# ---- design 1 ----
Figure 1. Cell classes on the final placement (design 1).
Fill, decap, tap and diode cells in gray.
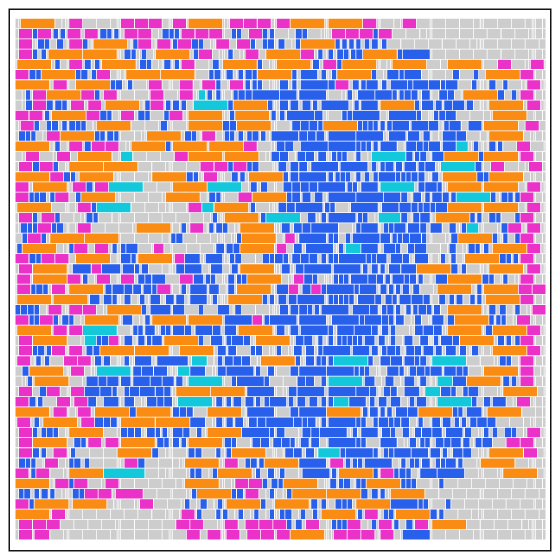

$ cat config.mk
export PLATFORM = sky130hd
export DESIGN_NAME = tlk2711_rx_buf_sched
export DESIGN_NICKNAME = d
export VERILOG_FILES = /design/src/rtl/tlk2711_pkg.sv /design/src/rtl/tlk2711_pulse_det.sv /design/src/rtl/tlk2711_rx_buf_sched.sv
export SDC_FILE = /design/constraint.sdc
export NUM_CORES = 1
export LEC_CHECK = 0
export CORE_UTILIZATION = 55
export CTS_BUF_LIST = sky130_fd_sc_hd__clkbuf_16
export CTS_CLUSTER_SIZE = 40
export DETAILED_ROUTE_END_ITERATION = 10
export GPL_ROUTABILITY_DRIVEN = 0
export PLACE_DENSITY = 0.82
export SYNTH_ARGS = -nofsm -noshare
export SYNTH_HDL_FRONTEND = slang
export SYNTH_HIERARCHICAL = 1
export SYNTH_SLANG_ARGS = --single-unit
$ cat constraint.sdc
create_clock -name clk -period 6.25 [get_ports clk]
set_input_delay 1.5625 -clock clk [delete_from_list [all_inputs] [get_ports clk]]
set_output_delay 1.5625 -clock clk [all_outputs]
set_load 0.05 [all_outputs]
$ cat src/rtl/tlk2711_pkg.sv
// Shared types and helpers for the TLK2711 receive buffer scheduler.
package tlk2711_pkg;

    localparam int MAX_BUF = 8;

    typedef enum logic [2:0] {
        ST_IDLE  = 3'd0,
        ST_ALLOC = 3'd1,
        ST_RUN   = 3'd2,
        ST_STALL = 3'd3,
        ST_DRAIN = 3'd4
    } state_t;

    // A buffer count of 0 or beyond the instance size means "use every buffer".
    function automatic logic [3:0] clamp_buf_num(input logic [3:0] num, input int num_buf);
        if (num == 4'd0 || int'(num) > num_buf) begin
            return 4'(num_buf);
        end
        return num;
    endfunction

    function automatic logic [2:0] ring_next(input logic [2:0] idx, input logic [3:0] num);
        logic [3:0] nxt;
        nxt = {1'b0, idx} + 4'd1;
        return (nxt >= num) ? 3'd0 : nxt[2:0];
    endfunction

endpackage

$ cat src/rtl/tlk2711_pulse_det.sv
// Rising-edge detector: one-cycle pulse on the first cycle a level goes high.
module tlk2711_pulse_det (
    input  logic clk,
    input  logic rst_n,
    input  logic clr,
    input  logic d,
    output logic rise
);

    logic d_q;

    always_ff @(posedge clk or negedge rst_n) begin
        if (!rst_n) begin
            d_q <= 1'b0;
        end else if (clr) begin
            d_q <= 1'b0;
        end else begin
            d_q <= d;
        end
    end

    assign rise = d & ~d_q;

endmodule

$ cat src/rtl/tlk2711_rx_buf_sched.sv
// Ring scheduler that arms the TLK2711 receiver into host-owned DDR buffers in strict order.
//   state | meaning
//   IDLE  | ring stopped, waiting for enable
//   ALLOC | check next buffer is free, arm link or stall
//   RUN   | link filling current buffer
//   STALL | next buffer still owned by host
//   DRAIN | enable dropped, finishing current buffer
module tlk2711_rx_buf_sched
    import tlk2711_pkg::*;
#(
    parameter int ADDR_WIDTH = 32,
    parameter int NUM_BUF    = 4
) (
    input  logic                  clk,
    input  logic                  rst_n,
    input  logic                  i_soft_rst,
    input  logic                  i_cfg_enable,
    input  logic [ADDR_WIDTH-1:0] i_cfg_base_addr,
    input  logic [31:0]           i_cfg_stride,
    input  logic [3:0]            i_cfg_buf_num,
    input  logic                  i_rx_interrupt,
    input  logic [31:0]           i_rx_total_packet,
    input  logic [15:0]           i_rx_body_num,
    input  logic                  i_loss_interrupt,
    output logic                  o_rx_start,
    output logic [ADDR_WIDTH-1:0] o_rx_base_addr,
    input  logic                  i_host_release,
    input  logic [2:0]            i_host_release_idx,
    output logic                  o_buf_irq,
    output logic [2:0]            o_buf_idx,
    output logic [31:0]           o_buf_len,
    output logic [15:0]           o_buf_frames,
    output logic                  o_err_irq,
    output logic                  o_overflow,
    output logic                  o_busy,
    output logic [MAX_BUF-1:0]    o_owned
);

    localparam int PW = (ADDR_WIDTH > 35) ? ADDR_WIDTH : 35;

    state_t                state, state_nxt;
    logic [2:0]            cur_idx;
    logic [3:0]            buf_num_q;
    logic [ADDR_WIDTH-1:0] base_q;
    logic [31:0]           stride_q;
    logic [MAX_BUF-1:0]    owned_nxt;
    logic [PW-1:0]         arm_off;
    logic [ADDR_WIDTH-1:0] arm_addr;
    logic                  rx_rise, rel_valid;
    logic                  start_ring, arm, stall, complete, err;

    tlk2711_pulse_det u_rx_det (
        .clk  (clk),
        .rst_n(rst_n),
        .clr  (i_soft_rst),
        .d    (i_rx_interrupt),
        .rise (rx_rise)
    );

    assign rel_valid = i_host_release && ({1'b0, i_host_release_idx} < buf_num_q)
                       && o_owned[i_host_release_idx];
    // Offset is formed wide enough for the full product, then wraps into the address space.
    assign arm_off  = PW'(stride_q) * PW'(cur_idx);
    assign arm_addr = base_q + arm_off[ADDR_WIDTH-1:0];
    assign o_busy   = (state != ST_IDLE);

    always_ff @(posedge clk or negedge rst_n) begin
        if (!rst_n) begin
            state <= ST_IDLE;
        end else if (i_soft_rst) begin
            state <= ST_IDLE;
        end else begin
            state <= state_nxt;
        end
    end

    always_comb begin
        state_nxt  = state;
        start_ring = 1'b0;
        arm        = 1'b0;
        stall      = 1'b0;
        complete   = 1'b0;
        err        = 1'b0;
        case (state)
            ST_IDLE: begin
                if (i_cfg_enable) begin
                    start_ring = 1'b1;
                    state_nxt  = ST_ALLOC;
                end
            end
            ST_ALLOC: begin
                if (!o_owned[cur_idx]) begin
                    arm       = 1'b1;
                    state_nxt = ST_RUN;
                end else begin
                    stall     = 1'b1;
                    state_nxt = ST_STALL;
                end
            end
            ST_RUN, ST_DRAIN: begin
                complete = rx_rise;
                err      = i_loss_interrupt;
                if (rx_rise || i_loss_interrupt) begin
                    state_nxt = (state == ST_RUN && i_cfg_enable) ? ST_ALLOC : ST_IDLE;
                end else if (state == ST_RUN && !i_cfg_enable) begin
                    state_nxt = ST_DRAIN;
                end
            end
            ST_STALL: begin
                // A release of the blocking buffer in this cycle unblocks immediately.
                if (!i_cfg_enable) begin
                    state_nxt = ST_IDLE;
                end else if (!o_owned[cur_idx] || (rel_valid && i_host_release_idx == cur_idx)) begin
                    state_nxt = ST_ALLOC;
                end
            end
            default: state_nxt = ST_IDLE;
        endcase
    end

    always_comb begin
        owned_nxt = o_owned;
        if (rel_valid) begin
            owned_nxt[i_host_release_idx] = 1'b0;
        end
        if (complete) begin
            owned_nxt[cur_idx] = 1'b1;
        end
    end

    always_ff @(posedge clk or negedge rst_n) begin
        if (!rst_n) begin
            {o_rx_start, o_buf_irq, o_err_irq, o_overflow} <= '0;
            {o_rx_base_addr, base_q, stride_q}             <= '0;
            {o_buf_idx, o_buf_len, o_buf_frames}           <= '0;
            {o_owned, cur_idx, buf_num_q}                  <= '0;
        end else if (i_soft_rst) begin
            {o_rx_start, o_buf_irq, o_err_irq, o_overflow} <= '0;
            {o_rx_base_addr, base_q, stride_q}             <= '0;
            {o_buf_idx, o_buf_len, o_buf_frames}           <= '0;
            {o_owned, cur_idx, buf_num_q}                  <= '0;
        end else begin
            o_rx_start <= arm;
            o_buf_irq  <= complete;
            o_err_irq  <= err;
            o_owned    <= owned_nxt;
            if (start_ring) begin
                base_q     <= i_cfg_base_addr;
                stride_q   <= i_cfg_stride;
                buf_num_q  <= clamp_buf_num(i_cfg_buf_num, NUM_BUF);
                cur_idx    <= 3'd0;
                o_overflow <= 1'b0;
            end
            if (arm) begin
                o_rx_base_addr <= arm_addr;
            end
            if (stall) begin
                o_overflow <= 1'b1;
            end
            if (complete) begin
                o_buf_idx    <= cur_idx;
                o_buf_len    <= i_rx_total_packet;
                o_buf_frames <= i_rx_body_num;
                cur_idx      <= ring_next(cur_idx, buf_num_q);
            end
        end
    end

endmodule

# ---- design 2 ----
$ cat src/rtl/game_pkg.sv
// Shared game constants and types: motion FSM encoding, object size and
// saturating 12-bit arithmetic helpers.
package game_pkg;

    typedef enum logic [1:0] {
        ST_GROUND = 2'd0,
        ST_RISE   = 2'd1,
        ST_FALL   = 2'd2
    } motion_state_e;

    localparam logic [11:0] OBJ_SIZE = 12'd40;

    function automatic logic [11:0] sat_sub(input logic [11:0] a, input logic [11:0] b);
        return (a < b) ? 12'd0 : a - b;
    endfunction

    function automatic logic [11:0] sat_add(input logic [11:0] a, input logic [11:0] b,
                                            input logic [11:0] max_val);
        logic [12:0] sum;
        sum = {1'b0, a} + {1'b0, b};
        return (sum > {1'b0, max_val}) ? max_val : sum[11:0];
    endfunction

endpackage

$ cat src/rtl/btn_sync.sv
// Two-flop synchronizer for an asynchronous input; EDGE selects whether the
// output is the synchronized level or a one-cycle rising-edge pulse.
module btn_sync #(
    parameter bit EDGE = 1'b0
) (
    input  logic clk_vga,
    input  logic rst_n,
    input  logic din,
    output logic out
);

    logic meta_q, sync_q, prev_q;
    logic meta_d, sync_d, prev_d;

    always_comb begin
        meta_d = din;
        sync_d = meta_q;
        prev_d = sync_q;
    end

    // NOTE: sequential state uses non-blocking assignments so every flop
    // samples the pre-edge value of its neighbour, giving a true shift chain.
    always_ff @(posedge clk_vga or negedge rst_n) begin
        if (!rst_n) begin
            meta_q <= 1'b0;
            sync_q <= 1'b0;
            prev_q <= 1'b0;
        end else begin
            meta_q <= meta_d;
            sync_q <= sync_d;
            prev_q <= prev_d;
        end
    end

    assign out = EDGE ? (sync_q & ~prev_q) : sync_q;

endmodule

$ cat src/rtl/obj_motion.sv
// Per-frame object motion: horizontal stepping with edge clamping and a
// ground/rise/fall jump FSM, all advanced once per vertical-sync tick.
module obj_motion
    import game_pkg::*;
#(
    parameter logic [11:0] X_INIT   = 12'd300,
    parameter logic [11:0] GROUND_Y = 12'd400,
    parameter logic [11:0] X_MAX    = 12'd640 - OBJ_SIZE,
    parameter logic [11:0] STEP     = 12'd4,
    parameter logic [5:0]  JUMP_V   = 6'd12,
    parameter logic [5:0]  MAX_FALL = 6'd12
) (
    input  logic        clk_vga,
    input  logic        rst_n,
    input  logic        y_valid,
    input  logic        end_show,
    input  logic        btn_left,
    input  logic        btn_right,
    input  logic        btn_jump,
    output logic [11:0] obj_x_begin,
    output logic [11:0] obj_y_begin,
    output logic        airborne
);

    logic left_s, right_s, jump_rise, frame_tick;

    btn_sync #(.EDGE(1'b0)) u_left  (.clk_vga(clk_vga), .rst_n(rst_n), .din(btn_left),  .out(left_s));
    btn_sync #(.EDGE(1'b0)) u_right (.clk_vga(clk_vga), .rst_n(rst_n), .din(btn_right), .out(right_s));
    btn_sync #(.EDGE(1'b1)) u_jump  (.clk_vga(clk_vga), .rst_n(rst_n), .din(btn_jump),  .out(jump_rise));
    // Inverting y_valid turns its falling edge (start of sync) into a rising pulse.
    btn_sync #(.EDGE(1'b1)) u_vsync (.clk_vga(clk_vga), .rst_n(rst_n), .din(~y_valid),  .out(frame_tick));

    motion_state_e state_q, state_d;
    logic [11:0]   x_q, x_d, y_q, y_d;
    logic [5:0]    vy_q, vy_d;
    logic          jump_req_q, jump_req_d;
    logic [12:0]   fall_sum;

    assign fall_sum = {1'b0, y_q} + {7'd0, vy_q};

    // NOTE: every variable gets its hold value first, so no path through the
    // case statement can leave one unassigned and infer a latch.
    always_comb begin
        state_d    = state_q;
        x_d        = x_q;
        y_d        = y_q;
        vy_d       = vy_q;
        jump_req_d = (frame_tick || end_show) ? 1'b0 : (jump_req_q | jump_rise);

        if (frame_tick && !end_show) begin
            unique case (state_q)
                ST_GROUND: begin
                    if (jump_req_q) begin
                        y_d     = sat_sub(y_q, {6'd0, JUMP_V});
                        vy_d    = JUMP_V - 6'd1;
                        state_d = ST_RISE;
                    end else begin
                        vy_d = 6'd0;
                    end
                end
                ST_RISE: begin
                    if (vy_q == 6'd0) begin
                        vy_d    = 6'd1;
                        state_d = ST_FALL;
                    end else begin
                        y_d  = sat_sub(y_q, {6'd0, vy_q});
                        vy_d = vy_q - 6'd1;
                    end
                end
                ST_FALL: begin
                    if (fall_sum >= {1'b0, GROUND_Y}) begin
                        y_d     = GROUND_Y;
                        vy_d    = 6'd0;
                        state_d = ST_GROUND;
                    end else begin
                        y_d  = fall_sum[11:0];
                        vy_d = (vy_q >= MAX_FALL) ? MAX_FALL : vy_q + 6'd1;
                    end
                end
                default: state_d = ST_GROUND;
            endcase

            if (left_s && !right_s) begin
                x_d = sat_sub(x_q, STEP);
            end else if (right_s && !left_s) begin
                x_d = sat_add(x_q, STEP, X_MAX);
            end
        end
    end

    always_ff @(posedge clk_vga or negedge rst_n) begin
        if (!rst_n) begin
            state_q    <= ST_GROUND;
            x_q        <= X_INIT;
            y_q        <= GROUND_Y;
            vy_q       <= 6'd0;
            jump_req_q <= 1'b0;
        end else begin
            state_q    <= state_d;
            x_q        <= x_d;
            y_q        <= y_d;
            vy_q       <= vy_d;
            jump_req_q <= jump_req_d;
        end
    end

    assign obj_x_begin = x_q;
    assign obj_y_begin = y_q;
    assign airborne    = (state_q != ST_GROUND);

endmodule

$ cat config.mk
export PLATFORM = sky130hd
export DESIGN_NAME = obj_motion
export DESIGN_NICKNAME = d
export VERILOG_FILES = /design/src/rtl/game_pkg.sv /design/src/rtl/btn_sync.sv /design/src/rtl/obj_motion.sv
export SDC_FILE = /design/constraint.sdc
export NUM_CORES = 1
export LEC_CHECK = 0
export ABC_AREA = 1
export CAP_MARGIN = 10
export CORE_MARGIN = 2
export CORE_UTILIZATION = 45
export DETAILED_ROUTE_END_ITERATION = 10
export DONT_BUFFER_PORTS = 1
export GPL_ROUTABILITY_DRIVEN = 0
export GPL_TIMING_DRIVEN = 0
export MAX_ROUTING_LAYER = met4
export PLACE_DENSITY = 0.73
export SYNTH_ARGS = -nofsm -noshare
export SYNTH_HDL_FRONTEND = slang
export SYNTH_SLANG_ARGS = --single-unit
$ cat constraint.sdc
create_clock -name clk_vga -period 2.2 [get_ports clk_vga]
set_input_delay 0.55 -clock clk_vga [delete_from_list [all_inputs] [get_ports clk_vga]]
set_output_delay 0.55 -clock clk_vga [all_outputs]
set_load 0.01 [all_outputs]
# ---- design 3 ----
--- config.mk ---
export PLATFORM = sky130hd
export DESIGN_NAME = regfile_seq_ctrl
export DESIGN_NICKNAME = d
export VERILOG_FILES = /design/src/rtl/regfile_seq_ctrl.sv
export SDC_FILE = /design/constraint.sdc
export NUM_CORES = 1
export LEC_CHECK = 0
export ABC_AREA = 1
export ABC_CLOCK_PERIOD_IN_PS = 1750
export CORE_AREA = 4 4 81 83
export DETAILED_ROUTE_END_ITERATION = 8
export DIE_AREA = 0 0 85 87
export GPL_ROUTABILITY_DRIVEN = 0
export PLACE_DENSITY = 0.83
export SLEW_MARGIN = 20
export SYNTH_ARGS = -nofsm -noshare
export SYNTH_HDL_FRONTEND = slang
export SYNTH_SLANG_ARGS = --single-unit
export TNS_END_PERCENT = 1
--- constraint.sdc ---
create_clock -name clk -period 1.75 [get_ports clk]
set_clock_uncertainty 0.05 [all_clocks]
set_input_delay 0.35 -clock clk [delete_from_list [all_inputs] [get_ports clk]]
set_output_delay 0.35 -clock clk [all_outputs]
set_load 0.02 [all_outputs]
--- src/rtl/regfile_seq_ctrl.sv ---
// Command sequencer for the 8x8 register file: turns one register-level command at a time
// into timed enab/mux/seg/or2 drive, captures read data and runs the read-ALU-writeback flow.
module regfile_seq_ctrl #(
  parameter int ALU_TIMEOUT  = 15,
  parameter bit CLR_ON_RESET = 1'b1
) (
  input  logic       clk,
  input  logic       rst_n,
  input  logic       cmd_valid,
  output logic       cmd_ready,
  input  logic [2:0] cmd_op,
  input  logic [2:0] cmd_reg,
  input  logic [7:0] cmd_imm,
  output logic [1:0] rf_enab,
  output logic [1:0] rf_mux_sel,
  output logic [2:0] rf_seg,
  output logic [7:0] rf_or2,
  input  logic [7:0] rf_dout_a,
  input  logic [7:0] rf_dout_b,
  output logic       alu_start,
  output logic [7:0] alu_a,
  output logic [7:0] alu_b,
  input  logic       alu_done,
  output logic       rd_valid,
  output logic [7:0] rd_data,
  output logic       cmd_done,
  output logic       err,
  output logic [1:0] err_code
);

  typedef enum logic [2:0] {
    S_RST_CLR  = 3'd0,
    S_CLR_CYC  = 3'd1,
    S_IDLE     = 3'd2,
    S_EXEC     = 3'd3,
    S_RD_REQ   = 3'd4,
    S_ALU_RD   = 3'd5,
    S_ALU_WAIT = 3'd6,
    S_ALU_WB   = 3'd7
  } state_t;

  localparam logic [2:0] OP_NOP  = 3'b000;
  localparam logic [2:0] OP_CLR  = 3'b001;
  localparam logic [2:0] OP_MOVN = 3'b010;
  localparam logic [2:0] OP_MOV0 = 3'b011;
  localparam logic [2:0] OP_MVI  = 3'b100;
  localparam logic [2:0] OP_ALU  = 3'b101;
  localparam logic [2:0] OP_RD   = 3'b110;

  localparam logic [1:0] EN_CLR  = 2'b00;
  localparam logic [1:0] EN_WR   = 2'b01;
  localparam logic [1:0] EN_HOLD = 2'b10;
  localparam logic [1:0] EN_RD   = 2'b11;

  localparam logic [1:0] ERR_ILLEGAL = 2'b01;
  localparam logic [1:0] ERR_TIMEOUT = 2'b10;

  localparam logic [7:0] TO_LIMIT = 8'(ALU_TIMEOUT);

  state_t     r_state;
  logic [2:0] r_reg;
  logic [7:0] r_cnt;
  logic       r_cmd_ready;
  logic [1:0] r_rf_enab;
  logic [1:0] r_rf_mux_sel;
  logic [2:0] r_rf_seg;
  logic [7:0] r_rf_or2;
  logic       r_alu_start;
  logic [7:0] r_alu_a;
  logic [7:0] r_alu_b;
  logic       r_rd_valid;
  logic [7:0] r_rd_data;
  logic       r_cmd_done;
  logic       r_err;
  logic [1:0] r_err_code;

  logic       w_accept;
  logic [7:0] w_cnt_next;
  logic       w_timeout;

  assign w_accept   = cmd_valid && r_cmd_ready && (r_state == S_IDLE);
  assign w_cnt_next = r_cnt + 8'd1;
  assign w_timeout  = (w_cnt_next == TO_LIMIT);

  // Sequencer FSM; every output is a register updated here.
  always_ff @(posedge clk) begin
    if (!rst_n) begin
      r_state      <= CLR_ON_RESET ? S_RST_CLR : S_IDLE;
      r_reg        <= 3'd0;
      r_cnt        <= 8'd0;
      r_cmd_ready  <= 1'b0;
      r_rf_enab    <= EN_HOLD;
      r_rf_mux_sel <= 2'b00;
      r_rf_seg     <= 3'd0;
      r_rf_or2     <= 8'h00;
      r_alu_start  <= 1'b0;
      r_alu_a      <= 8'h00;
      r_alu_b      <= 8'h00;
      r_rd_valid   <= 1'b0;
      r_rd_data    <= 8'h00;
      r_cmd_done   <= 1'b0;
      r_err        <= 1'b0;
      r_err_code   <= 2'b00;
    end else begin
      // Pulses and enab fall back every cycle so clear/write never lasts beyond one cycle.
      r_rf_enab   <= EN_HOLD;
      r_alu_start <= 1'b0;
      r_rd_valid  <= 1'b0;
      r_cmd_done  <= 1'b0;
      r_err       <= 1'b0;
      case (r_state)
        S_RST_CLR: begin
          r_rf_enab   <= EN_CLR;
          r_cmd_ready <= 1'b0;
          r_state     <= S_CLR_CYC;
        end
        S_CLR_CYC: begin
          r_cmd_ready <= 1'b1;
          r_state     <= S_IDLE;
        end
        S_IDLE: begin
          r_cmd_ready <= 1'b1;
          if (w_accept) begin
            r_reg <= cmd_reg;
            case (cmd_op)
              OP_NOP: begin
                r_cmd_ready <= 1'b0;
                r_state     <= S_EXEC;
              end
              OP_CLR: begin
                r_rf_enab   <= EN_CLR;
                r_cmd_ready <= 1'b0;
                r_state     <= S_EXEC;
              end
              OP_MOVN: begin
                r_rf_enab    <= EN_WR;
                r_rf_mux_sel <= 2'b00;
                r_rf_seg     <= cmd_reg;
                r_cmd_ready  <= 1'b0;
                r_state      <= S_EXEC;
              end
              OP_MOV0: begin
                r_rf_enab    <= EN_WR;
                r_rf_mux_sel <= 2'b01;
                r_rf_seg     <= cmd_reg;
                r_cmd_ready  <= 1'b0;
                r_state      <= S_EXEC;
              end
              OP_MVI: begin
                r_rf_enab    <= EN_WR;
                r_rf_mux_sel <= 2'b10;
                r_rf_seg     <= cmd_reg;
                r_rf_or2     <= cmd_imm;
                r_cmd_ready  <= 1'b0;
                r_state      <= S_EXEC;
              end
              OP_RD: begin
                r_rf_enab   <= EN_RD;
                r_rf_seg    <= cmd_reg;
                r_cmd_ready <= 1'b0;
                r_state     <= S_RD_REQ;
              end
              OP_ALU: begin
                r_rf_enab   <= EN_RD;
                r_rf_seg    <= cmd_reg;
                r_cnt       <= 8'd0;
                r_cmd_ready <= 1'b0;
                r_state     <= S_ALU_RD;
              end
              default: begin
                // Illegal op: report immediately and stay ready, no register-file activity.
                r_err      <= 1'b1;
                r_err_code <= ERR_ILLEGAL;
                r_state    <= S_IDLE;
              end
            endcase
          end else begin
            r_state <= S_IDLE;
          end
        end
        S_EXEC: begin
          r_cmd_done  <= 1'b1;
          r_cmd_ready <= 1'b1;
          r_state     <= S_IDLE;
        end
        S_RD_REQ: begin
          r_rd_data   <= rf_dout_b;
          r_rd_valid  <= 1'b1;
          r_cmd_done  <= 1'b1;
          r_cmd_ready <= 1'b1;
          r_state     <= S_IDLE;
        end
        S_ALU_RD: begin
          r_alu_a     <= rf_dout_a;
          r_alu_b     <= rf_dout_b;
          r_alu_start <= 1'b1;
          r_cnt       <= 8'd0;
          r_state     <= S_ALU_WAIT;
        end
        S_ALU_WAIT: begin
          // A done sampled on the expiry cycle still wins over the timeout.
          if (alu_done) begin
            r_rf_enab    <= EN_WR;
            r_rf_mux_sel <= 2'b11;
            r_rf_seg     <= r_reg;
            r_cnt        <= 8'd0;
            r_state      <= S_ALU_WB;
          end else if (w_timeout) begin
            r_err       <= 1'b1;
            r_err_code  <= ERR_TIMEOUT;
            r_cnt       <= 8'd0;
            r_cmd_ready <= 1'b1;
            r_state     <= S_IDLE;
          end else begin
            r_cnt   <= w_cnt_next;
            r_state <= S_ALU_WAIT;
          end
        end
        S_ALU_WB: begin
          r_cmd_done  <= 1'b1;
          r_cmd_ready <= 1'b1;
          r_state     <= S_IDLE;
        end
        default: begin
          r_cmd_ready <= 1'b0;
          r_state     <= S_IDLE;
        end
      endcase
    end
  end

  assign cmd_ready  = r_cmd_ready;
  assign rf_enab    = r_rf_enab;
  assign rf_mux_sel = r_rf_mux_sel;
  assign rf_seg     = r_rf_seg;
  assign rf_or2     = r_rf_or2;
  assign alu_start  = r_alu_start;
  assign alu_a      = r_alu_a;
  assign alu_b      = r_alu_b;
  assign rd_valid   = r_rd_valid;
  assign rd_data    = r_rd_data;
  assign cmd_done   = r_cmd_done;
  assign err        = r_err;
  assign err_code   = r_err_code;

endmodule

# ---- design 4 ----
<file path="src/rtl/lcd_pkg.sv">
// Shared constants, state encoding and small helpers for the ST7789V3 init sequencer.
// Init ROM entries are {kind[1:0], payload[7:0]}.
package lcd_pkg;

    localparam int ENTRY_W = 10;

    localparam logic [1:0] KIND_CMD   = 2'b00;
    localparam logic [1:0] KIND_DATA  = 2'b01;
    localparam logic [1:0] KIND_DELAY = 2'b10;
    localparam logic [1:0] KIND_END   = 2'b11;

    localparam logic [7:0] SWRESET = 8'h01;
    localparam logic [7:0] SLPOUT  = 8'h11;
    localparam logic [7:0] COLMOD  = 8'h3A;
    localparam logic [7:0] MADCTL  = 8'h36;
    localparam logic [7:0] INVON   = 8'h21;
    localparam logic [7:0] DISPON  = 8'h29;

    typedef enum logic [2:0] {
        ST_IDLE,
        ST_RST_LO,
        ST_RST_WAIT,
        ST_FETCH,
        ST_SEND,
        ST_WAIT_MS,
        ST_READY
    } seq_state_e;

    // Down-counters exit on zero, so an N-cycle wait loads N-1.
    function automatic logic [31:0] cycles_to_load(input logic [31:0] n);
        return (n == 32'd0) ? 32'd0 : n - 32'd1;
    endfunction

    function automatic logic [31:0] sat_mul(input logic [7:0] a, input logic [31:0] b);
        logic [39:0] p;
        p = 40'(a) * 40'(b);
        return (|p[39:32]) ? 32'hFFFF_FFFF : p[31:0];
    endfunction

endpackage

</file>
<file path="src/rtl/lcd_init_rom.sv">
// Synchronous-read init ROM for the ST7789V3 bring-up sequence.
// Unused addresses read as END so a short table always terminates.
module lcd_init_rom
    import lcd_pkg::*;
#(
    parameter int ROM_AW = 5
) (
    input  logic                clk,
    input  logic [ROM_AW-1:0]   addr,
    output logic [ENTRY_W-1:0]  entry
);

    function automatic logic [ENTRY_W-1:0] rom_word(input int unsigned idx);
        case (idx)
            0:       return {KIND_CMD,   SLPOUT};
            1:       return {KIND_DELAY, 8'd120};
            2:       return {KIND_CMD,   COLMOD};
            3:       return {KIND_DATA,  8'h55};
            4:       return {KIND_CMD,   MADCTL};
            5:       return {KIND_DATA,  8'h00};
            6:       return {KIND_CMD,   INVON};
            7:       return {KIND_CMD,   DISPON};
            8:       return {KIND_DELAY, 8'd10};
            default: return {KIND_END,   8'h00};
        endcase
    endfunction

    always_ff @(posedge clk) begin
        entry <= rom_word(32'(addr));
    end

endmodule

</file>
<file path="src/rtl/lcd_init_sequencer.sv">
// ST7789V3 bring-up sequencer: reset pulse, init ROM walk, then pixel pass-through.
// Define LCD_SEQ_DELAY_EN for full-length RST_WAIT/DELAY waits; otherwise each lasts one cycle.
module lcd_init_sequencer
    import lcd_pkg::*;
#(
    parameter int unsigned RST_LOW_CYC  = 140,
    parameter int unsigned RST_WAIT_CYC = 1_680_000,
    parameter int unsigned MS_CYC       = 14_000,
    parameter int          ROM_AW       = 5
) (
    input  logic       clk,
    input  logic       rst,
    input  logic       start,
    output logic       lcd_rst,
    output logic       tx_valid,
    input  logic       tx_ready,
    output logic [7:0] tx_byte,
    output logic       tx_dc,
    input  logic       px_valid,
    output logic       px_ready,
    input  logic [7:0] px_byte,
    output logic       busy,
    output logic       done
);

    seq_state_e          state_q;
    logic [31:0]         cnt_q;
    logic [ROM_AW-1:0]   addr_q;
    logic [ROM_AW-1:0]   addr_d;
    logic                lcd_rst_q;
    logic                valid_q;
    logic [7:0]          byte_q;
    logic                dc_q;
    logic                busy_q;
    logic                done_q;

    logic [ENTRY_W-1:0]  entry;
    logic [1:0]          kind;
    logic [7:0]          payload;
    logic [31:0]         delay_cyc;
    logic                at_last;
    logic                wait_rst_done;
    logic                wait_ms_done;
    logic                delay_skip;
    logic                step;

    // The ROM is addressed with next-state so FETCH already sees the entry at addr_q.
    lcd_init_rom #(
        .ROM_AW (ROM_AW)
    ) u_rom (
        .clk   (clk),
        .addr  (addr_d),
        .entry (entry)
    );

    assign kind      = entry[ENTRY_W-1 -: 2];
    assign payload   = entry[7:0];
    assign delay_cyc = sat_mul(payload, 32'(MS_CYC));
    assign at_last   = (addr_q == {ROM_AW{1'b1}});

`ifdef LCD_SEQ_DELAY_EN
    assign wait_rst_done = (cnt_q == 32'd0);
    assign wait_ms_done  = (cnt_q == 32'd0);
    assign delay_skip    = (delay_cyc == 32'd0);
`else
    assign wait_rst_done = 1'b1;
    assign wait_ms_done  = 1'b1;
    assign delay_skip    = 1'b0;
`endif

    assign step = ((state_q == ST_SEND)    && tx_ready)     ||
                  ((state_q == ST_WAIT_MS) && wait_ms_done) ||
                  ((state_q == ST_FETCH)   && (kind == KIND_DELAY) && delay_skip);

    // Address stops at the last entry; the FSM turns that step into READY.
    always_comb begin
        addr_d = addr_q;
        if ((state_q == ST_RST_WAIT) && wait_rst_done) begin
            addr_d = '0;
        end else if (step && !at_last) begin
            addr_d = addr_q + 1'b1;
        end
    end

    always_ff @(posedge clk or negedge rst) begin
        if (!rst) begin
            state_q   <= ST_IDLE;
            cnt_q     <= 32'd0;
            addr_q    <= '0;
            lcd_rst_q <= 1'b0;
            valid_q   <= 1'b0;
            byte_q    <= 8'h00;
            dc_q      <= 1'b0;
            busy_q    <= 1'b0;
            done_q    <= 1'b0;
        end else begin
            addr_q <= addr_d;
            if (step) begin
                valid_q <= 1'b0;
                if (at_last) begin
                    state_q <= ST_READY;
                    busy_q  <= 1'b0;
                    done_q  <= 1'b1;
                end else begin
                    state_q <= ST_FETCH;
                end
            end else begin
                unique case (state_q)
                    ST_IDLE: begin
                        if (start) begin
                            state_q   <= ST_RST_LO;
                            cnt_q     <= cycles_to_load(32'(RST_LOW_CYC));
                            busy_q    <= 1'b1;
                            lcd_rst_q <= 1'b0;
                        end
                    end
                    ST_RST_LO: begin
                        if (cnt_q == 32'd0) begin
                            state_q   <= ST_RST_WAIT;
                            lcd_rst_q <= 1'b1;
                            cnt_q     <= cycles_to_load(32'(RST_WAIT_CYC));
                        end else begin
                            cnt_q <= cnt_q - 32'd1;
                        end
                    end
                    ST_RST_WAIT: begin
                        if (wait_rst_done) begin
                            state_q <= ST_FETCH;
                        end else begin
                            cnt_q <= cnt_q - 32'd1;
                        end
                    end
                    ST_FETCH: begin
                        case (kind)
                            KIND_CMD, KIND_DATA: begin
                                state_q <= ST_SEND;
                                valid_q <= 1'b1;
                                byte_q  <= payload;
                                dc_q    <= (kind == KIND_DATA);
                            end
                            KIND_DELAY: begin
                                state_q <= ST_WAIT_MS;
                                cnt_q   <= cycles_to_load(delay_cyc);
                            end
                            default: begin
                                state_q <= ST_READY;
                                busy_q  <= 1'b0;
                                done_q  <= 1'b1;
                            end
                        endcase
                    end
                    ST_WAIT_MS: begin
                        cnt_q <= cnt_q - 32'd1;
                    end
                    ST_READY: begin
                        if (start && !px_valid) begin
                            state_q   <= ST_RST_LO;
                            cnt_q     <= cycles_to_load(32'(RST_LOW_CYC));
                            busy_q    <= 1'b1;
                            done_q    <= 1'b0;
                            lcd_rst_q <= 1'b0;
                        end
                    end
                    default: begin
                    end
                endcase
            end
        end
    end

    // In READY the serializer belongs to the pixel source; pixel bytes are always data.
    assign lcd_rst  = lcd_rst_q;
    assign tx_valid = done_q ? px_valid : valid_q;
    assign tx_byte  = done_q ? px_byte  : byte_q;
    assign tx_dc    = done_q ? 1'b1     : dc_q;
    assign px_ready = done_q & tx_ready;
    assign busy     = busy_q;
    assign done     = done_q;

endmodule

</file>
<file path="config.mk">
export PLATFORM = sky130hd
export DESIGN_NAME = lcd_init_sequencer
export DESIGN_NICKNAME = d
export VERILOG_FILES = /design/src/rtl/lcd_pkg.sv /design/src/rtl/lcd_init_rom.sv /design/src/rtl/lcd_init_sequencer.sv
export SDC_FILE = /design/constraint.sdc
export NUM_CORES = 1
export LEC_CHECK = 0
export CELL_PAD_IN_SITES_DETAIL_PLACEMENT = 1
export CELL_PAD_IN_SITES_GLOBAL_PLACEMENT = 1
export CORE_UTILIZATION = 35
export CTS_CLUSTER_SIZE = 16
export DETAILED_ROUTE_END_ITERATION = 10
export PLACE_DENSITY = 0.69
export RECOVER_POWER = 100
export SYNTH_ARGS = -nofsm -noshare
export SYNTH_HDL_FRONTEND = slang
export SYNTH_SLANG_ARGS = --single-unit
</file>
<file path="constraint.sdc">
create_clock -name clk -period 4.7 [get_ports clk]
set_input_delay 0.47 -clock clk [delete_from_list [all_inputs] [get_ports clk]]
set_output_delay 0.47 -clock clk [all_outputs]
set_load 0.05 [all_outputs]
</file>
Figure 2. Floorplan with the power grid (design 1).
Bar = 50 µm. Pins as bars on the die edge.
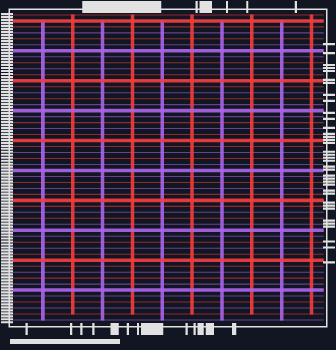
net	color
VSS	purple
VDD	red
met1 rails	52
rows	51
met5 straps	10
signal pins	222
met4 straps	10

Notes on Figure 1 above:
class	color	cells	share of their area
clock drivers and dummy loads	cyan	32	4.4%
combinational and other logic	blue	1057	48%
other buffers and delay cells	magenta	231	17%
flops	orange	170	31%

==> run notes, design 1 <==
Status of the implementation.

- The met2 layer usage reported by global route is between 40 and 50%, for reference.
- The average instance area after synthesis is about 8.5 µm², for reference.
- The flow ran to the end, and the final reports show no timing, DRC or antenna violations.
- The cell type with the largest total area is dfrtp_1, for reference.
- The post-synthesis sequential area ratio is about two fifths, for reference.
- Counting the buffers created by CTS gives 17.
- The flop count is approximately 170, for reference.
- The leading cell type by number of instances after synthesis is nand2_1, for reference.
- Per the final report, max-transition violations number 0.
- The share of the core filled with cells is 71.35%, for reference.
- For this run, the final setup violation count is recorded as 0.
- The setup slack at placement is ~1900 ps, for reference.
- The setup path with the least slack is of type reg2reg.
- The area share of buffers outside the clock network is 16.44%, for reference.
- The dominant kind of combinational cell is simple AND/OR/NAND/NOR gates, for reference.
- The type of destination of the critical path is a flop, for reference.
- The signal on the critical path passes through and2_1 > fa_1 > inv_1 > fa_1 > inv_1 > ha_1 > a21oi_1 > o21ai_0 > a211o_1 > o221ai_1 > nand2_1 > a211o_1 > a221o_1.
- Dividing the detail-routed wire length by the instance count gives 16.15 µm.
- The number of well-tap cells placed is 265, for reference.
- The first global-routing pass estimated between 40000 and 50000 µm of wire.
- The top cell type's share of synthesized area is between 30% and 40%, for reference.
- Fill cells in the final layout number 1519.
- Looking at the post-CTS report, the setup buffer insertion count equals 0.
- For this run the aggregate overflow at the end of global routing stands at 0.
## design 1: worst paths after layout
path / to / depth (start not counted) / startpoint / slack, ps
min reg2reg: o_rx_base_addr[2] / 2 / o_rx_base_addr[2] / 480
min in group asynchronous: o_buf_frames[12] / 1 / rst_n / 1050
min: o_rx_base_addr[2] / 2 / o_rx_base_addr[2] / 480
max reg2reg: o_rx_base_addr[25] / 13 / cur_idx[2] / 1780
max: o_rx_base_addr[25] / 13 / cur_idx[2] / 1780
max in group asynchronous: o_rx_base_addr[25] / 2 / rst_n / 4160
## design 1: worst reg2reg max path, delay by kind of cell, from the launching register on
family,cells,cell delay (ps)
fa+ha+maj,3,1430
buf+inv,2,100
compound gates,6,1840
simple gates,2,480
flops,1,520
## design 1: power groups by stage
stage / sequential, mW / combinational (mW) / clock (mW)
final: 1.17 / 0.371 / 1.09
after CTS: 1.17 / 0.374 / 1.10
after floorplan: 1.22 / 0.163 / 0
after detailed placement: 1.19 / 0.370 / 0
after global placement: 1.19 / 0.363 / 0
after global routing: 1.17 / 0.409 / 1.14
## design 1: layer usage
layer,routed length (µm),part of all wire [%]
met5,0,0
met4,527,1.9
met1,11840,42
met2,13590,48
met3,2376,8.4
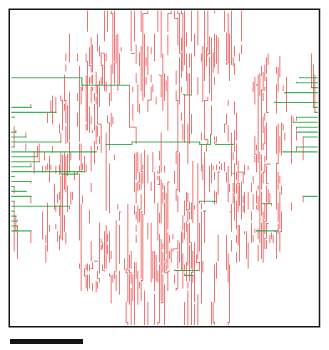
Figure 3: design 3, routed metal, one color a layer.
Bar = 20 µm. Two of the layers only.
layer	color	wire length
metal 3	green	324 µm
metal 2	red	3270 µm

==> run notes, design 3 <==
Status of the implementation.

- The cell depth of the worst setup path is 1, for reference.
- The number of slew-limit violations in the final report is 0, for reference.
- The number of instances in the synthesized netlist is about 340, for reference.
- For the worst reg-to-reg path, the startpoint reported by OpenROAD is r_cnt[0].
- Summing all flip-flop and latch instances after layout gives roughly 0.0012 mm².
- The total CTS buffers is 9, for reference.
- The post-route cell area is roughly 0.0038 mm², for reference.
- According to the cell report, the number of logic gates is 240.
- Per the placement report, the placed cell count is roughly 500.
- According to the report, the first pass of detailed routing completed in 4 iterations.
- The flow ran to the end, and the final reports show no timing, DRC or antenna violations.
- Multiplexer cells account for 0% of the synthesized area.
- For the worst min-delay path, the startpoint reported by OpenROAD is alu_a[4].
- The analysis attributes to net switching a power of 708.6 µW.
- Max fanout on the critical path was recorded as 2.
- The number of buffer and inverter instances along the worst setup path is 1, for reference.
- In this run, the combinational gates consume a little under a tenth of the power.
- The number of nets in the final layout is approximately 480, for reference.
- The count of inserted antenna diode cells is 0, for reference.
- The clock net in this run drives a total of about 60 sinks.
- The largest share of the power goes to the clock network.
- The synthesized design spends more area on one cell type than any other, namely dfxtp_1.
- Setup repair after global routing could not meet its margin everywhere.
- The dominant register cell in the synthesized netlist is dfxtp_1, for reference.
- The total area inside the core boundary comes to just under 0.006 mm².
- Looking at the max-slew report, the worst-margin pin has a slew of between 300 and 400 ps.
- Along the worst hold path, the cell count comes to 2.
- The fill cell total of the finished layout is ~520, for reference.
- The via count of the first global-routing pass is around 2600, for reference.
## design 3: placed cells by master (no fill, tap or decap), types with 3 or more instances in the layout
master and count:
a21oi_1 27, a31oi_1 9, buf_4 15, clkbuf_8 12
clkdlybuf4s50_1 78, dfxtp_1 60, inv_1 23, inv_2 6
inv_4 3, nand2_1 65, nand2_2 3, nand2_4 3
nand3_1 27, nand4_1 4, nor2_1 42, nor2_2 12
nor2_4 4, nor2_8 3, o21ai_0 13, o21ai_1 14
## design 3: cell usage after synthesis (2+ instances only)
cell type	count
inv_4	3
a21oi_2	2
dfxtp_1	60
nor2_1	43
clkbuf_1	6
nor2_8	3
a31oi_1	9
nand2_1	67
nor2_4	3
nand2_4	3
ha_1	3
o21ai_1	13
inv_1	24
nand3_1	27
inv_2	5
buf_2	3
a21oi_1	27
o21ai_0	14
nor2_2	12
nand4_1	4
## design 3: metal layers
metal	vias to the layer above	track usage [%]	share of wire, %
met4	0	5.612	0.50
met1	1165	22.12	46
met2	59	31.57	48
li1	1316	-	-
met3	4	4.541	4.8
met5	-	0	0
## design 3: repair_timing
action                                  CTS  global route
cloned                                    0             0
setup buffers                             0             0
resized                                   1             7
endpoints found under the setup margin    1            19
pin swaps                                 0             1
hold buffers                              0             0
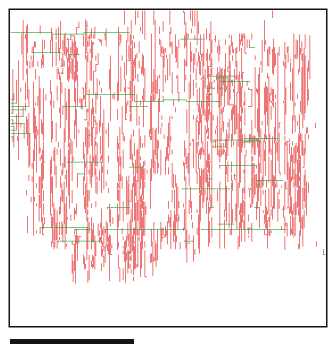
Figure 4: design 4, routed metal, one color a layer.
Bar = 50 µm. Two of the layers only.
layer	color	wire length
metal 3	green	472 µm
metal 2	red	7920 µm

Figure 5. Clock routing (design 4).
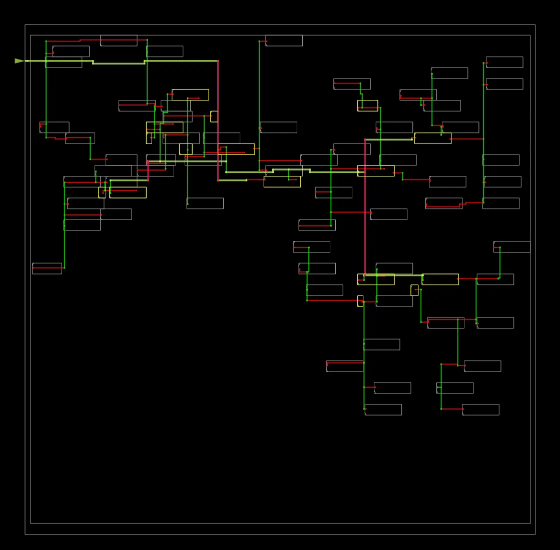
Clock buffer cells: 12
number of sequential cells: 61

==> run notes, design 4 <==
Status of the implementation.

- The flow ran to the end, but the final reports show violations.
- The final reports fail on capacitance limit, slew limit.
- Sorting the synthesized cells by how often they occur yields 58 x ha_1, 53 x nor2_1, 52 x dfrtp_1, 42 x nand2_1, 39 x a21oi_1.
- The placement row count is 45, for reference.
- Compared with the post-synthesis result, the final layout area differs by 19.62%.
- The starting utilization of the core area is between 30% and 40%, for reference.
- TritonCTS built the clock tree.
- In this run the register-to-register setup slack is 150 ps.
- The number of optimization iterations in the first detailed-route pass is 4, for reference.
- The number of input and output port buffers inserted is 26, for reference.
- Across the whole layout, storage elements account for roughly 0.0015 mm².
- In the post-synthesis netlist, the biggest area contributors are dfrtp_1 24%, ha_1 13%, fa_1 5.4%.
- Hold repair after CTS inserted 0 buffers.
- The final layout contains routed wiring with a total length of 15810 µm.
- The post-route netlist has between 10% and 20% of its cells at a drive strength greater than 1.
- The number of synthesis warnings is 0, for reference.
- The detailed placer's ending HPWL is roughly 12000 µm, for reference.
- The final timing report counts setup violations totalling 0.
- For this design, the slowest cell found on the critical path is fa_1.
- The final layout report lists a filler cell count of between 1500 and 2000.
- The count of instantiated cells in the yosys netlist is around 610, for reference.
- The tightest hold path in the finished design has a slack of approximately 500 ps.
- Per the detail_route report, vias per standard cell equal approximately 5.5.
- The clock period could shrink to approximately 4600 ps.
- The final worst slack is 147.6 ps, for reference.
- For the worst reg-to-reg path, the startpoint reported by OpenROAD is u_rom.entry[6].
- The clock network area share is around 4%, for reference.
- The capture point of the worst register-to-register path is recorded as cnt_q[3].
- The max-cap check violation count is 1, for reference.
- The share of synthesized cell area in and-or and or-and compound cells is 19.39%, for reference.
- The arrival time at the worst endpoint is ~4800 ps, for reference.
- The final timing report lists a max-slew violation count of 53.
[design 4: flip-flops by register name (all words and copies together) (netlist names), 3 cells and up]
name         flops
cnt_q           32
u_rom.entry      9
byte_q           7
addr_q           5
state_q          3
[design 4: routing by layer]
metal  share of wire (%)  wire length [µm]  up-vias  global-route usage [%]
li1                    -                 -     2323                       -
met5                   0                 0        -                       0
met3                 3.0               472       26                   3.548
met1                  45              7080     2412                   25.39
met4                 2.1               335        0                   5.882
met2                  50              7920       80                   35.49
[design 4: worst max path at each step]
stage	start	to	cells past startpoint
detailed placement	u_rom.entry[2]	cnt_q[3]	15
global placement	u_rom.entry[2]	cnt_q[15]	16
floorplan	u_rom.entry[5]	cnt_q[19]	18
CTS	u_rom.entry[5]	cnt_q[19]	19
global route	u_rom.entry[5]	cnt_q[21]	21
finish	u_rom.entry[6]	cnt_q[3]	19
[design 4: report_power, final]
| part | internal, mW | total (mW) | switching (mW) |
|---|---|---|---|
| Combinational | 0.371 | 0.843 | 0.472 |
| Clock | 0.369 | 0.602 | 0.233 |
| Sequential | 0.530 | 0.537 | 0.00708 |
[design 4: repair_timing]
action,CTS,global route
setup buffers,3,6
setup endpoints to repair,19,22
gates resized,4,26
pin swaps,6,10
gates cloned,0,0
Figure 6. Cell classes on the final placement (design 2).
Fill, decap, tap and diode cells in gray.
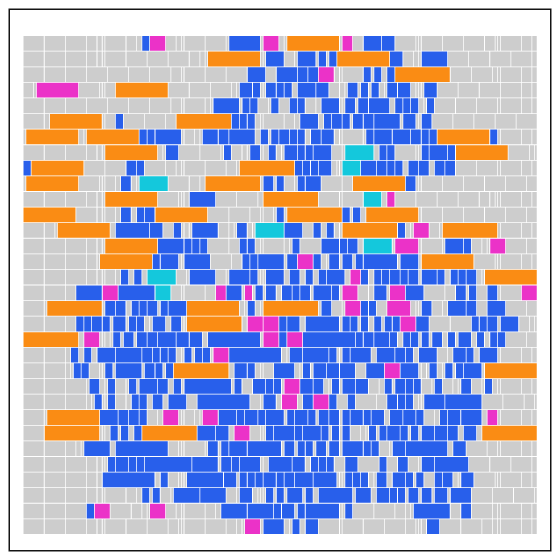
class	color	cells	share of their area
flops	orange	41	24%
other buffers and delay cells	magenta	37	6.6%
clock drivers and dummy loads	cyan	8	2.2%
combinational and other logic	blue	467	67%

Figure 7. Clock routing (design 2).
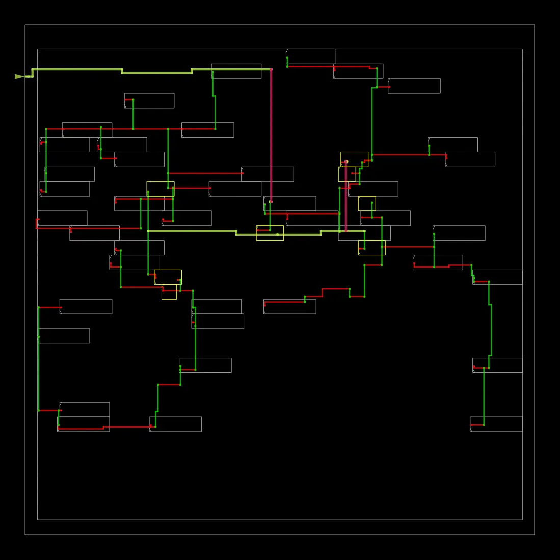
number of clock sinks: 41
number of buffers created by CTS: 5
clock tree skew after final layout: 4.921 ps

==> run notes, design 2 <==
Status of the implementation.

- The final reports fail on setup timing.
- The tool warning count for the run is 42.
- The report lists the power per cell area as ~1600 mW/mm².
- The final worst slack is -250.4 ps, for reference.
- The number of instances in the synthesized netlist is a little over 500, for reference.
- Per the cell usage report, the commonest logic cells after layout are 93 x nand2_1, 65 x inv_1, 48 x nor2_1.
- The synthesized design spends more area on one cell type than any other, namely dfrtp_1.
- The largest net degree at the start of global routing is 35, for reference.
- The run finished, with violations left.
- Looking at the critical path, the highest net fanout was 5.
- The total global-route track usage is around 23%, for reference.
- The fraction of the mapped netlist area in adder cells is between 9 and 10%, for reference.
- The clock H-tree reported by CTS has 2 levels.
- The final count of negative-setup-slack endpoints is 18, for reference.
- The count of distinct cell types in the synthesized netlist is 42, for reference.
- CTS placed an instance of clkbuf_8 at the clock tree root.
- The met2 layer usage reported by global route is a little over a third, for reference.
- The timing report gives the biggest stage delay along the critical path as between 400 and 500 ps.
- The kind of critical path is reg2reg, for reference.
- In the Yosys report the total cell count is between 500 and 600.
- According to the cell report, flip-flops and latches in the layout number around 41.
- The average routed wire per standard cell is 15.52 µm, for reference.
- 32 I/O pins were placed.
- The number of synthesis warnings is 0, for reference.
-- design 2: where the power goes --
| group | internal [mW] | switching, mW |
|---|---|---|
| clock | 0.230 | 0.311 |
| combinational | 1.93 | 3.13 |
| sequential | 1.05 | 0.458 |
-- design 2: final timing paths --
| path | start | end | slack (ps) | cells after the start |
|---|---|---|---|---|
| max | obj_y_begin[0] | obj_y_begin[3] | -250 | 17 |
| min | rst_n | u_right.meta_q | 70 | 1 |
| max reg2reg | obj_y_begin[0] | obj_y_begin[3] | -250 | 17 |
| min reg2reg | u_jump.meta_q | u_jump.prev_d | 360 | 0 |
| max in group asynchronous | rst_n | obj_y_begin[5] | 1930 | 1 |
| min in group clk_vga | btn_left | u_left.meta_q | 260 | 0 |
-- design 2: state kept, by name, indices dropped and copies added (netlist names) --
register        cells
obj_y_begin        12
obj_x_begin        10
vy_q                6
state_q             2
jump_req_q          1
u_jump.meta_q       1
u_jump.prev_d       1
u_jump.prev_q       1
u_left.meta_q       1
u_left.out          1
u_right.meta_q      1
u_right.out         1
u_vsync.meta_q      1
u_vsync.prev_d      1
u_vsync.prev_q      1

==> gallery <==
Clock distribution.
shot_01.png
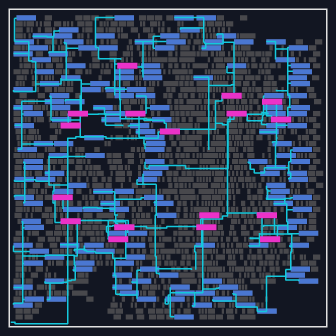
shot_02.png
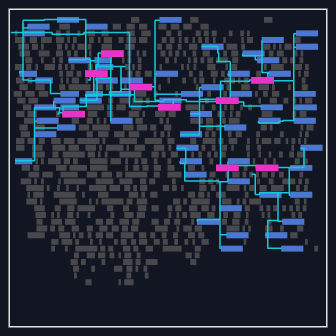
shot_03.png
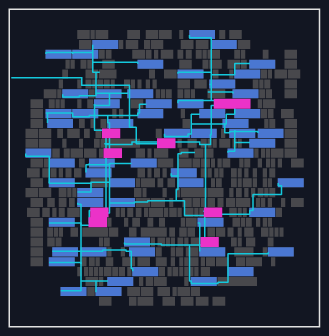
shot_04.png
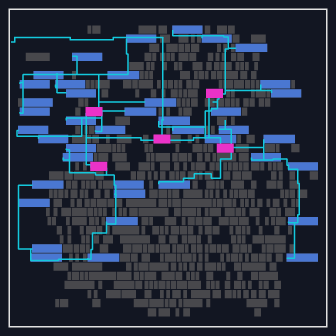
The one with the fewest sequential cells is shot_04.png.
design 2 -> shot_04.png
design 3 -> shot_03.png
design 1 -> shot_01.png
design 4 -> shot_02.png

Key to shot_03.png:
[flip-flops] blue | count: 60
[clock drivers] magenta | count: 9
[clock wires] cyan | length: 749 µm
flops lie	all over the die
routed clock nets	10


# ---- design 5 ----
Figure 8. Floorplan with the power grid (design 5).
Bar = 20 µm. Pins as bars on the die edge.
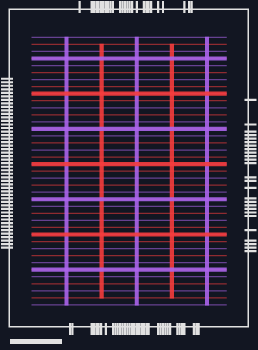

## src/rtl/imm_encoder_pkg.sv

```systemverilog
// -----------------------------------------------------------------------------
// imm_encoder_pkg
// Shared definitions for the immediate encoder slice:
//   - imm_kind_e : immediate format selector (I, S, B, J, U, LI; 6/7 illegal)
//   - RV64I major opcode constants used when building LI expansions
//   - state_e    : output FSM states of imm_encoder
//   - fits_signed: true when a 64-bit value is representable as an N-bit
//                  two's-complement number
// -----------------------------------------------------------------------------
package imm_encoder_pkg;

    typedef enum logic [2:0] {
        IMM_I  = 3'd0,
        IMM_S  = 3'd1,
        IMM_B  = 3'd2,
        IMM_J  = 3'd3,
        IMM_U  = 3'd4,
        IMM_LI = 3'd5
    } imm_kind_e;

    localparam logic [6:0] OP_IMM   = 7'h13;
    localparam logic [6:0] OP_IMM32 = 7'h1b;
    localparam logic [6:0] LOAD     = 7'h03;
    localparam logic [6:0] STORE    = 7'h23;
    localparam logic [6:0] BRANCH   = 7'h63;
    localparam logic [6:0] JALR     = 7'h67;
    localparam logic [6:0] JAL      = 7'h6f;
    localparam logic [6:0] AUIPC    = 7'h17;
    localparam logic [6:0] LUI      = 7'h37;

    // S_OUT holds the final word of a request, S_LI1 holds the LUI half of a
    // two-word LI while the ADDIW half waits in a side register.
    typedef enum logic [1:0] {
        S_IDLE = 2'd0,
        S_OUT  = 2'd1,
        S_LI1  = 2'd2
    } state_e;

    // A value sign-fits in 'bits' bits when everything from bit bits-1 upward
    // is a copy of the sign, i.e. the arithmetic shift leaves all-0 or all-1.
    function automatic logic fits_signed(input logic [63:0] v,
                                         input int unsigned bits);
        logic [63:0] upper;
        upper = $signed(v) >>> (bits - 32'd1);
        return (upper == 64'd0) || (upper == {64{1'b1}});
    endfunction

endpackage

```

## src/rtl/imm_pack.sv

```systemverilog
// -----------------------------------------------------------------------------
// imm_pack
// Purely combinational immediate scatter and range check.
//   kind      : immediate format (imm_kind_e encoding, 6/7 illegal)
//   tmpl      : instruction template; immediate bit positions are replaced.
//               For LI only tmpl[11:7] (rd) is used.
//   imm       : signed immediate, DATA_WIDTH bits
//   word0     : first (or only) instruction word
//   word1     : second word, meaningful only when two_words=1 (ADDIW of LI)
//   two_words : LI needs LUI followed by ADDIW
//   err       : range / alignment violation or illegal kind. The word is
//               still built from the truncated immediate bits.
// -----------------------------------------------------------------------------
module imm_pack
    import imm_encoder_pkg::*;
#(
    parameter int DATA_WIDTH = 64
) (
    input  logic [2:0]            kind,
    input  logic [31:0]           tmpl,
    input  logic [DATA_WIDTH-1:0] imm,
    output logic [31:0]           word0,
    output logic [31:0]           word1,
    output logic                  two_words,
    output logic                  err
);

    logic [63:0] imm64_s;
    logic [11:0] lo12_s;
    logic [19:0] hi20_s;
    logic [4:0]  rd_s;
    logic [31:0] li_addi_s;
    logic [31:0] li_lui_s;
    logic [31:0] li_addiw_s;

    // Sign-extend the request so every range check works on 64 bits.
    assign imm64_s = 64'($signed(imm));

    assign lo12_s = imm64_s[11:0];
    // (imm[31:0] + 0x800)[31:12]: the carry out of the low 12 bits is exactly
    // imm[11], so the upper field is imm[31:12] plus that bit, wrapping in
    // 20 bits. This rounds hi20 so the sign-extended lo12 lands on the value.
    assign hi20_s = imm64_s[31:12] + {19'd0, imm64_s[11]};
    assign rd_s   = tmpl[11:7];

    assign li_addi_s  = {lo12_s, 5'd0, 3'd0, rd_s, OP_IMM};
    assign li_lui_s   = {hi20_s, rd_s, LUI};
    assign li_addiw_s = {lo12_s, rd_s, 3'd0, rd_s, OP_IMM32};

    // Format-specific scatter and checks.
    always_comb begin
        word0     = tmpl;
        word1     = 32'd0;
        two_words = 1'b0;
        err       = 1'b0;
        case (kind)
            IMM_I: begin
                word0 = {imm64_s[11:0], tmpl[19:0]};
                err   = ~fits_signed(imm64_s, 32'd12);
            end
            IMM_S: begin
                word0 = {imm64_s[11:5], tmpl[24:12], imm64_s[4:0], tmpl[6:0]};
                err   = ~fits_signed(imm64_s, 32'd12);
            end
            IMM_B: begin
                word0 = {imm64_s[12], imm64_s[10:5], tmpl[24:12],
                         imm64_s[4:1], imm64_s[11], tmpl[6:0]};
                err   = ~fits_signed(imm64_s, 32'd13) | imm64_s[0];
            end
            IMM_J: begin
                word0 = {imm64_s[20], imm64_s[10:1], imm64_s[11],
                         imm64_s[19:12], tmpl[11:0]};
                err   = ~fits_signed(imm64_s, 32'd21) | imm64_s[0];
            end
            IMM_U: begin
                word0 = {imm64_s[31:12], tmpl[11:0]};
                err   = ~fits_signed(imm64_s, 32'd32) | (imm64_s[11:0] != 12'd0);
            end
            IMM_LI: begin
                err = ~fits_signed(imm64_s, 32'd32);
                if (hi20_s == 20'd0) begin
                    // Small constant: a single ADDI from x0 reaches it.
                    word0     = li_addi_s;
                    word1     = 32'd0;
                    two_words = 1'b0;
                end else if (lo12_s == 12'd0) begin
                    // Page-aligned constant: LUI alone is exact.
                    word0     = li_lui_s;
                    word1     = 32'd0;
                    two_words = 1'b0;
                end else begin
                    // ADDIW (not ADDI) keeps the RV64 result a sign-extended
                    // 32-bit value even when LUI+lo12 crosses bit 31.
                    word0     = li_lui_s;
                    word1     = li_addiw_s;
                    two_words = 1'b1;
                end
            end
            default: begin
                // Illegal kind: pass the template through untouched.
                word0 = tmpl;
                err   = 1'b1;
            end
        endcase
    end

endmodule

```

## src/rtl/imm_encoder.sv

```systemverilog
// -----------------------------------------------------------------------------
// imm_encoder
// Packs a signed immediate into an RV64I instruction template (or expands an
// LI request into ADDI / LUI / LUI+ADDIW) and streams the words out through a
// registered valid/ready port.
//   clk_i, rst_i        : clock, synchronous active-high reset
//   req_valid_i/ready_o : request handshake; ready is combinational from
//                         inst_ready_i so single-word requests flow at 1/cycle
//   req_kind_i          : imm_kind_e format, 6/7 illegal
//   req_tmpl_i          : instruction template
//   req_imm_i           : signed immediate
//   inst_valid_o/ready_i: output word handshake
//   inst_o              : encoded instruction word
//   inst_last_o         : final word of the current request
//   err_o               : request failed its range/alignment check
// Words are visible the cycle after the accepting edge and hold stable while
// the consumer stalls.
// -----------------------------------------------------------------------------
module imm_encoder
    import imm_encoder_pkg::*;
#(
    parameter int DATA_WIDTH = 64
) (
    input  logic                  clk_i,
    input  logic                  rst_i,
    input  logic                  req_valid_i,
    output logic                  req_ready_o,
    input  logic [2:0]            req_kind_i,
    input  logic [31:0]           req_tmpl_i,
    input  logic [DATA_WIDTH-1:0] req_imm_i,
    output logic                  inst_valid_o,
    input  logic                  inst_ready_i,
    output logic [31:0]           inst_o,
    output logic                  inst_last_o,
    output logic                  err_o
);

    state_e      state_r;
    logic        valid_r;
    logic [31:0] inst_r;
    logic        last_r;
    logic        err_r;
    logic [31:0] pend_word_r;

    logic [31:0] word0_s;
    logic [31:0] word1_s;
    logic        two_words_s;
    logic        err_s;
    logic        accept_s;
    logic        handshake_s;

    imm_pack #(
        .DATA_WIDTH (DATA_WIDTH)
    ) u_pack (
        .kind      (req_kind_i),
        .tmpl      (req_tmpl_i),
        .imm       (req_imm_i),
        .word0     (word0_s),
        .word1     (word1_s),
        .two_words (two_words_s),
        .err       (err_s)
    );

    // A new request may enter when the output is empty or its final word is
    // leaving this cycle; never while the ADDIW half of an LI is pending.
    assign req_ready_o = (state_r == S_IDLE) |
                         ((state_r == S_OUT) & inst_ready_i);
    assign accept_s    = req_valid_i & req_ready_o;
    assign handshake_s = valid_r & inst_ready_i;

    assign inst_valid_o = valid_r;
    assign inst_o       = inst_r;
    assign inst_last_o  = last_r;
    assign err_o        = err_r;

    // Output FSM: loads packed words, holds them under backpressure and
    // steps from the LUI half to the ADDIW half of a two-word LI.
    always_ff @(posedge clk_i) begin
        if (rst_i) begin
            state_r     <= S_IDLE;
            valid_r     <= 1'b0;
            inst_r      <= 32'd0;
            last_r      <= 1'b0;
            err_r       <= 1'b0;
            pend_word_r <= 32'd0;
        end else begin
            case (state_r)
                S_IDLE: begin
                    if (accept_s) begin
                        valid_r     <= 1'b1;
                        inst_r      <= word0_s;
                        err_r       <= err_s;
                        last_r      <= ~two_words_s;
                        pend_word_r <= word1_s;
                        state_r     <= two_words_s ? S_LI1 : S_OUT;
                    end
                end
                S_OUT: begin
                    if (handshake_s) begin
                        if (accept_s) begin
                            valid_r     <= 1'b1;
                            inst_r      <= word0_s;
                            err_r       <= err_s;
                            last_r      <= ~two_words_s;
                            pend_word_r <= word1_s;
                            state_r     <= two_words_s ? S_LI1 : S_OUT;
                        end else begin
                            valid_r <= 1'b0;
                            inst_r  <= 32'd0;
                            last_r  <= 1'b0;
                            err_r   <= 1'b0;
                            state_r <= S_IDLE;
                        end
                    end
                end
                S_LI1: begin
                    // err_r already describes the whole LI request; keep it.
                    if (handshake_s) begin
                        inst_r  <= pend_word_r;
                        last_r  <= 1'b1;
                        state_r <= S_OUT;
                    end
                end
                default: begin
                    valid_r <= 1'b0;
                    inst_r  <= 32'd0;
                    last_r  <= 1'b0;
                    err_r   <= 1'b0;
                    state_r <= S_IDLE;
                end
            endcase
        end
    end

endmodule

```

## config.mk

```make
export PLATFORM = sky130hd
export DESIGN_NAME = imm_encoder
export DESIGN_NICKNAME = d
export VERILOG_FILES = /design/src/rtl/imm_encoder_pkg.sv /design/src/rtl/imm_pack.sv /design/src/rtl/imm_encoder.sv
export SDC_FILE = /design/constraint.sdc
export NUM_CORES = 1
export LEC_CHECK = 0
export CORE_ASPECT_RATIO = 1.4
export CORE_MARGIN = 8
export CORE_UTILIZATION = 50
export DETAILED_ROUTE_END_ITERATION = 8
export PLACE_DENSITY = 0.87
export RECOVER_POWER = 50
export SYNTH_ARGS = -nofsm -noshare
export SYNTH_HDL_FRONTEND = slang
export SYNTH_SLANG_ARGS = --single-unit
```

## constraint.sdc

```tcl
create_clock -name clk_i -period 11.6 [get_ports clk_i]
set_input_delay 3.48 -clock clk_i [delete_from_list [all_inputs] [get_ports clk_i]]
set_output_delay 3.48 -clock clk_i [all_outputs]
set_load 0.01 [all_outputs]
```

# ---- design 6 ----
===== config.mk =====
export PLATFORM = sky130hd
export DESIGN_NAME = cpu_clock_ctrl
export DESIGN_NICKNAME = d
export VERILOG_FILES = /design/src/rtl/cpu_clock_ctrl.sv
export SDC_FILE = /design/constraint.sdc
export NUM_CORES = 1
export LEC_CHECK = 0
export ABC_CLOCK_PERIOD_IN_PS = 3900
export CAP_MARGIN = 5
export CORE_MARGIN = 10
export CORE_UTILIZATION = 54
export DETAILED_ROUTE_END_ITERATION = 12
export PLACE_DENSITY = 0.84
export SLEW_MARGIN = 15
export SYNTH_ARGS = -nofsm -noshare
export SYNTH_HDL_FRONTEND = slang
export SYNTH_SLANG_ARGS = --single-unit

===== constraint.sdc =====
create_clock -name clock -period 3.9 [get_ports clock]
set_input_delay 0.78 -clock clock [delete_from_list [all_inputs] [get_ports clock]]
set_output_delay 0.78 -clock clock [all_outputs]
set_load 0.01 [all_outputs]

===== src/rtl/cpu_clock_ctrl.sv =====
// cpu_clock_ctrl
//   Generates the clock enable that paces every CPU state element. The CPU
//   either free-runs (optionally slowed by an enable divider) or advances one
//   cycle per rising edge of a step request. The block counts the enables it
//   issues and, when built with CYCLE_LIMIT_EN, halts after a programmed
//   number of them.
//
// Parameters
//   CNT_W   width of the cycle counter and of the cycle limit
//   DIV_W   width of the enable divider
//
// Optional feature
//   CYCLE_LIMIT_EN  when defined, adds the limit input and the HALT path.
//                   When undefined, HALT is never entered and halted stays 0.
//
// Ports
//   clock    sole clock, everything updates on its rising edge
//   reset    synchronous active-high reset, overrides run/step/clear
//   run      level request for free-running execution
//   step     single-step request, acted on at its rising edge in IDLE
//   clear    leaves HALT and zeroes the cycle count (any state)
//   div      in RUN, cpu_en asserts once every div+1 clocks
//   limit    cycle limit, 0 disables halting (CYCLE_LIMIT_EN only)
//   cpu_en   clock enable for CPU state elements
//   cycles   number of cpu_en pulses issued, saturating at all-ones
//   state    IDLE=0, RUN=1, STEP=2, HALT=3
//   halted   high exactly when state is HALT

module cpu_clock_ctrl #(
  parameter int CNT_W = 32,
  parameter int DIV_W = 8
) (
  input  logic             clock,
  input  logic             reset,
  input  logic             run,
  input  logic             step,
  input  logic             clear,
  input  logic [DIV_W-1:0] div,
`ifdef CYCLE_LIMIT_EN
  input  logic [CNT_W-1:0] limit,
`endif
  output logic             cpu_en,
  output logic [CNT_W-1:0] cycles,
  output logic [1:0]       state,
  output logic             halted
);

  typedef enum logic [1:0] {
    IDLE = 2'd0,
    RUN  = 2'd1,
    STEP = 2'd2,
    HALT = 2'd3
  } state_t;

  state_t           state_q, state_d;
  logic [DIV_W-1:0] divCnt_q, divCnt_d;
  logic [CNT_W-1:0] cycles_q, cycles_d;
  logic             step_q;
  logic             stepRise;
  logic             limitHit;

  assign stepRise = step & ~step_q;

  // The divider uses >= so that lowering div while running releases the
  // enable immediately instead of waiting for the counter to wrap around.
  assign cpu_en = ((state_q == RUN) && (divCnt_q >= div)) || (state_q == STEP);

`ifdef CYCLE_LIMIT_EN
  // A hit is the enable that will bring the count up to the limit; the state
  // machine then parks in HALT no matter what run says.
  assign limitHit = cpu_en && (limit != '0) && ((cycles_q + CNT_W'(1)) == limit);
`else
  assign limitHit = 1'b0;
`endif

  // Next-state logic. run beats a simultaneous step edge in IDLE, and step
  // edges seen in any other state are dropped rather than remembered.
  always_comb begin
    state_d = state_q;
    case (state_q)
      IDLE: begin
        if (run)           state_d = RUN;
        else if (stepRise) state_d = STEP;
      end
      RUN: begin
        if (limitHit)      state_d = HALT;
        else if (!run)     state_d = IDLE;
      end
      STEP:                state_d = limitHit ? HALT : IDLE;
      HALT: begin
        if (clear)         state_d = IDLE;
      end
      default:             state_d = IDLE;
    endcase
  end

  // Divider and cycle counter next values. The divider sits at zero outside
  // RUN so every entry into RUN starts a fresh interval; clear beats a
  // coincident enable and the count never wraps.
  always_comb begin
    divCnt_d = '0;
    if ((state_q == RUN) && !cpu_en) divCnt_d = divCnt_q + DIV_W'(1);

    cycles_d = cycles_q;
    if (clear)                              cycles_d = '0;
    else if (cpu_en && (cycles_q != '1))    cycles_d = cycles_q + CNT_W'(1);
  end

  // State registers with synchronous reset taking priority over everything.
  always_ff @(posedge clock) begin
    if (reset) begin
      state_q  <= IDLE;
      divCnt_q <= '0;
      cycles_q <= '0;
      step_q   <= 1'b0;
    end else begin
      state_q  <= state_d;
      divCnt_q <= divCnt_d;
      cycles_q <= cycles_d;
      step_q   <= step;
    end
  end

  assign cycles = cycles_q;
  assign state  = state_q;
  assign halted = (state_q == HALT);

endmodule


# ---- design 7 ----
$ cat config.mk
export PLATFORM = sky130hd
export DESIGN_NAME = ext_interleaver
export DESIGN_NICKNAME = d
export VERILOG_FILES = /design/src/rtl/turbo_pkg.sv /design/src/rtl/ext_interleaver_qpp_addr_gen.sv /design/src/rtl/ext_interleaver.sv
export SDC_FILE = /design/constraint.sdc
export NUM_CORES = 1
export LEC_CHECK = 0
export CAP_MARGIN = 30
export CORE_MARGIN = 5
export CORE_UTILIZATION = 55
export DETAILED_ROUTE_END_ITERATION = 7
export PLACE_DENSITY = 0.8
export SYNTH_ARGS = -nofsm -noshare
export SYNTH_HDL_FRONTEND = slang
export SYNTH_HIERARCHICAL = 1
export SYNTH_SLANG_ARGS = --single-unit
$ cat constraint.sdc
create_clock -name clk_i -period 2.97 [get_ports clk_i]
set_input_delay 0.594 -clock clk_i [delete_from_list [all_inputs] [get_ports clk_i]]
set_output_delay 0.594 -clock clk_i [all_outputs]
set_load 0.02 [all_outputs]
$ cat src/rtl/turbo_pkg.sv
`default_nettype none
// ============================================================================
// Module      : turbo_pkg
// Description : Shared constants and types for the turbo decoder extrinsic path
// Revision    : 1.0 - initial release
// ============================================================================
package turbo_pkg;

  localparam int LLR_W     = 10;
  localparam int FRAME_LEN = 16;
  localparam int F1        = 3;
  localparam int F2        = 4;

  typedef enum logic {
    MODE_INTLV   = 1'b0,
    MODE_DEINTLV = 1'b1
  } intlv_mode_e;

  typedef logic signed [LLR_W-1:0] llr_t;

endpackage
`default_nettype wire

$ cat src/rtl/ext_interleaver_qpp_addr_gen.sv
`default_nettype none
// ============================================================================
// Module      : qpp_addr_gen
// Description : Multiplier-free recursive QPP address generator
// Revision    : 1.0 - initial release
// ============================================================================
module qpp_addr_gen #(
  parameter int FRAME_LEN = 16,
  parameter int F1        = 3,
  parameter int F2        = 4
) (
  input  logic                         clk_i,
  input  logic                         rst_n_i,
  input  logic                         clr_i,
  input  logic                         adv_i,
  output logic [$clog2(FRAME_LEN)-1:0] pi_o
);

  localparam int              AW   = $clog2(FRAME_LEN);
  localparam logic [AW:0]     c_k  = (AW+1)'(FRAME_LEN);
  localparam logic [AW-1:0]   c_g0 = AW'((F1 + F2) % FRAME_LEN);
  localparam logic [AW-1:0]   c_dg = AW'((2 * F2) % FRAME_LEN);

  logic [AW-1:0] r_pi;
  logic [AW-1:0] r_g;
  logic [AW:0]   w_pi_sum;
  logic [AW:0]   w_g_sum;
  logic [AW-1:0] w_pi_nxt;
  logic [AW-1:0] w_g_nxt;

  // Both addends are below K, so one conditional subtract completes the mod.
  always_comb begin
    w_pi_sum = {1'b0, r_pi} + {1'b0, r_g};
    w_g_sum  = {1'b0, r_g} + {1'b0, c_dg};
    w_pi_nxt = (w_pi_sum >= c_k) ? AW'(w_pi_sum - c_k) : w_pi_sum[AW-1:0];
    w_g_nxt  = (w_g_sum >= c_k)  ? AW'(w_g_sum - c_k)  : w_g_sum[AW-1:0];
  end

  always_ff @(posedge clk_i or negedge rst_n_i) begin
    if (!rst_n_i) begin
      r_pi <= '0;
      r_g  <= c_g0;
    end else if (clr_i) begin
      r_pi <= '0;
      r_g  <= c_g0;
    end else if (adv_i) begin
      r_pi <= w_pi_nxt;
      r_g  <= w_g_nxt;
    end
  end

  assign pi_o = r_pi;

endmodule
`default_nettype wire

$ cat src/rtl/ext_interleaver.sv
`default_nettype none
// ============================================================================
// Module      : ext_interleaver
// Description : Ping-pong extrinsic buffer with QPP interleave/deinterleave.
//               Optional EXT_SCALE_EN applies a 0.75 extrinsic scale on read.
// Revision    : 1.0 - initial release
// ============================================================================
module ext_interleaver #(
  parameter int FRAME_LEN = turbo_pkg::FRAME_LEN,
  parameter int F1        = turbo_pkg::F1,
  parameter int F2        = turbo_pkg::F2,
  parameter int LLR_W     = turbo_pkg::LLR_W
) (
  input  logic             clk_i,
  input  logic             rst_n_i,
  input  logic             mode_i,
  input  logic             in_valid_i,
  input  logic [LLR_W-1:0] in_ext_i,
  output logic             in_ready_o,
  output logic             out_valid_o,
  input  logic             out_ready_i,
  output logic [LLR_W-1:0] out_ext_o,
  output logic             frame_done_o
);

  import turbo_pkg::*;

  localparam int            AW     = $clog2(FRAME_LEN);
  localparam logic [AW-1:0] c_last = AW'(FRAME_LEN - 1);

  logic [LLR_W-1:0] r_mem [2][FRAME_LEN];
  logic [1:0]       r_full;
  logic             r_wbank;
  logic             r_rbank;
  logic [AW-1:0]    r_wcnt;
  logic [AW-1:0]    r_rcnt;
  intlv_mode_e      r_mode [2];
  logic             r_out_valid;
  logic             r_out_last;
  logic             r_frame_done;
  logic [LLR_W-1:0] r_out_ext;

  logic [AW-1:0]    w_wpi;
  logic [AW-1:0]    w_rpi;
  logic [AW-1:0]    w_waddr;
  logic [AW-1:0]    w_raddr;
  logic             w_wr_en;
  logic             w_wr_first;
  logic             w_wr_last;
  logic             w_rd_en;
  logic             w_rd_last;
  intlv_mode_e      w_wr_mode;
  logic [LLR_W-1:0] w_rd_data;
  logic [LLR_W-1:0] w_rd_scaled;

  assign in_ready_o = !r_full[r_wbank];
  assign w_wr_en    = in_valid_i & in_ready_o;
  assign w_wr_first = (r_wcnt == '0);
  assign w_wr_last  = (r_wcnt == c_last);
  // The first beat of a frame uses the live mode; later beats use the latched one.
  assign w_wr_mode  = w_wr_first ? intlv_mode_e'(mode_i) : r_mode[r_wbank];
  assign w_waddr    = (w_wr_mode == MODE_DEINTLV) ? w_wpi : r_wcnt;

  assign w_rd_en    = (!r_out_valid | out_ready_i) & r_full[r_rbank];
  assign w_rd_last  = (r_rcnt == c_last);
  assign w_raddr    = (r_mode[r_rbank] == MODE_INTLV) ? w_rpi : r_rcnt;
  assign w_rd_data  = r_mem[r_rbank][w_raddr];

  qpp_addr_gen #(
    .FRAME_LEN (FRAME_LEN),
    .F1        (F1),
    .F2        (F2)
  ) u_wr_gen (
    .clk_i   (clk_i),
    .rst_n_i (rst_n_i),
    .clr_i   (w_wr_en & w_wr_last),
    .adv_i   (w_wr_en),
    .pi_o    (w_wpi)
  );

  qpp_addr_gen #(
    .FRAME_LEN (FRAME_LEN),
    .F1        (F1),
    .F2        (F2)
  ) u_rd_gen (
    .clk_i   (clk_i),
    .rst_n_i (rst_n_i),
    .clr_i   (w_rd_en & w_rd_last),
    .adv_i   (w_rd_en),
    .pi_o    (w_rpi)
  );

`ifdef EXT_SCALE_EN
  logic signed [LLR_W+1:0] w_x;
  logic signed [LLR_W+1:0] w_x3;

  always_comb begin
    w_x         = {{2{w_rd_data[LLR_W-1]}}, w_rd_data};
    w_x3        = w_x + (w_x <<< 1);
    w_rd_scaled = LLR_W'(w_x3 >>> 2);
  end
`else
  assign w_rd_scaled = w_rd_data;
`endif

  // Storage carries no reset; the full flags decide what is meaningful.
  always_ff @(posedge clk_i) begin
    if (w_wr_en) begin
      r_mem[r_wbank][w_waddr] <= in_ext_i;
    end
  end

  always_ff @(posedge clk_i or negedge rst_n_i) begin
    if (!rst_n_i) begin
      r_full       <= '0;
      r_wbank      <= 1'b0;
      r_rbank      <= 1'b0;
      r_wcnt       <= '0;
      r_rcnt       <= '0;
      r_mode[0]    <= MODE_INTLV;
      r_mode[1]    <= MODE_INTLV;
      r_out_valid  <= 1'b0;
      r_out_last   <= 1'b0;
      r_out_ext    <= '0;
      r_frame_done <= 1'b0;
    end else begin
      r_frame_done <= r_out_valid & out_ready_i & r_out_last;

      if (w_wr_en) begin
        if (w_wr_first) begin
          r_mode[r_wbank] <= w_wr_mode;
        end
        if (w_wr_last) begin
          r_full[r_wbank] <= 1'b1;
          r_wbank         <= ~r_wbank;
          r_wcnt          <= '0;
        end else begin
          r_wcnt <= r_wcnt + 1'b1;
        end
      end

      // Write and read always target different banks, so flag updates never collide.
      if (w_rd_en) begin
        r_out_ext   <= w_rd_scaled;
        r_out_valid <= 1'b1;
        r_out_last  <= w_rd_last;
        if (w_rd_last) begin
          r_full[r_rbank] <= 1'b0;
          r_rbank         <= ~r_rbank;
          r_rcnt          <= '0;
        end else begin
          r_rcnt <= r_rcnt + 1'b1;
        end
      end else if (out_ready_i) begin
        r_out_valid <= 1'b0;
        r_out_last  <= 1'b0;
      end
    end
  end

  assign out_valid_o  = r_out_valid;
  assign out_ext_o    = r_out_ext;
  assign frame_done_o = r_frame_done;

endmodule
`default_nettype wire


==> notes/layouts.md <==
Pictures saved along the way, in no particular order.

Cell classes on the final placement.
Fill, decap, tap and diode cells in gray.
image #1
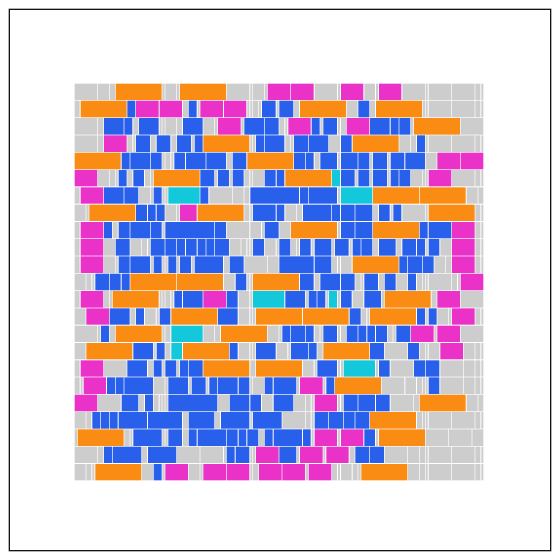
image #2
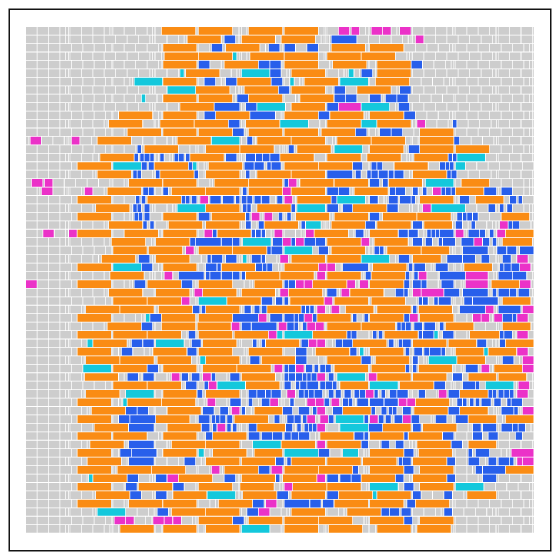
image #3
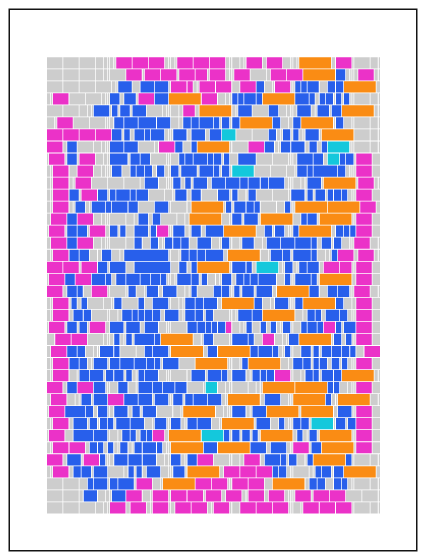
For design 7, see image #2.
For design 6, see image #1.
For design 5, see image #3.
Of these, fewest cells: image #1
Of these, most sequential cells: image #2

Key to image #3:
class	color	cells	share of their area
clock drivers and dummy loads	cyan	8	1.7%
other buffers and delay cells	magenta	147	27%
combinational and other logic	blue	439	51%
flops	orange	54	20%

Figure 9. Clock distribution (design 5).
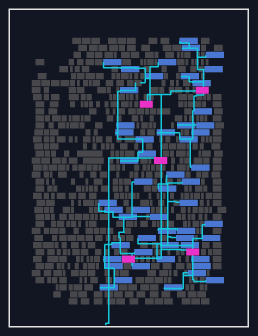
[flip-flops] blue | count: 54
[clock wires] cyan | length: 659 µm
[clock drivers] magenta | count: 5
routed clock nets	6

Figure 10. Clock routing (design 5).
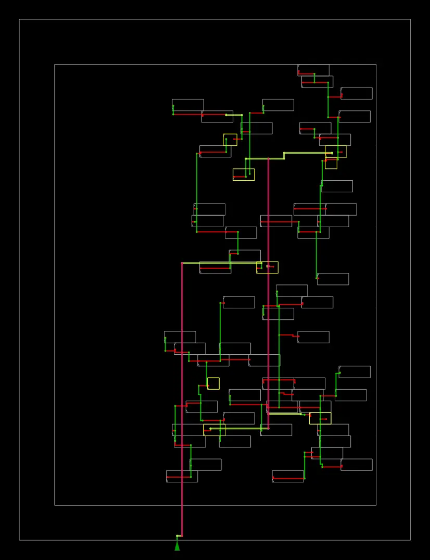
Clock Power: 112 µW
clock tree skew after final layout: 10.36 ps

About Figure 8:
net	color
VDD	red
VSS	purple
met1 rails	39
rows	38
met5 straps	7

==> run notes, design 5 <==
Status of the implementation.

- The flow ran to the end, but the final reports show violations.
- The final reports fail on capacitance limit, slew limit.
- The final timing report derives a shortest allowable period of ~8300 ps.
- The clock tree from TritonCTS is built, for reference.
- The finished layout holds roughly 750 standard cells, fillers aside.
- After detailed routing, the wire length on met1 is between 5000 and 6000 µm.
- After global routing, the most crowded layer is met2.
- According to the dpl log, the detail-placed design has an HPWL of ~12000 µm.
- The finished cells cover roughly 0.0055 mm².
- The flip-flop and latch count after synthesis is approximately 54, for reference.
- Once the clock tree was built, the setup fixing pass inserted 0 buffers.
- The total overflow left after global routing is 0.
- The routed wire length on met2 is between 7000 and 8000 µm, for reference.
- The multiplexer share of the synthesized area is under 10%, for reference.
- The most numerous cell on the critical path is clkdlybuf4s50_1, for reference.
- The number of slew-limit violations in the final report is ~43, for reference.
- In the layout the commonest cells are 101 x clkdlybuf4s50_1, 63 x nand2_1, 54 x dfxtp_1.
- The area growth from synthesis to layout is 36.48%, for reference.
- The slowest library cell on the worst path is clkdlybuf4s50_1, for reference.
- The total number of warnings across the stage logs is 27, for reference.
- Per the detailed placement report, the placed cell area equals around 0.0054 mm².
- The completed layout was analyzed and its total power is ~490 µW.
- The number of instances in the synthesized netlist is around 540, for reference.
- Cells with a size suffix above 1 make up 4.630% of the layout.
- The report counts max-capacitance violations totalling 1.
- The global routing met3 resource utilization is under 10%, for reference.
- According to the Yosys statistics, the synthesized design has a chip area of 0.004020 mm².
==> design 5: worst min-delay path, stage by stage (launching register included) <==
cell and delay (ps):
dfxtp_1 340, nand2_1 40, o21ai_0 60
==> design 5: path summary, 6_finish.rpt <==
| kind | from | end | cells after the start |
|---|---|---|---|
| worst min register to register | inst_o[2] | inst_o[2] | 2 |
| worst max-delay path | inst_ready_i | req_ready_o | 4 |
| worst max register to register | state_r[1] | pend_word_r[20] | 7 |
| worst min-delay path | inst_o[2] | inst_o[2] | 2 |
==> design 5: power by group <==
part	internal, mW	leakage (nW)	switching, mW
clock network	0.0433	0.0408	0.0689
registers	0.199	0.441	0.00894
logic	0.0827	1.49	0.0902
total	0.325	1.97	0.168
==> design 5: sequential cells by signal (all words and copies together), names as in the netlist <==
name	cells
pend_word_r	18
state_r	1
inst_valid_o	1
inst_o	32
inst_last_o	1
err_o	1
==> design 5: cell type report <==
| type | count | area (µm²) |
|---|---|---|
| inverters | 10 | 37.54 |
| clock buffers | 5 | 68.82 |
| clock inverters | 3 | 23.77 |
| well taps | 100 | 125.1 |
| multi-input cells | 429 | 2709 |
| fillers | 683 | 2311 |
| flip-flops and latches | 54 | 1081 |
| repair buffers | 147 | 1441 |
Figure 11. Clock distribution (design 7).
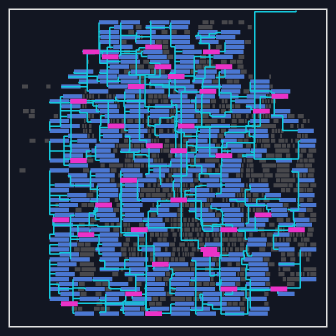
[clock wires] cyan | length: 3660 µm
[clock drivers] magenta | count: 35
[flip-flops] blue | count: 359
routed clock nets	36

Figure 12. Clock routing (design 7).
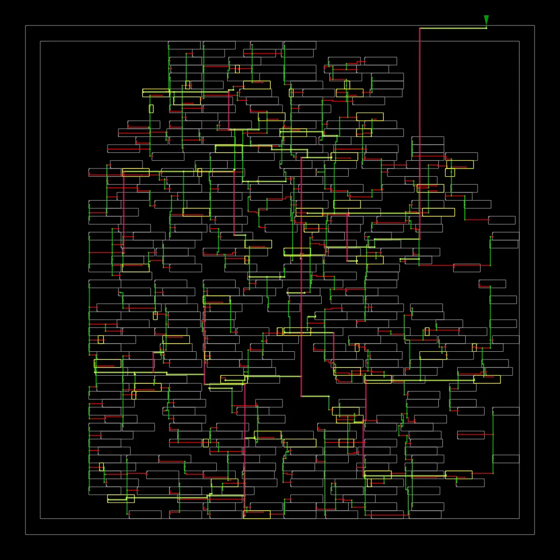
number of sequential cells: 359
number of buffers created by CTS: 35

==> run notes, design 7 <==
Status of the implementation.

- The share of synthesized area in the top cell type comes to roughly two thirds.
- The logic share of the area is around 23%, for reference.
- The post-route cell area is about 0.017 mm², for reference.
- The sequential cell area is 0.01059 mm², for reference.
- The clock tree from TritonCTS is built, for reference.
- The script logs the ratio of routed vias to standard cells as between 6 and 7.
- Leaving out filler cells and counting taps, the final layout contains between 1000 and 1500.
- The leakage component of the power was reported as 6.318 nW.
- The total global-route track usage is a little under a quarter, for reference.
- Net switching is between 30% and 40% of the power.
- Data on the critical path arrives at its endpoint at about 3200 ps.
- In the setup report, the worst path falls into the class reg2reg.
- The total overflow reported by the global router is 0, for reference.
- Ranked by total area, the top cell class in this layout is sequential cells.
- The largest register by flop count is r_mem.
- The worst setup path is launched from a flop.
- The post-synthesis sequential area ratio is slightly above 70%, for reference.
- The H-tree depth reported by CTS is 2, for reference.
- The number of clock buffers in the layout is between 40 and 50, for reference.
- By count the netlist is led by 320 x edfxtp_1, 117 x mux2i_1, 97 x nand2_1, 50 x nor2_1, 37 x dfrtp_1.
- The initial antenna violation count came to 0.
- The sequential power is around 6.4 mW, for reference.
- The run finished with clean final reports.
- In this run the post-CTS setup repair buffer count came out at 0.
- The placed standard-cell area is 0.01603 mm², for reference.
- Port buffering added 27 buffers.
- For this run, combinational gates with multiple inputs come to approximately 530.
[design 7: path summary, 6_finish.rpt]
check                                  start                to
worst max-delay path                 r_rbank      out_ext_o[5]
worst min-delay path                 rst_n_i  u_wr_gen/pi_o[1]
worst max register to register       r_rbank      out_ext_o[5]
worst min register to register  out_ext_o[2]      out_ext_o[2]
max in group asynchronous            rst_n_i   u_wr_gen/r_g[1]
min in group clk_i              out_ext_o[2]      out_ext_o[2]
[design 7: worst max-delay path, cell delays in order, from the launching register on]
cell     delay (ps)
dfrtp_2         390
mux2i_4         370
buf_4           210
mux2i_4         510
buf_4           300
nand3_1         100
a32oi_1         350
a21oi_1         200
a221o_1         300
[design 7: kinds of logic (layout without fill, tap and decap cells)]
| logic type | Yosys count | in the layout | synth area share, % |
|---|---|---|---|
| xor gates and xnor gates | 6 | 6 | 0.3551 |
| muxes | 148 | 148 | 11.66 |
| AOI/OAI and AO/OA | 132 | 132 | 6.418 |
| adders and majority gates | 11 | 11 | 1.032 |
| buffers and inverters | 60 | 196 | 1.945 |
| DFF | 359 | 359 | 71.55 |
| and+or+nand+nor | 230 | 230 | 7.035 |
Figure 13. Floorplan with the power grid (design 6).
Bar = 20 µm. Pins as bars on the die edge.
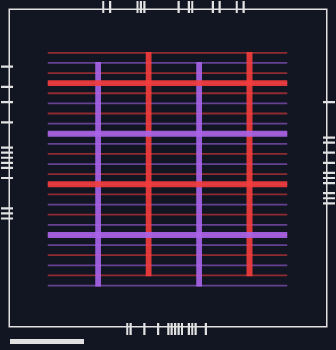
net	color
VDD	red
VSS	purple
signal pins	49
rows	23
met4 straps	4

Figure 14. Clock distribution (design 6).
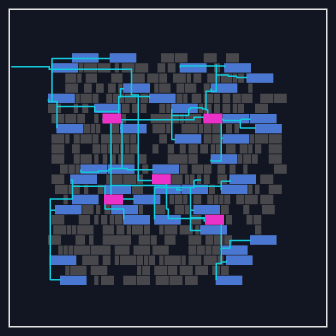
[flip-flops] blue | count: 43
[clock drivers] magenta | count: 5
[clock wires] cyan | length: 522 µm
routed clock nets	6

==> run notes, design 6 <==
Status of the implementation.

- The clock passes through at most 2 buffers.
- By instance count after routing, the leading logic cell types are 48 x clkdlybuf4s50_1, 43 x dfxtp_1, 34 x nor2_1.
- The via count is around 2100, for reference.
- The total clock network power is 273 µW, for reference.
- The run finished with clean final reports.
- The highest metal layer carrying signal wires in the routed design is met4.
- According to the I/O placement log, the pin count is between 40 and 50.
- The synthesis stat section lists a flop and latch total of between 40 and 50.
- Setup repair after global routing left no endpoint under its margin.
- The routed wire length on met2 is 2617 µm, for reference.
- The signal on the critical path passes through clkdlybuf4s50_1 > inv_1 > ha_1 > nand3_1 > or3_4 > o31ai_4 > clkdlybuf4s50_1.
- The slack of the worst reg-to-reg path is roughly 1300 ps, for reference.
- Data arrives at the worst endpoint at ~2900 ps.
- Yosys attributes the largest share of cell area to dfxtp_1 38%, xor2_1 7.3%, nor2_1 5.6%.
- The fraction of layout cells with a size suffix above 1 is around 6.3%, for reference.
- In the final routing, the length of wire on met1 measures approximately 2300 µm.
- The power in combinational cells is approximately 42 µW, for reference.
- The final count of hold timing violations is 0, for reference.
- The met2 layer usage reported by global route is between 20 and 25%, for reference.
- The count of instantiated cells in the yosys netlist is ~270, for reference.
- Excluding fillers, the count of instances in the completed layout stands at 368.
design 6: worst paths after layout:
path                                  start           to  cells past startpoint
worst max register to register  divCnt_q[7]   cycles[25]                      8
worst min-delay path            divCnt_q[0]  divCnt_q[0]                      1
worst min register to register  divCnt_q[0]  divCnt_q[0]                      1
worst max-delay path                 div[7]       cpu_en                      7
design 6: registers in the layout, indices dropped and copies added (netlist names):
| signal | cells |
|---|---|
| divCnt_q | 8 |
| state | 2 |
| cycles | 32 |
| step_q | 1 |
design 6: cell type report:
cell class / instances / area [µm²] / area share [%]
clock buffer: 7 / 76.32 / 2.659
timing repair buffer: 49 / 488.0 / 17.00
sequential: 43 / 860.8 / 29.99
inverter: 15 / 56.30 / 1.962
tap: 50 / 62.56 / 2.180
multi-input combinational: 203 / 1321 / 46.03
clock inverter: 1 / 5.005 / 0.1744
design 6: logic make-up after synthesis:
kind of cell | Yosys count | share of synthesized area [%]
AND/OR/NAND/NOR | 134 | 32.91
XOR/XNOR | 25 | 9.615
adder cells (fa/ha/maj) | 10 | 5.495
flip-flops | 43 | 37.80
AND-OR/OR-AND | 33 | 9.560
buffers and inverters | 23 | 4.175
multiplexers | 1 | 0.4396

# ---- design 8 ----
Figure 15. Floorplan with the power grid (design 8).
Bar = 20 µm. Pins as bars on the die edge.
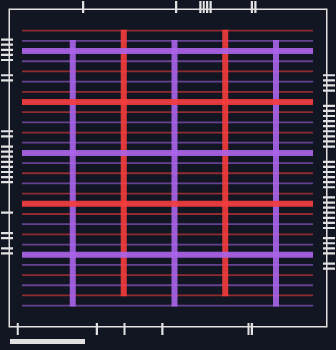

--- src/rtl/seg_pkg.sv ---
// Shared definitions for the seven-segment encoder/decoder pair:
// active-low segment patterns (g..a), digit count and scan FSM states.
package seg_pkg;

   localparam int SEG_DIGITS = 8;

   localparam logic [6:0] SEG_0 = 7'h40;
   localparam logic [6:0] SEG_1 = 7'h79;
   localparam logic [6:0] SEG_2 = 7'h24;
   localparam logic [6:0] SEG_3 = 7'h30;
   localparam logic [6:0] SEG_4 = 7'h19;
   localparam logic [6:0] SEG_5 = 7'h12;
   localparam logic [6:0] SEG_6 = 7'h02;
   localparam logic [6:0] SEG_7 = 7'h78;
   localparam logic [6:0] SEG_8 = 7'h00;
   localparam logic [6:0] SEG_9 = 7'h18;
   localparam logic [6:0] SEG_A = 7'h08;
   localparam logic [6:0] SEG_B = 7'h03;
   localparam logic [6:0] SEG_C = 7'h46;
   localparam logic [6:0] SEG_D = 7'h21;
   localparam logic [6:0] SEG_E = 7'h06;
   localparam logic [6:0] SEG_F = 7'h0E;

   typedef enum logic [1:0] {
      ST_IDLE,
      ST_SETTLE,
      ST_HOLD
   } state_t;

   // True when exactly one anode is driven low.
   function automatic logic onehot_low(input logic [7:0] a);
      logic [7:0] v;
      v = ~a;
      return (v != 8'h00) && ((v & (v - 8'd1)) == 8'h00);
   endfunction

endpackage

--- src/rtl/seg_pattern_decode.sv ---
// Combinational lookup from an active-low 7-bit segment pattern to its hex nibble;
// hit is low for any pattern outside the sixteen hex glyphs.
module seg_pattern_decode
   import seg_pkg::*;
(
   input  logic [6:0] pattern,
   output logic [3:0] nibble,
   output logic       hit
);

   always_comb begin
      nibble = 4'h0;
      hit    = 1'b1;
      case (pattern)
         SEG_0:   nibble = 4'h0;
         SEG_1:   nibble = 4'h1;
         SEG_2:   nibble = 4'h2;
         SEG_3:   nibble = 4'h3;
         SEG_4:   nibble = 4'h4;
         SEG_5:   nibble = 4'h5;
         SEG_6:   nibble = 4'h6;
         SEG_7:   nibble = 4'h7;
         SEG_8:   nibble = 4'h8;
         SEG_9:   nibble = 4'h9;
         SEG_A:   nibble = 4'hA;
         SEG_B:   nibble = 4'hB;
         SEG_C:   nibble = 4'hC;
         SEG_D:   nibble = 4'hD;
         SEG_E:   nibble = 4'hE;
         SEG_F:   nibble = 4'hF;
         default: hit    = 1'b0;
      endcase
   end

endmodule

--- src/rtl/seg_scan_decoder.sv ---
// Reconstructs the hex value shown on a multiplexed active-low 7-segment bus.
// Define SEG_SCAN_DP_EN to capture decimal points; otherwise seg[7] is ignored and dp is 0.
module seg_scan_decoder
   import seg_pkg::*;
#(
   parameter int STABLE_CYCLES = 4
) (
   input  logic        clk,
   input  logic        rst,
   input  logic [7:0]  seg,
   input  logic [7:0]  an,
   output logic [31:0] value,
   output logic [7:0]  digit_valid,
   output logic        frame_valid,
   output logic        err,
   output logic [7:0]  dp
);

   localparam logic [7:0] STABLE_LIM = 8'(STABLE_CYCLES);
`ifdef SEG_SCAN_DP_EN
   localparam logic DP_EN = 1'b1;
`else
   localparam logic DP_EN = 1'b0;
`endif

   logic [7:0] seg_q, an_q, seg_m;
   logic [7:0] cnt_reg, cnt_next;
   state_t     state_reg, state_next;
   logic       changed, sample, hit;
   logic [3:0] nibble;
   logic [2:0] idx;
   logic [7:0] dv_reg, dv_set;
   logic       fv_reg, err_reg;
   logic [3:0] value_reg [SEG_DIGITS];

   // With decimal points disabled, dp toggles must not restart debouncing.
   assign seg_m   = {seg[7] | ~DP_EN, seg[6:0]};
   // Comparing the raw bus against its registered copy flags a change one cycle early,
   // so a change arriving on the sampling cycle suppresses that sample.
   assign changed = ({an, seg_m} != {an_q, seg_q});

   always_ff @(posedge clk) begin
      if (rst) begin
         seg_q     <= 8'hFF;
         an_q      <= 8'hFF;
         cnt_reg   <= 8'd0;
         state_reg <= ST_IDLE;
      end else begin
         seg_q     <= seg_m;
         an_q      <= an;
         cnt_reg   <= cnt_next;
         state_reg <= state_next;
      end
   end

   always_comb begin
      state_next = state_reg;
      cnt_next   = cnt_reg;
      sample     = 1'b0;
      if (changed) begin
         cnt_next   = 8'd0;
         state_next = onehot_low(an) ? ST_SETTLE : ST_IDLE;
      end else begin
         if (cnt_reg < STABLE_LIM)
            cnt_next = cnt_reg + 8'd1;
         if (state_reg == ST_SETTLE && cnt_next == STABLE_LIM) begin
            sample     = 1'b1;
            state_next = ST_HOLD;
         end
      end
   end

   always_comb begin
      idx = 3'd0;
      for (int i = 0; i < SEG_DIGITS; i++)
         if (!an_q[i])
            idx = 3'(i);
   end

   seg_pattern_decode u_decode (
      .pattern (seg_q[6:0]),
      .nibble  (nibble),
      .hit     (hit)
   );

   assign dv_set = dv_reg | (8'b1 << idx);

   always_ff @(posedge clk) begin
      if (rst) begin
         dv_reg  <= 8'h00;
         fv_reg  <= 1'b0;
         err_reg <= 1'b0;
      end else begin
         fv_reg <= 1'b0;
         if (sample) begin
            if (!hit) begin
               err_reg <= 1'b1;
            end else if (dv_set == 8'hFF) begin
               fv_reg <= 1'b1;
               dv_reg <= 8'h00;
            end else begin
               dv_reg <= dv_set;
            end
         end
      end
   end

   genvar gi;
   generate
      for (gi = 0; gi < SEG_DIGITS; gi++) begin : g_digit
         always_ff @(posedge clk) begin
            if (rst)
               value_reg[gi] <= 4'h0;
            else if (sample && hit && idx == 3'(gi))
               value_reg[gi] <= nibble;
         end
         assign value[4*gi +: 4] = value_reg[gi];
`ifdef SEG_SCAN_DP_EN
         logic dp_reg;
         always_ff @(posedge clk) begin
            if (rst)
               dp_reg <= 1'b0;
            else if (sample && idx == 3'(gi))
               dp_reg <= ~seg_q[7];
         end
         assign dp[gi] = dp_reg;
`else
         assign dp[gi] = 1'b0;
`endif
      end
   endgenerate

   assign digit_valid = dv_reg;
   assign frame_valid = fv_reg;
   assign err         = err_reg;

endmodule

--- config.mk ---
export PLATFORM = sky130hd
export DESIGN_NAME = seg_scan_decoder
export DESIGN_NICKNAME = d
export VERILOG_FILES = /design/src/rtl/seg_pkg.sv /design/src/rtl/seg_pattern_decode.sv /design/src/rtl/seg_scan_decoder.sv
export SDC_FILE = /design/constraint.sdc
export NUM_CORES = 1
export LEC_CHECK = 0
export CORE_MARGIN = 3
export CORE_UTILIZATION = 51
export CTS_CLUSTER_DIAMETER = 60
export DETAILED_ROUTE_END_ITERATION = 6
export GPL_TIMING_DRIVEN = 0
export PLACE_DENSITY = 0.8
export SLEW_MARGIN = 20
export SYNTH_ARGS = -nofsm -noshare
export SYNTH_HDL_FRONTEND = slang
export SYNTH_SLANG_ARGS = --single-unit
--- constraint.sdc ---
create_clock -name clk -period 3.34 [get_ports clk]
set_input_delay 0.668 -clock clk [delete_from_list [all_inputs] [get_ports clk]]
set_output_delay 0.668 -clock clk [all_outputs]
set_load 0.05 [all_outputs]
# ---- design 9 ----
[config.mk]
export PLATFORM = sky130hd
export DESIGN_NAME = block_stream_sender
export DESIGN_NICKNAME = d
export VERILOG_FILES = /design/src/rtl/block_stream_sender.sv
export SDC_FILE = /design/constraint.sdc
export NUM_CORES = 1
export LEC_CHECK = 0
export ABC_CLOCK_PERIOD_IN_PS = 3350
export CAP_MARGIN = 0
export CORE_ASPECT_RATIO = 1.75
export CORE_UTILIZATION = 55
export DETAILED_ROUTE_END_ITERATION = 10
export PLACE_DENSITY = 0.74
export SYNTH_ARGS = -nofsm -noshare
export SYNTH_HDL_FRONTEND = slang
export SYNTH_SLANG_ARGS = --single-unit
[constraint.sdc]
create_clock -name clk -period 3.35 [get_ports clk]
set_clock_uncertainty 0.2 [all_clocks]
set_input_delay 0.5025 -clock clk [delete_from_list [all_inputs] [get_ports clk]]
set_output_delay 0.5025 -clock clk [all_outputs]
set_load 0.005 [all_outputs]
[src/rtl/block_stream_sender.sv]
// block_stream_sender: buffers upstream pixels and replays them as
// bubble-free, gap-separated blocks for the noise estimator.
module block_stream_sender #(
    parameter int DATA_WIDTH    = 8,
    parameter int TOTAL_SAMPLES = 64,
    parameter int GAP_CYCLES    = 2
) (
    input  logic                  clk,
    input  logic                  rst_n,
    input  logic                  frame_start,
    input  logic [31:0]           blocks_per_frame,
    input  logic                  s_valid,
    input  logic [DATA_WIDTH-1:0] s_data,
    output logic                  s_ready,
    output logic [DATA_WIDTH-1:0] data_out,
    output logic                  data_valid,
    output logic                  start_data,
    output logic                  start_of_frame,
    output logic                  end_of_frame,
    output logic                  busy,
    output logic                  frame_done
);
    localparam int DEPTH = 2 * TOTAL_SAMPLES;
    localparam int AW    = $clog2(DEPTH);
    localparam int CW    = AW + 1;
    localparam int IW    = $clog2(TOTAL_SAMPLES);
    localparam int GW    = (GAP_CYCLES > 1) ? $clog2(GAP_CYCLES) : 1;

    typedef enum logic [1:0] {
        ST_IDLE,
        ST_WAIT,
        ST_SEND,
        ST_GAP
    } state_t;

    logic [DATA_WIDTH-1:0] r_mem [DEPTH];
    logic [AW-1:0]         r_wr;
    logic [AW-1:0]         r_rd;
    logic [CW-1:0]         r_count;

    state_t                r_state;
    logic [31:0]           r_blocks_left;
    logic [IW-1:0]         r_idx;
    logic [GW-1:0]         r_gap;
    logic                  r_first;

    logic [DATA_WIDTH-1:0] r_data_out;
    logic                  r_data_valid;
    logic                  r_start_data;
    logic                  r_sof;
    logic                  r_eof;
    logic                  r_busy;
    logic                  r_frame_done;

    logic                  w_push;
    logic                  w_pop;
    logic                  w_have_block;
    logic                  w_last_blk;
    logic                  w_last_idx;

    assign s_ready      = (r_count < CW'(DEPTH));
    assign w_push       = s_valid && s_ready;
    assign w_have_block = (r_count >= CW'(TOTAL_SAMPLES));
    assign w_last_blk   = (r_blocks_left == 32'd1);
    assign w_last_idx   = (r_idx == IW'(TOTAL_SAMPLES - 1));
    // A block only launches from a full block of buffered data, so
    // every pop inside SEND is guaranteed to find a sample.
    assign w_pop        = (r_state == ST_SEND) ||
                          ((r_state == ST_WAIT) && w_have_block);

    assign data_out       = r_data_out;
    assign data_valid     = r_data_valid;
    assign start_data     = r_start_data;
    assign start_of_frame = r_sof;
    assign end_of_frame   = r_eof;
    assign busy           = r_busy;
    assign frame_done     = r_frame_done;

    always_ff @(posedge clk) begin
        if (w_push) begin
            r_mem[r_wr] <= s_data;
        end
    end

    always_ff @(posedge clk or negedge rst_n) begin
        if (!rst_n) begin
            r_wr    <= '0;
            r_rd    <= '0;
            r_count <= '0;
        end else begin
            if (w_push) begin
                r_wr <= r_wr + 1'b1;
            end
            if (w_pop) begin
                r_rd <= r_rd + 1'b1;
            end
            case ({w_push, w_pop})
                2'b10:   r_count <= r_count + 1'b1;
                2'b01:   r_count <= r_count - 1'b1;
                default: r_count <= r_count;
            endcase
        end
    end

    always_ff @(posedge clk or negedge rst_n) begin
        if (!rst_n) begin
            r_state       <= ST_IDLE;
            r_blocks_left <= '0;
            r_idx         <= '0;
            r_gap         <= '0;
            r_first       <= 1'b0;
            r_data_out    <= '0;
            r_data_valid  <= 1'b0;
            r_start_data  <= 1'b0;
            r_sof         <= 1'b0;
            r_eof         <= 1'b0;
            r_busy        <= 1'b0;
            r_frame_done  <= 1'b0;
        end else begin
            r_data_valid <= 1'b0;
            r_start_data <= 1'b0;
            r_sof        <= 1'b0;
            r_eof        <= 1'b0;
            r_frame_done <= 1'b0;
            if (w_pop) begin
                r_data_out <= r_mem[r_rd];
            end
            unique case (r_state)
                ST_IDLE: begin
                    // busy still set here means the frame just ended
                    if (r_busy) begin
                        r_busy       <= 1'b0;
                        r_frame_done <= 1'b1;
                    end else if (frame_start && (blocks_per_frame != 32'd0)) begin
                        r_blocks_left <= blocks_per_frame;
                        r_busy        <= 1'b1;
                        r_first       <= 1'b1;
                        r_state       <= ST_WAIT;
                    end
                end
                ST_WAIT: begin
                    if (w_have_block) begin
                        r_data_valid <= 1'b1;
                        r_start_data <= 1'b1;
                        r_sof        <= r_first;
                        r_eof        <= w_last_blk;
                        r_first      <= 1'b0;
                        r_idx        <= IW'(1);
                        r_state      <= ST_SEND;
                    end
                end
                ST_SEND: begin
                    r_data_valid <= 1'b1;
                    r_eof        <= w_last_blk;
                    r_idx        <= r_idx + 1'b1;
                    if (w_last_idx) begin
                        r_blocks_left <= r_blocks_left - 32'd1;
                        if (w_last_blk) begin
                            r_state <= ST_IDLE;
                        end else begin
                            r_gap   <= '0;
                            r_state <= ST_GAP;
                        end
                    end
                end
                ST_GAP: begin
                    if (r_gap == GW'(GAP_CYCLES - 1)) begin
                        r_state <= ST_WAIT;
                    end else begin
                        r_gap <= r_gap + 1'b1;
                    end
                end
                default: r_state <= ST_IDLE;
            endcase
        end
    end
endmodule

# ---- design 10 ----
`src/rtl/i281_isa_pkg.sv`:
```
// i281 ISA constants shared by the instruction encoder and the program loader.
// Holds the mnemonic codes, opcodes, sub-op codes, field positions and loader states.
package i281_isa_pkg;

  typedef enum logic [4:0] {
    MN_NOOP    = 5'd0,
    MN_INPUTC  = 5'd1,
    MN_INPUTCF = 5'd2,
    MN_INPUTD  = 5'd3,
    MN_INPUTDF = 5'd4,
    MN_MOVE    = 5'd5,
    MN_LOADI   = 5'd6,
    MN_ADD     = 5'd7,
    MN_ADDI    = 5'd8,
    MN_SUB     = 5'd9,
    MN_SUBI    = 5'd10,
    MN_LOAD    = 5'd11,
    MN_LOADF   = 5'd12,
    MN_STORE   = 5'd13,
    MN_STOREF  = 5'd14,
    MN_SHIFTL  = 5'd15,
    MN_SHIFTR  = 5'd16,
    MN_CMP     = 5'd17,
    MN_JUMP    = 5'd18,
    MN_BRE     = 5'd19,
    MN_BRNE    = 5'd20,
    MN_BRG     = 5'd21,
    MN_BRGE    = 5'd22
  } mnem_e;

  localparam logic [3:0] OPC_NOOP   = 4'h0;
  localparam logic [3:0] OPC_INPUT  = 4'h1;
  localparam logic [3:0] OPC_MOVE   = 4'h2;
  localparam logic [3:0] OPC_LOADI  = 4'h3;
  localparam logic [3:0] OPC_ADD    = 4'h4;
  localparam logic [3:0] OPC_ADDI   = 4'h5;
  localparam logic [3:0] OPC_SUB    = 4'h6;
  localparam logic [3:0] OPC_SUBI   = 4'h7;
  localparam logic [3:0] OPC_LOAD   = 4'h8;
  localparam logic [3:0] OPC_LOADF  = 4'h9;
  localparam logic [3:0] OPC_STORE  = 4'hA;
  localparam logic [3:0] OPC_STOREF = 4'hB;
  localparam logic [3:0] OPC_SHIFT  = 4'hC;
  localparam logic [3:0] OPC_CMP    = 4'hD;
  localparam logic [3:0] OPC_JUMP   = 4'hE;
  localparam logic [3:0] OPC_BRANCH = 4'hF;

  // Sub-op codes occupy the Y field for the input, shift and branch classes
  localparam logic [1:0] SUB_INPUTC  = 2'b00;
  localparam logic [1:0] SUB_INPUTCF = 2'b01;
  localparam logic [1:0] SUB_INPUTD  = 2'b10;
  localparam logic [1:0] SUB_INPUTDF = 2'b11;
  localparam logic [1:0] SUB_SHIFTL  = 2'b00;
  localparam logic [1:0] SUB_SHIFTR  = 2'b01;
  localparam logic [1:0] SUB_BRE     = 2'b00;
  localparam logic [1:0] SUB_BRNE    = 2'b01;
  localparam logic [1:0] SUB_BRG     = 2'b10;
  localparam logic [1:0] SUB_BRGE    = 2'b11;
  localparam logic [1:0] REG_NONE    = 2'b00;
  localparam logic [7:0] IMM_NONE    = 8'h00;

  localparam int OPC_LSB = 12;
  localparam int X_LSB   = 10;
  localparam int Y_LSB   = 8;
  localparam int IMM_LSB = 0;

  typedef enum logic [2:0] {
    ST_IDLE   = 3'd0,
    ST_ACCEPT = 3'd1,
    ST_WRITE  = 3'd2,
    ST_DONE   = 3'd3,
    ST_ERROR  = 3'd4
  } ld_state_e;

  function automatic logic [15:0] pack_word(input logic [3:0] opc, input logic [1:0] x,
                                            input logic [1:0] y, input logic [7:0] imm);
    logic [15:0] w;
    w = '0;
    w[OPC_LSB +: 4] = opc;
    w[X_LSB +: 2]   = x;
    w[Y_LSB +: 2]   = y;
    w[IMM_LSB +: 8] = imm;
    return w;
  endfunction

endpackage

```
`src/rtl/i281_instr_field_encoder.sv`:
```
// Combinational encoder: symbolic i281 instruction fields to a 16-bit word.
// Codes above BRGE report legal=0 and produce a zero word.
module i281_instr_field_encoder
  import i281_isa_pkg::*;
(
  input  logic [4:0]  mnem,
  input  logic [1:0]  x,
  input  logic [1:0]  y,
  input  logic [7:0]  imm,
  output logic [15:0] word,
  output logic        legal
);

  always_comb begin
    word  = '0;
    legal = 1'b1;
    case (mnem)
      MN_NOOP:    word = '0;
      MN_INPUTC:  word = pack_word(OPC_INPUT, x, SUB_INPUTC, imm);
      MN_INPUTCF: word = pack_word(OPC_INPUT, x, SUB_INPUTCF, imm);
      MN_INPUTD:  word = pack_word(OPC_INPUT, x, SUB_INPUTD, imm);
      MN_INPUTDF: word = pack_word(OPC_INPUT, x, SUB_INPUTDF, imm);
      MN_MOVE:    word = pack_word(OPC_MOVE, x, y, IMM_NONE);
      MN_ADD:     word = pack_word(OPC_ADD, x, y, IMM_NONE);
      MN_SUB:     word = pack_word(OPC_SUB, x, y, IMM_NONE);
      MN_CMP:     word = pack_word(OPC_CMP, x, y, IMM_NONE);
      MN_LOADI:   word = pack_word(OPC_LOADI, x, REG_NONE, imm);
      MN_ADDI:    word = pack_word(OPC_ADDI, x, REG_NONE, imm);
      MN_SUBI:    word = pack_word(OPC_SUBI, x, REG_NONE, imm);
      MN_LOAD:    word = pack_word(OPC_LOAD, x, REG_NONE, imm);
      MN_STORE:   word = pack_word(OPC_STORE, x, REG_NONE, imm);
      MN_LOADF:   word = pack_word(OPC_LOADF, x, y, imm);
      MN_STOREF:  word = pack_word(OPC_STOREF, x, y, imm);
      MN_SHIFTL:  word = pack_word(OPC_SHIFT, x, SUB_SHIFTL, IMM_NONE);
      MN_SHIFTR:  word = pack_word(OPC_SHIFT, x, SUB_SHIFTR, IMM_NONE);
      MN_JUMP:    word = pack_word(OPC_JUMP, REG_NONE, REG_NONE, imm);
      MN_BRE:     word = pack_word(OPC_BRANCH, REG_NONE, SUB_BRE, imm);
      MN_BRNE:    word = pack_word(OPC_BRANCH, REG_NONE, SUB_BRNE, imm);
      MN_BRG:     word = pack_word(OPC_BRANCH, REG_NONE, SUB_BRG, imm);
      MN_BRGE:    word = pack_word(OPC_BRANCH, REG_NONE, SUB_BRGE, imm);
      default:    legal = 1'b0;
    endcase
  end

endmodule

```
`src/rtl/i281_instr_encoder_loader.sv`:
```
// Program loader: encodes a stream of symbolic instructions and writes them to
// instruction memory from address 0 upward, one word per two cycles at most.
//   state  | meaning
//   IDLE   | after reset, waiting for Start
//   ACCEPT | In_Ready=1, waiting for an instruction
//   WRITE  | one-cycle memory write of the registered word
//   DONE   | session finished (last instruction or memory full)
//   ERROR  | illegal mnemonic received, nothing further written
module i281_instr_encoder_loader
  import i281_isa_pkg::*;
#(
  parameter int DEPTH  = 32,
  parameter int ADDR_W = 5
) (
  input  logic              Clock,
  input  logic              Reset_n,
  input  logic              Start,
  input  logic              In_Valid,
  output logic              In_Ready,
  input  logic [4:0]        In_Mnem,
  input  logic [1:0]        In_X,
  input  logic [1:0]        In_Y,
  input  logic [7:0]        In_Imm,
  input  logic              In_Last,
  output logic              Mem_WE,
  output logic [ADDR_W-1:0] Mem_Addr,
  output logic [15:0]       Mem_Data,
  output logic [ADDR_W:0]   Words_Written,
  output logic              Busy,
  output logic              Done,
  output logic              Error
);

  localparam logic [ADDR_W:0] DEPTH_CNT = (ADDR_W+1)'(DEPTH);
  localparam logic [ADDR_W:0] CNT_ONE   = (ADDR_W+1)'(1);

  ld_state_e         state, next_state;
  logic [15:0]       enc_word;
  logic              enc_legal;
  logic              last_q;
  logic [ADDR_W:0]   count_q;
  logic [ADDR_W:0]   count_inc;
  logic [ADDR_W-1:0] addr_q;
  logic [15:0]       data_q;
  logic              start_ok;
  logic              accept;

  i281_instr_field_encoder u_enc (
    .mnem  (In_Mnem),
    .x     (In_X),
    .y     (In_Y),
    .imm   (In_Imm),
    .word  (enc_word),
    .legal (enc_legal)
  );

  assign count_inc = count_q + CNT_ONE;
  assign start_ok  = Start && (state == ST_IDLE || state == ST_DONE || state == ST_ERROR);
  assign accept    = (state == ST_ACCEPT) && In_Valid;

  always_ff @(posedge Clock or negedge Reset_n) begin
    if (!Reset_n) state <= ST_IDLE;
    else          state <= next_state;
  end

  always_comb begin
    next_state = state;
    In_Ready   = 1'b0;
    Mem_WE     = 1'b0;
    Busy       = 1'b0;
    Done       = 1'b0;
    Error      = 1'b0;
    case (state)
      ST_IDLE: begin
        if (start_ok) next_state = ST_ACCEPT;
      end
      ST_ACCEPT: begin
        In_Ready = 1'b1;
        Busy     = 1'b1;
        if (accept) next_state = enc_legal ? ST_WRITE : ST_ERROR;
      end
      ST_WRITE: begin
        Mem_WE = 1'b1;
        Busy   = 1'b1;
        // memory-full terminates the session even without In_Last, so no wrap
        if (last_q || count_inc == DEPTH_CNT) next_state = ST_DONE;
        else                                  next_state = ST_ACCEPT;
      end
      ST_DONE: begin
        Done = 1'b1;
        if (start_ok) next_state = ST_ACCEPT;
      end
      ST_ERROR: begin
        Error = 1'b1;
        if (start_ok) next_state = ST_ACCEPT;
      end
      default: next_state = ST_IDLE;
    endcase
  end

  // Address and data are captured at the handshake so they are stable during
  // WRITE and simply hold afterwards.
  always_ff @(posedge Clock or negedge Reset_n) begin
    if (!Reset_n) begin
      count_q <= '0;
      addr_q  <= '0;
      data_q  <= '0;
      last_q  <= 1'b0;
    end else begin
      if (start_ok) begin
        count_q <= '0;
        addr_q  <= '0;
      end
      if (accept && enc_legal) begin
        data_q <= enc_word;
        addr_q <= count_q[ADDR_W-1:0];
        last_q <= In_Last;
      end
      if (state == ST_WRITE) count_q <= count_inc;
    end
  end

  assign Mem_Addr      = addr_q;
  assign Mem_Data      = data_q;
  assign Words_Written = count_q;

endmodule

```
`config.mk`:
```
export PLATFORM = sky130hd
export DESIGN_NAME = i281_instr_encoder_loader
export DESIGN_NICKNAME = d
export VERILOG_FILES = /design/src/rtl/i281_isa_pkg.sv /design/src/rtl/i281_instr_field_encoder.sv /design/src/rtl/i281_instr_encoder_loader.sv
export SDC_FILE = /design/constraint.sdc
export NUM_CORES = 1
export LEC_CHECK = 0
export CAP_MARGIN = 5
export CORE_MARGIN = 1.5
export CORE_UTILIZATION = 46
export DETAILED_ROUTE_END_ITERATION = 7
export MAX_ROUTING_LAYER = met4
export PLACE_DENSITY = 0.79
export REMOVE_ABC_BUFFERS = 1
export SYNTH_ARGS = -nofsm -noshare
export SYNTH_HDL_FRONTEND = slang
export SYNTH_SLANG_ARGS = --single-unit
```
`constraint.sdc`:
```
create_clock -name Clock -period 1.7 [get_ports Clock]
set_input_delay 0.17 -clock Clock [delete_from_list [all_inputs] [get_ports Clock]]
set_output_delay 0.17 -clock Clock [all_outputs]
set_load 0.02 [all_outputs]
```
Figure 16. Clock routing (design 10).
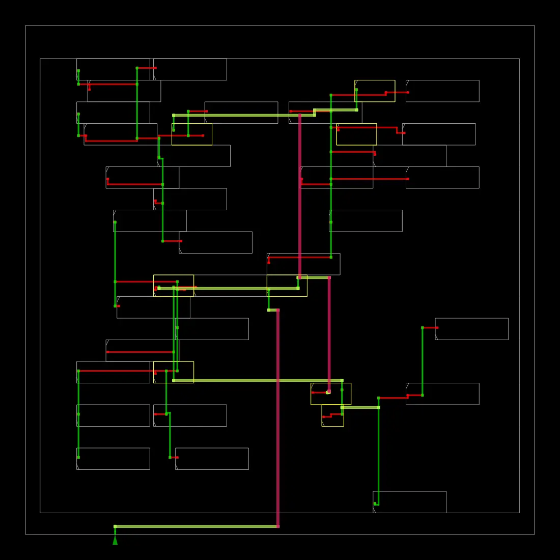
number of sequential cells: 31
Clock Power: 661 µW
Clock buffer cells: 7
clock tree skew after final layout: 4.148 ps
number of buffers created by CTS: 5

==> run notes, design 10 <==
Status of the implementation.

- The kind of critical path is reg2out, for reference.
- The total wire length is ~4500 µm, for reference.
- The source of the worst register-to-register timing path is state[1], for reference.
- The power report puts the leakage power at between 1 and 1.5 nW.
- The post-route cell area is 0.002576 mm², for reference.
- Measured along the x axis, the die boundary spans between 60 and 70 µm.
- The share of the cycle needed by the critical path after routing is 94.74%, for reference.
- In this run, post-CTS repair resized a total of 7 instances.
- The most frequent logic cell in the layout is clkdlybuf4s50_1, for reference.
- Per the detail_route log, the uppermost layer with routed signals is met4.
- The floorplan core area is between 0.003 and 0.004 mm², for reference.
- The number of nets in the final layout is around 280, for reference.
- The combinational gate area is roughly 860 µm², for reference.
- After detailed placement, the total cell area comes to around 0.0025 mm².
- The maximum root-to-sink buffer count is 2, for reference.
- The final timing report lists a max-slew violation count of 0.
- The starting DRC count in detailed routing is 114, for reference.
- Summed over all layers, the global routing overflow is 0.
- The detailed-route DRC error count is 0, for reference.
- The pre-antenna-repair detailed-routing pass consisted of 5 iterations.
- The dominant register cell in the synthesized netlist is dfrtp_1, for reference.
- The plain and repair buffers instantiated in the layout total ~85.
- In the final layout, the fill cell count is ~240.
- The clock sink count is 31, for reference.
- The routed wire length on met2 is around 2100 µm, for reference.
- Hold repair after CTS inserted 0 buffers.
- The flow ran to the end, and the final reports show no timing, DRC or antenna violations.
- The chip occupies 0.004096 mm².
- The post-synthesis instance area is 0.001712 mm², for reference.
- Compared with the post-synthesis result, the final layout area differs by 50.51%.
- The worst-case vdd ir drop is 0.8828 mV, for reference.
- The count of buffers added by post-CTS timing repair for setup is 0, for reference.
- For reference, the final report shows the hold violation count at 0.
design 10: flip-flops by register name, indices dropped and copies added (netlist names):
register,cells
Mem_Addr,5
Mem_Data,16
state,3
Words_Written,6
last_q,1
design 10: stage by stage:
step	hold slack (ps)	power, mW	TNS (ps)	std cells	util [%]
after CTS	289.1	3.729	-40.04	302	74.66
after detailed placement	484.7	3.094	-1953	294	71.76
after floorplan	-125.6	2.075	-99.08	163	-
final	271.8	3.737	0	303	74.85
after global routing	322.4	3.944	0	303	74.85
after global placement	466.9	3.037	-1103	294	71.76
design 10: report_power, final:
group | internal (mW) | switching, mW | leakage, nW | total, mW
clock network | 0.368 | 0.293 | 0.0505 | 0.661
registers | 0.987 | 0.169 | 0.402 | 1.16
logic | 0.956 | 0.965 | 0.696 | 1.92
total | 2.31 | 1.43 | 1.15 | 3.74
design 10: cell families after synthesis:
logic type	count (synthesis)	synth area share, %
simple gates	56	17.91
compound gates	62	27.49
xor+xnor	3	1.535
buf+inv	20	5.848
fa+ha+maj	1	0.7309
mux	2	1.170
flops	31	45.32
design 10: critical path: stages (launching register included):
cell and delay, ps:
dfrtp_1 390, buf_4 160, nor3b_2 240, dlygate4sd2_1 360
Figure 17. Clock distribution (design 9).
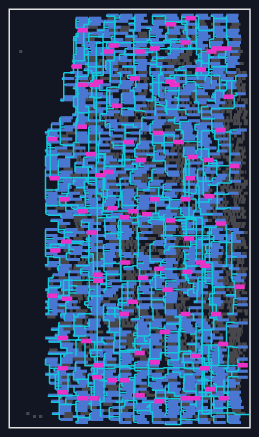
[flip-flops] blue | count: 1102
[clock drivers] magenta | count: 90
[clock wires] cyan | length: 11300 µm
routed clock nets	91

==> run notes, design 9 <==
Status of the implementation.

- For this run, the share of the core covered by cells in the final layout is between 60 and 70%.
- The detailed-route DRC error count is 0, for reference.
- The root cell of the clock tree is clkbuf_16, for reference.
- The number of flip-flops in the largest register is around 1000, for reference.
- Sequential cells were found to cover about three quarters of the synthesized design area.
- Yosys instantiated no cell more often than edfxtp_1.
- The finished layout holds roughly 3700 standard cells, fillers aside.
- The required time at the worst endpoint is listed as ~3700 ps.
- Counting instances in the post-synthesis netlist gives the leading cell types as 1024 x edfxtp_1, 231 x mux4_2, 180 x nor2_1, 101 x mux2i_1, 80 x clkbuf_1.
- The fraction of layout cells with a size suffix above 1 is 24.66%, for reference.
- The first global-routing pass estimated ~160000 µm of wire.
- In the synthesized netlist the async set-or-reset flop fraction comes to ~7.1%.
- The final worst slack is roughly 73 ps, for reference.
- After its last routability iteration, the placer logged a weighted congestion of 0.9109.
- The type of element launching the critical path is a flop, for reference.
- The sequential cell area is roughly 0.033 mm², for reference.
- The top cell type in the final layout, fill and taps aside, is edfxtp_1.
- The critical path's slowest stage uses the library cell dfrtp_1.
- The number of clock sinks came to 1102.
- The average routed wire per standard cell is ~29 µm, for reference.
- The cell depth of the worst setup path is 13, for reference.
- The run finished with clean final reports.
- Note, the detailed placer reported a final HPWL of a little under 70000 µm.
- The die outline width is ~220 µm, for reference.
- The largest net degree at the start of global routing is between 90 and 100, for reference.
- The total design power is approximately 39 mW, for reference.
- The number of buffers added to fix hold violations after cts is 1, for reference.
[design 9: metal layers]
layer  wire length (µm)  vias to the layer above
met4               6403                        0
met3               6631                      305
met2              57940                     1166
li1                   -                    10030
met5                  0                        -
met1              36530                    12320
[design 9: how the worst max path moves through the flow]
| stage | startpoint | endpoint | slack (ps) |
|---|---|---|---|
| floorplan | r_state[0] | r_count[7] | 7 |
| global placement | s_valid | r_count[7] | 5 |
| detailed placement | s_valid | r_count[7] | 10 |
| CTS | r_state[1] | r_count[7] | 160 |
| global route | r_state[1] | r_count[7] | 6 |
| finish | r_state[1] | r_count[7] | 70 |
[design 9: cells by family (layout without fill, tap and decap cells)]
kind of cell / Yosys count / count (layout) / share of synthesized area (%)
compound gates: 311 / 311 / 4.801
fa+ha+maj: 17 / 17 / 0.5008
buf+inv: 157 / 502 / 1.596
xor+xnor: 17 / 17 / 0.3386
simple gates: 396 / 396 / 4.180
mux: 335 / 335 / 14.21
flops: 1102 / 1102 / 74.37
[design 9: report_power, final]
| group | internal, mW | switching, mW |
|---|---|---|
| clock network | 5.66 | 4.83 |
| registers | 15.6 | 0.534 |
| logic | 5.59 | 6.96 |
| total | 26.9 | 12.3 |
Figure 18. Clock routing (design 8).
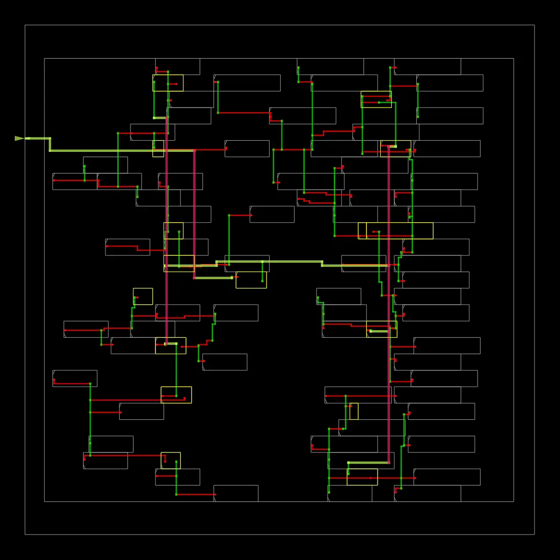
Clock Power: 660 µW
number of clock sinks: 67

## Picture notes: Figure 15
net	color
VDD	red
VSS	purple
met1 rails	28
met5 straps	5
met4 straps	5
signal pins	68

==> run notes, design 8 <==
Status of the implementation.

- Power spread over the standard cell area amounts to ~440 mW/mm².
- The run finished with clean final reports.
- The detailed-route vias per instance is ~5.4, for reference.
- The number of buffers and inverters on the critical path is 1.
- The via count is 2474, for reference.
- The die extent in y is 84.41 µm, for reference.
- Leaving out fill and tap cells, the most frequent cells in the layout are 58 x clkdlybuf4s50_1, 40 x nor2_1, 35 x dfxtp_1.
- The internal power of the cells totals around 1.3 mW.
- The fraction of met1 tracks used by global routing is roughly 26%, for reference.
- The worst setup path is captured at a flop.
- The average routed wire per standard cell is 15.29 µm, for reference.
- The share of the cycle needed by the critical path after routing is 86.63%, for reference.
- Counting only logic cells after layout, the most numerous master is clkdlybuf4s50_1.
- The violation tally recorded at the end of detailed-routing iteration 0 is 159.
- The worst hold-check slack is 466.2 ps, for reference.
- The worst-case vdd ir drop is roughly 0.24 mV, for reference.
- Post-synthesis, Yosys gives the total cell area as 0.003136 mm².
- Global routing used 19.93% of the available tracks.
- The initial antenna violation count came to 0.
- The fill cell total of the finished layout is 458, for reference.
- Looking at the global route congestion table, the highest-usage layer is met2.
- By count the netlist is led by 40 x nor2_1, 35 x dfxtp_1, 32 x edfxtp_1, 15 x or2_2, 13 x xnor2_1.
- Walking the critical path from launch to capture passes 8 cell instances.
design 8: final cells by class:
type	count	area (µm²)	share of cell area, %
Inverter	5	18.77	0.4663
Clock buffer	9	123.9	3.077
Clock inverter	7	68.82	1.710
Tap cell	72	90.09	2.238
Multi-Input combinational cell	215	1348	33.48
Timing Repair Buffer	58	580.6	14.42
Sequential cell	67	1662	41.28
Buffer	24	133.9	3.326
design 8: logic make-up after synthesis:
logic type	count (synthesis)	share of synthesized area, %
other	1	0.1196
adders and majority gates	2	0.7182
buffers and inverters	29	4.868
DFF	67	52.99
xor gates and xnor gates	17	4.749
muxes	2	0.6385
and+or+nand+nor	146	26.54
AOI/OAI and AO/OA	40	9.378
design 8: layer usage:
layer | routed length [µm] | up-vias
li1 | - | 1201
met1 | 3014 | 1144
met2 | 3337 | 112
met3 | 429 | 17
met4 | 206 | 0
met5 | 0 | -
design 8: stage by stage:
stage / instances / area (µm²) / total power [mW]
3_3_place_gp: 441 / 3832 / 1.135
2_1_floorplan: 311 / 3162 / 1.066
4_1_cts: 457 / 4025 / 1.784
5_1_grt: 457 / 4025 / 1.837
3_5_place_dp: 441 / 3832 / 1.140
6_report: 457 / 4025 / 1.783


==> screenshots <==
Cell classes on the final placement.
Fill, decap, tap and diode cells in gray.
Plate I
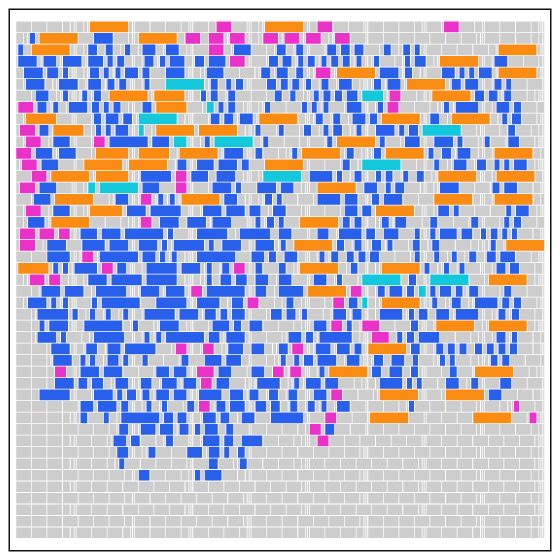
Plate II
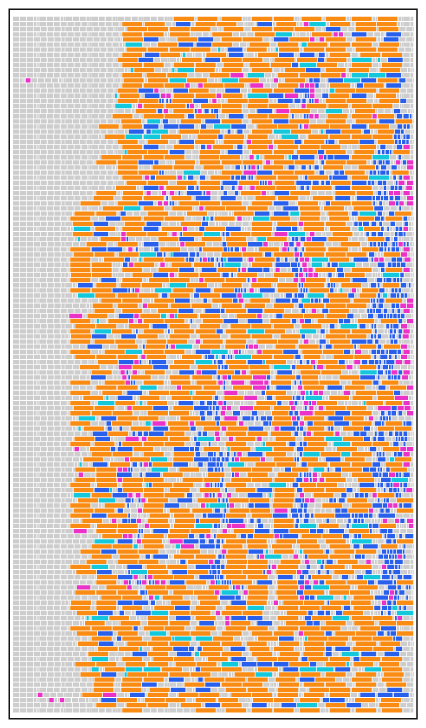
Plate III
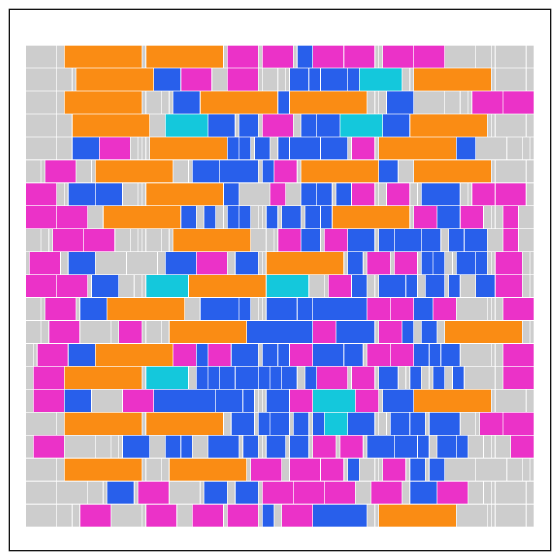
Plate IV
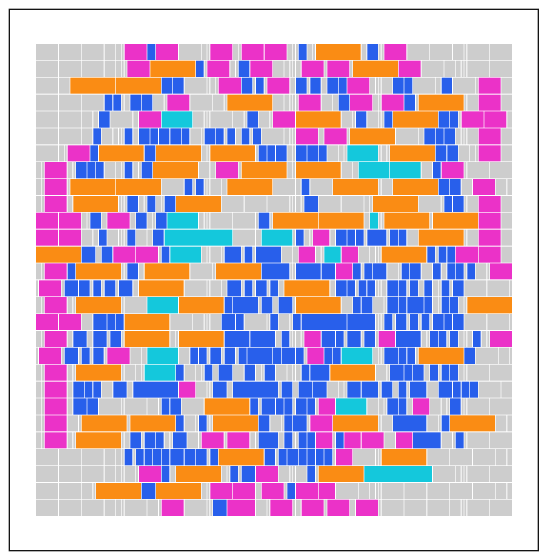
Plate V
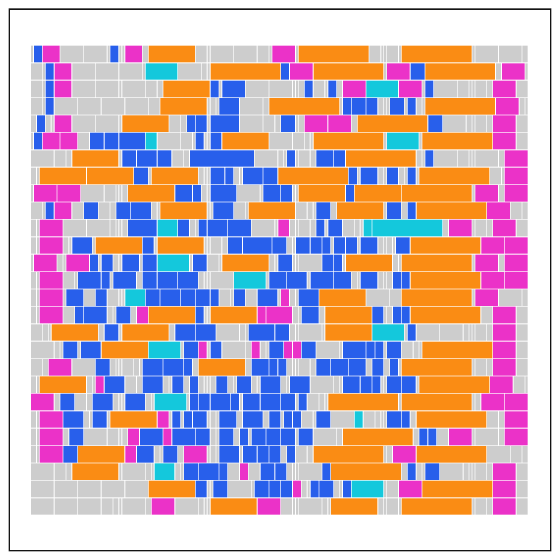
design 3: Plate IV
design 4: Plate I
design 10: Plate III
design 9: Plate II
design 8: Plate V
Of these, lowest utilization: Plate I
Of these, most cells: Plate II


==> gallery <==
Clock routing.
picture 1
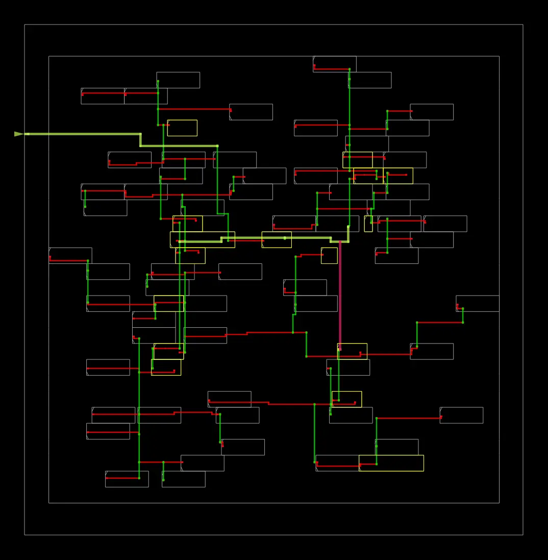
picture 2
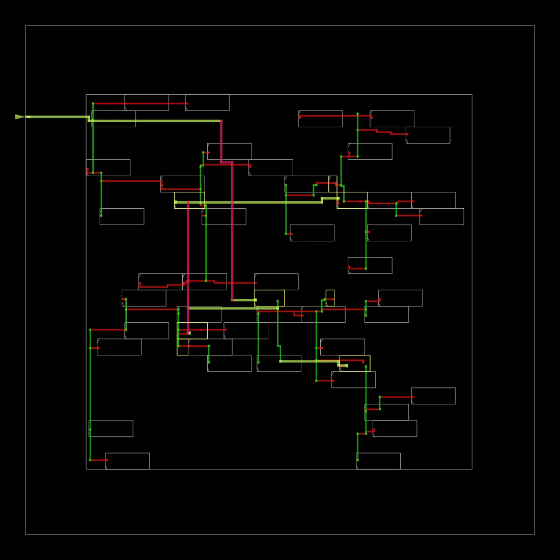
picture 3
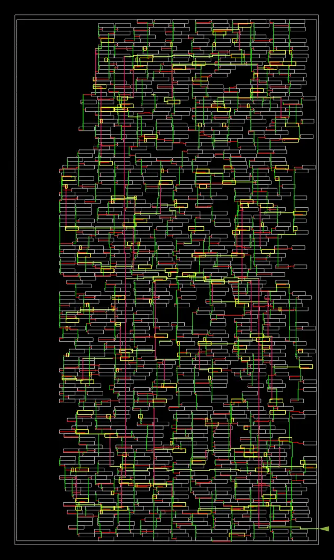
picture 4
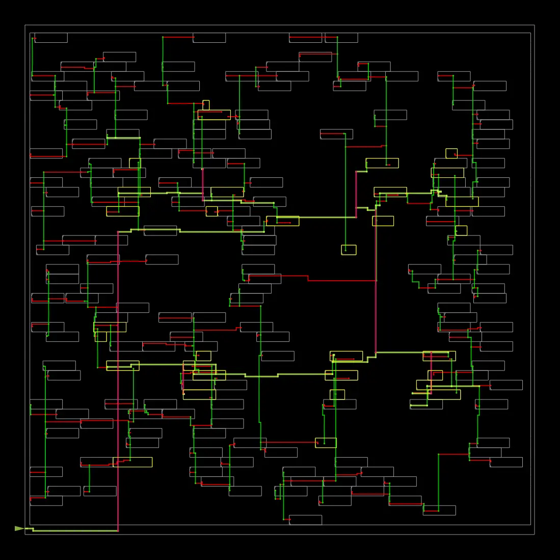
- most clock buffers: picture 3
design 1 -> picture 4
design 9 -> picture 3
design 3 -> picture 1
design 6 -> picture 2

Power figures rest on the tool's default switching activity, not on a simulated workload.
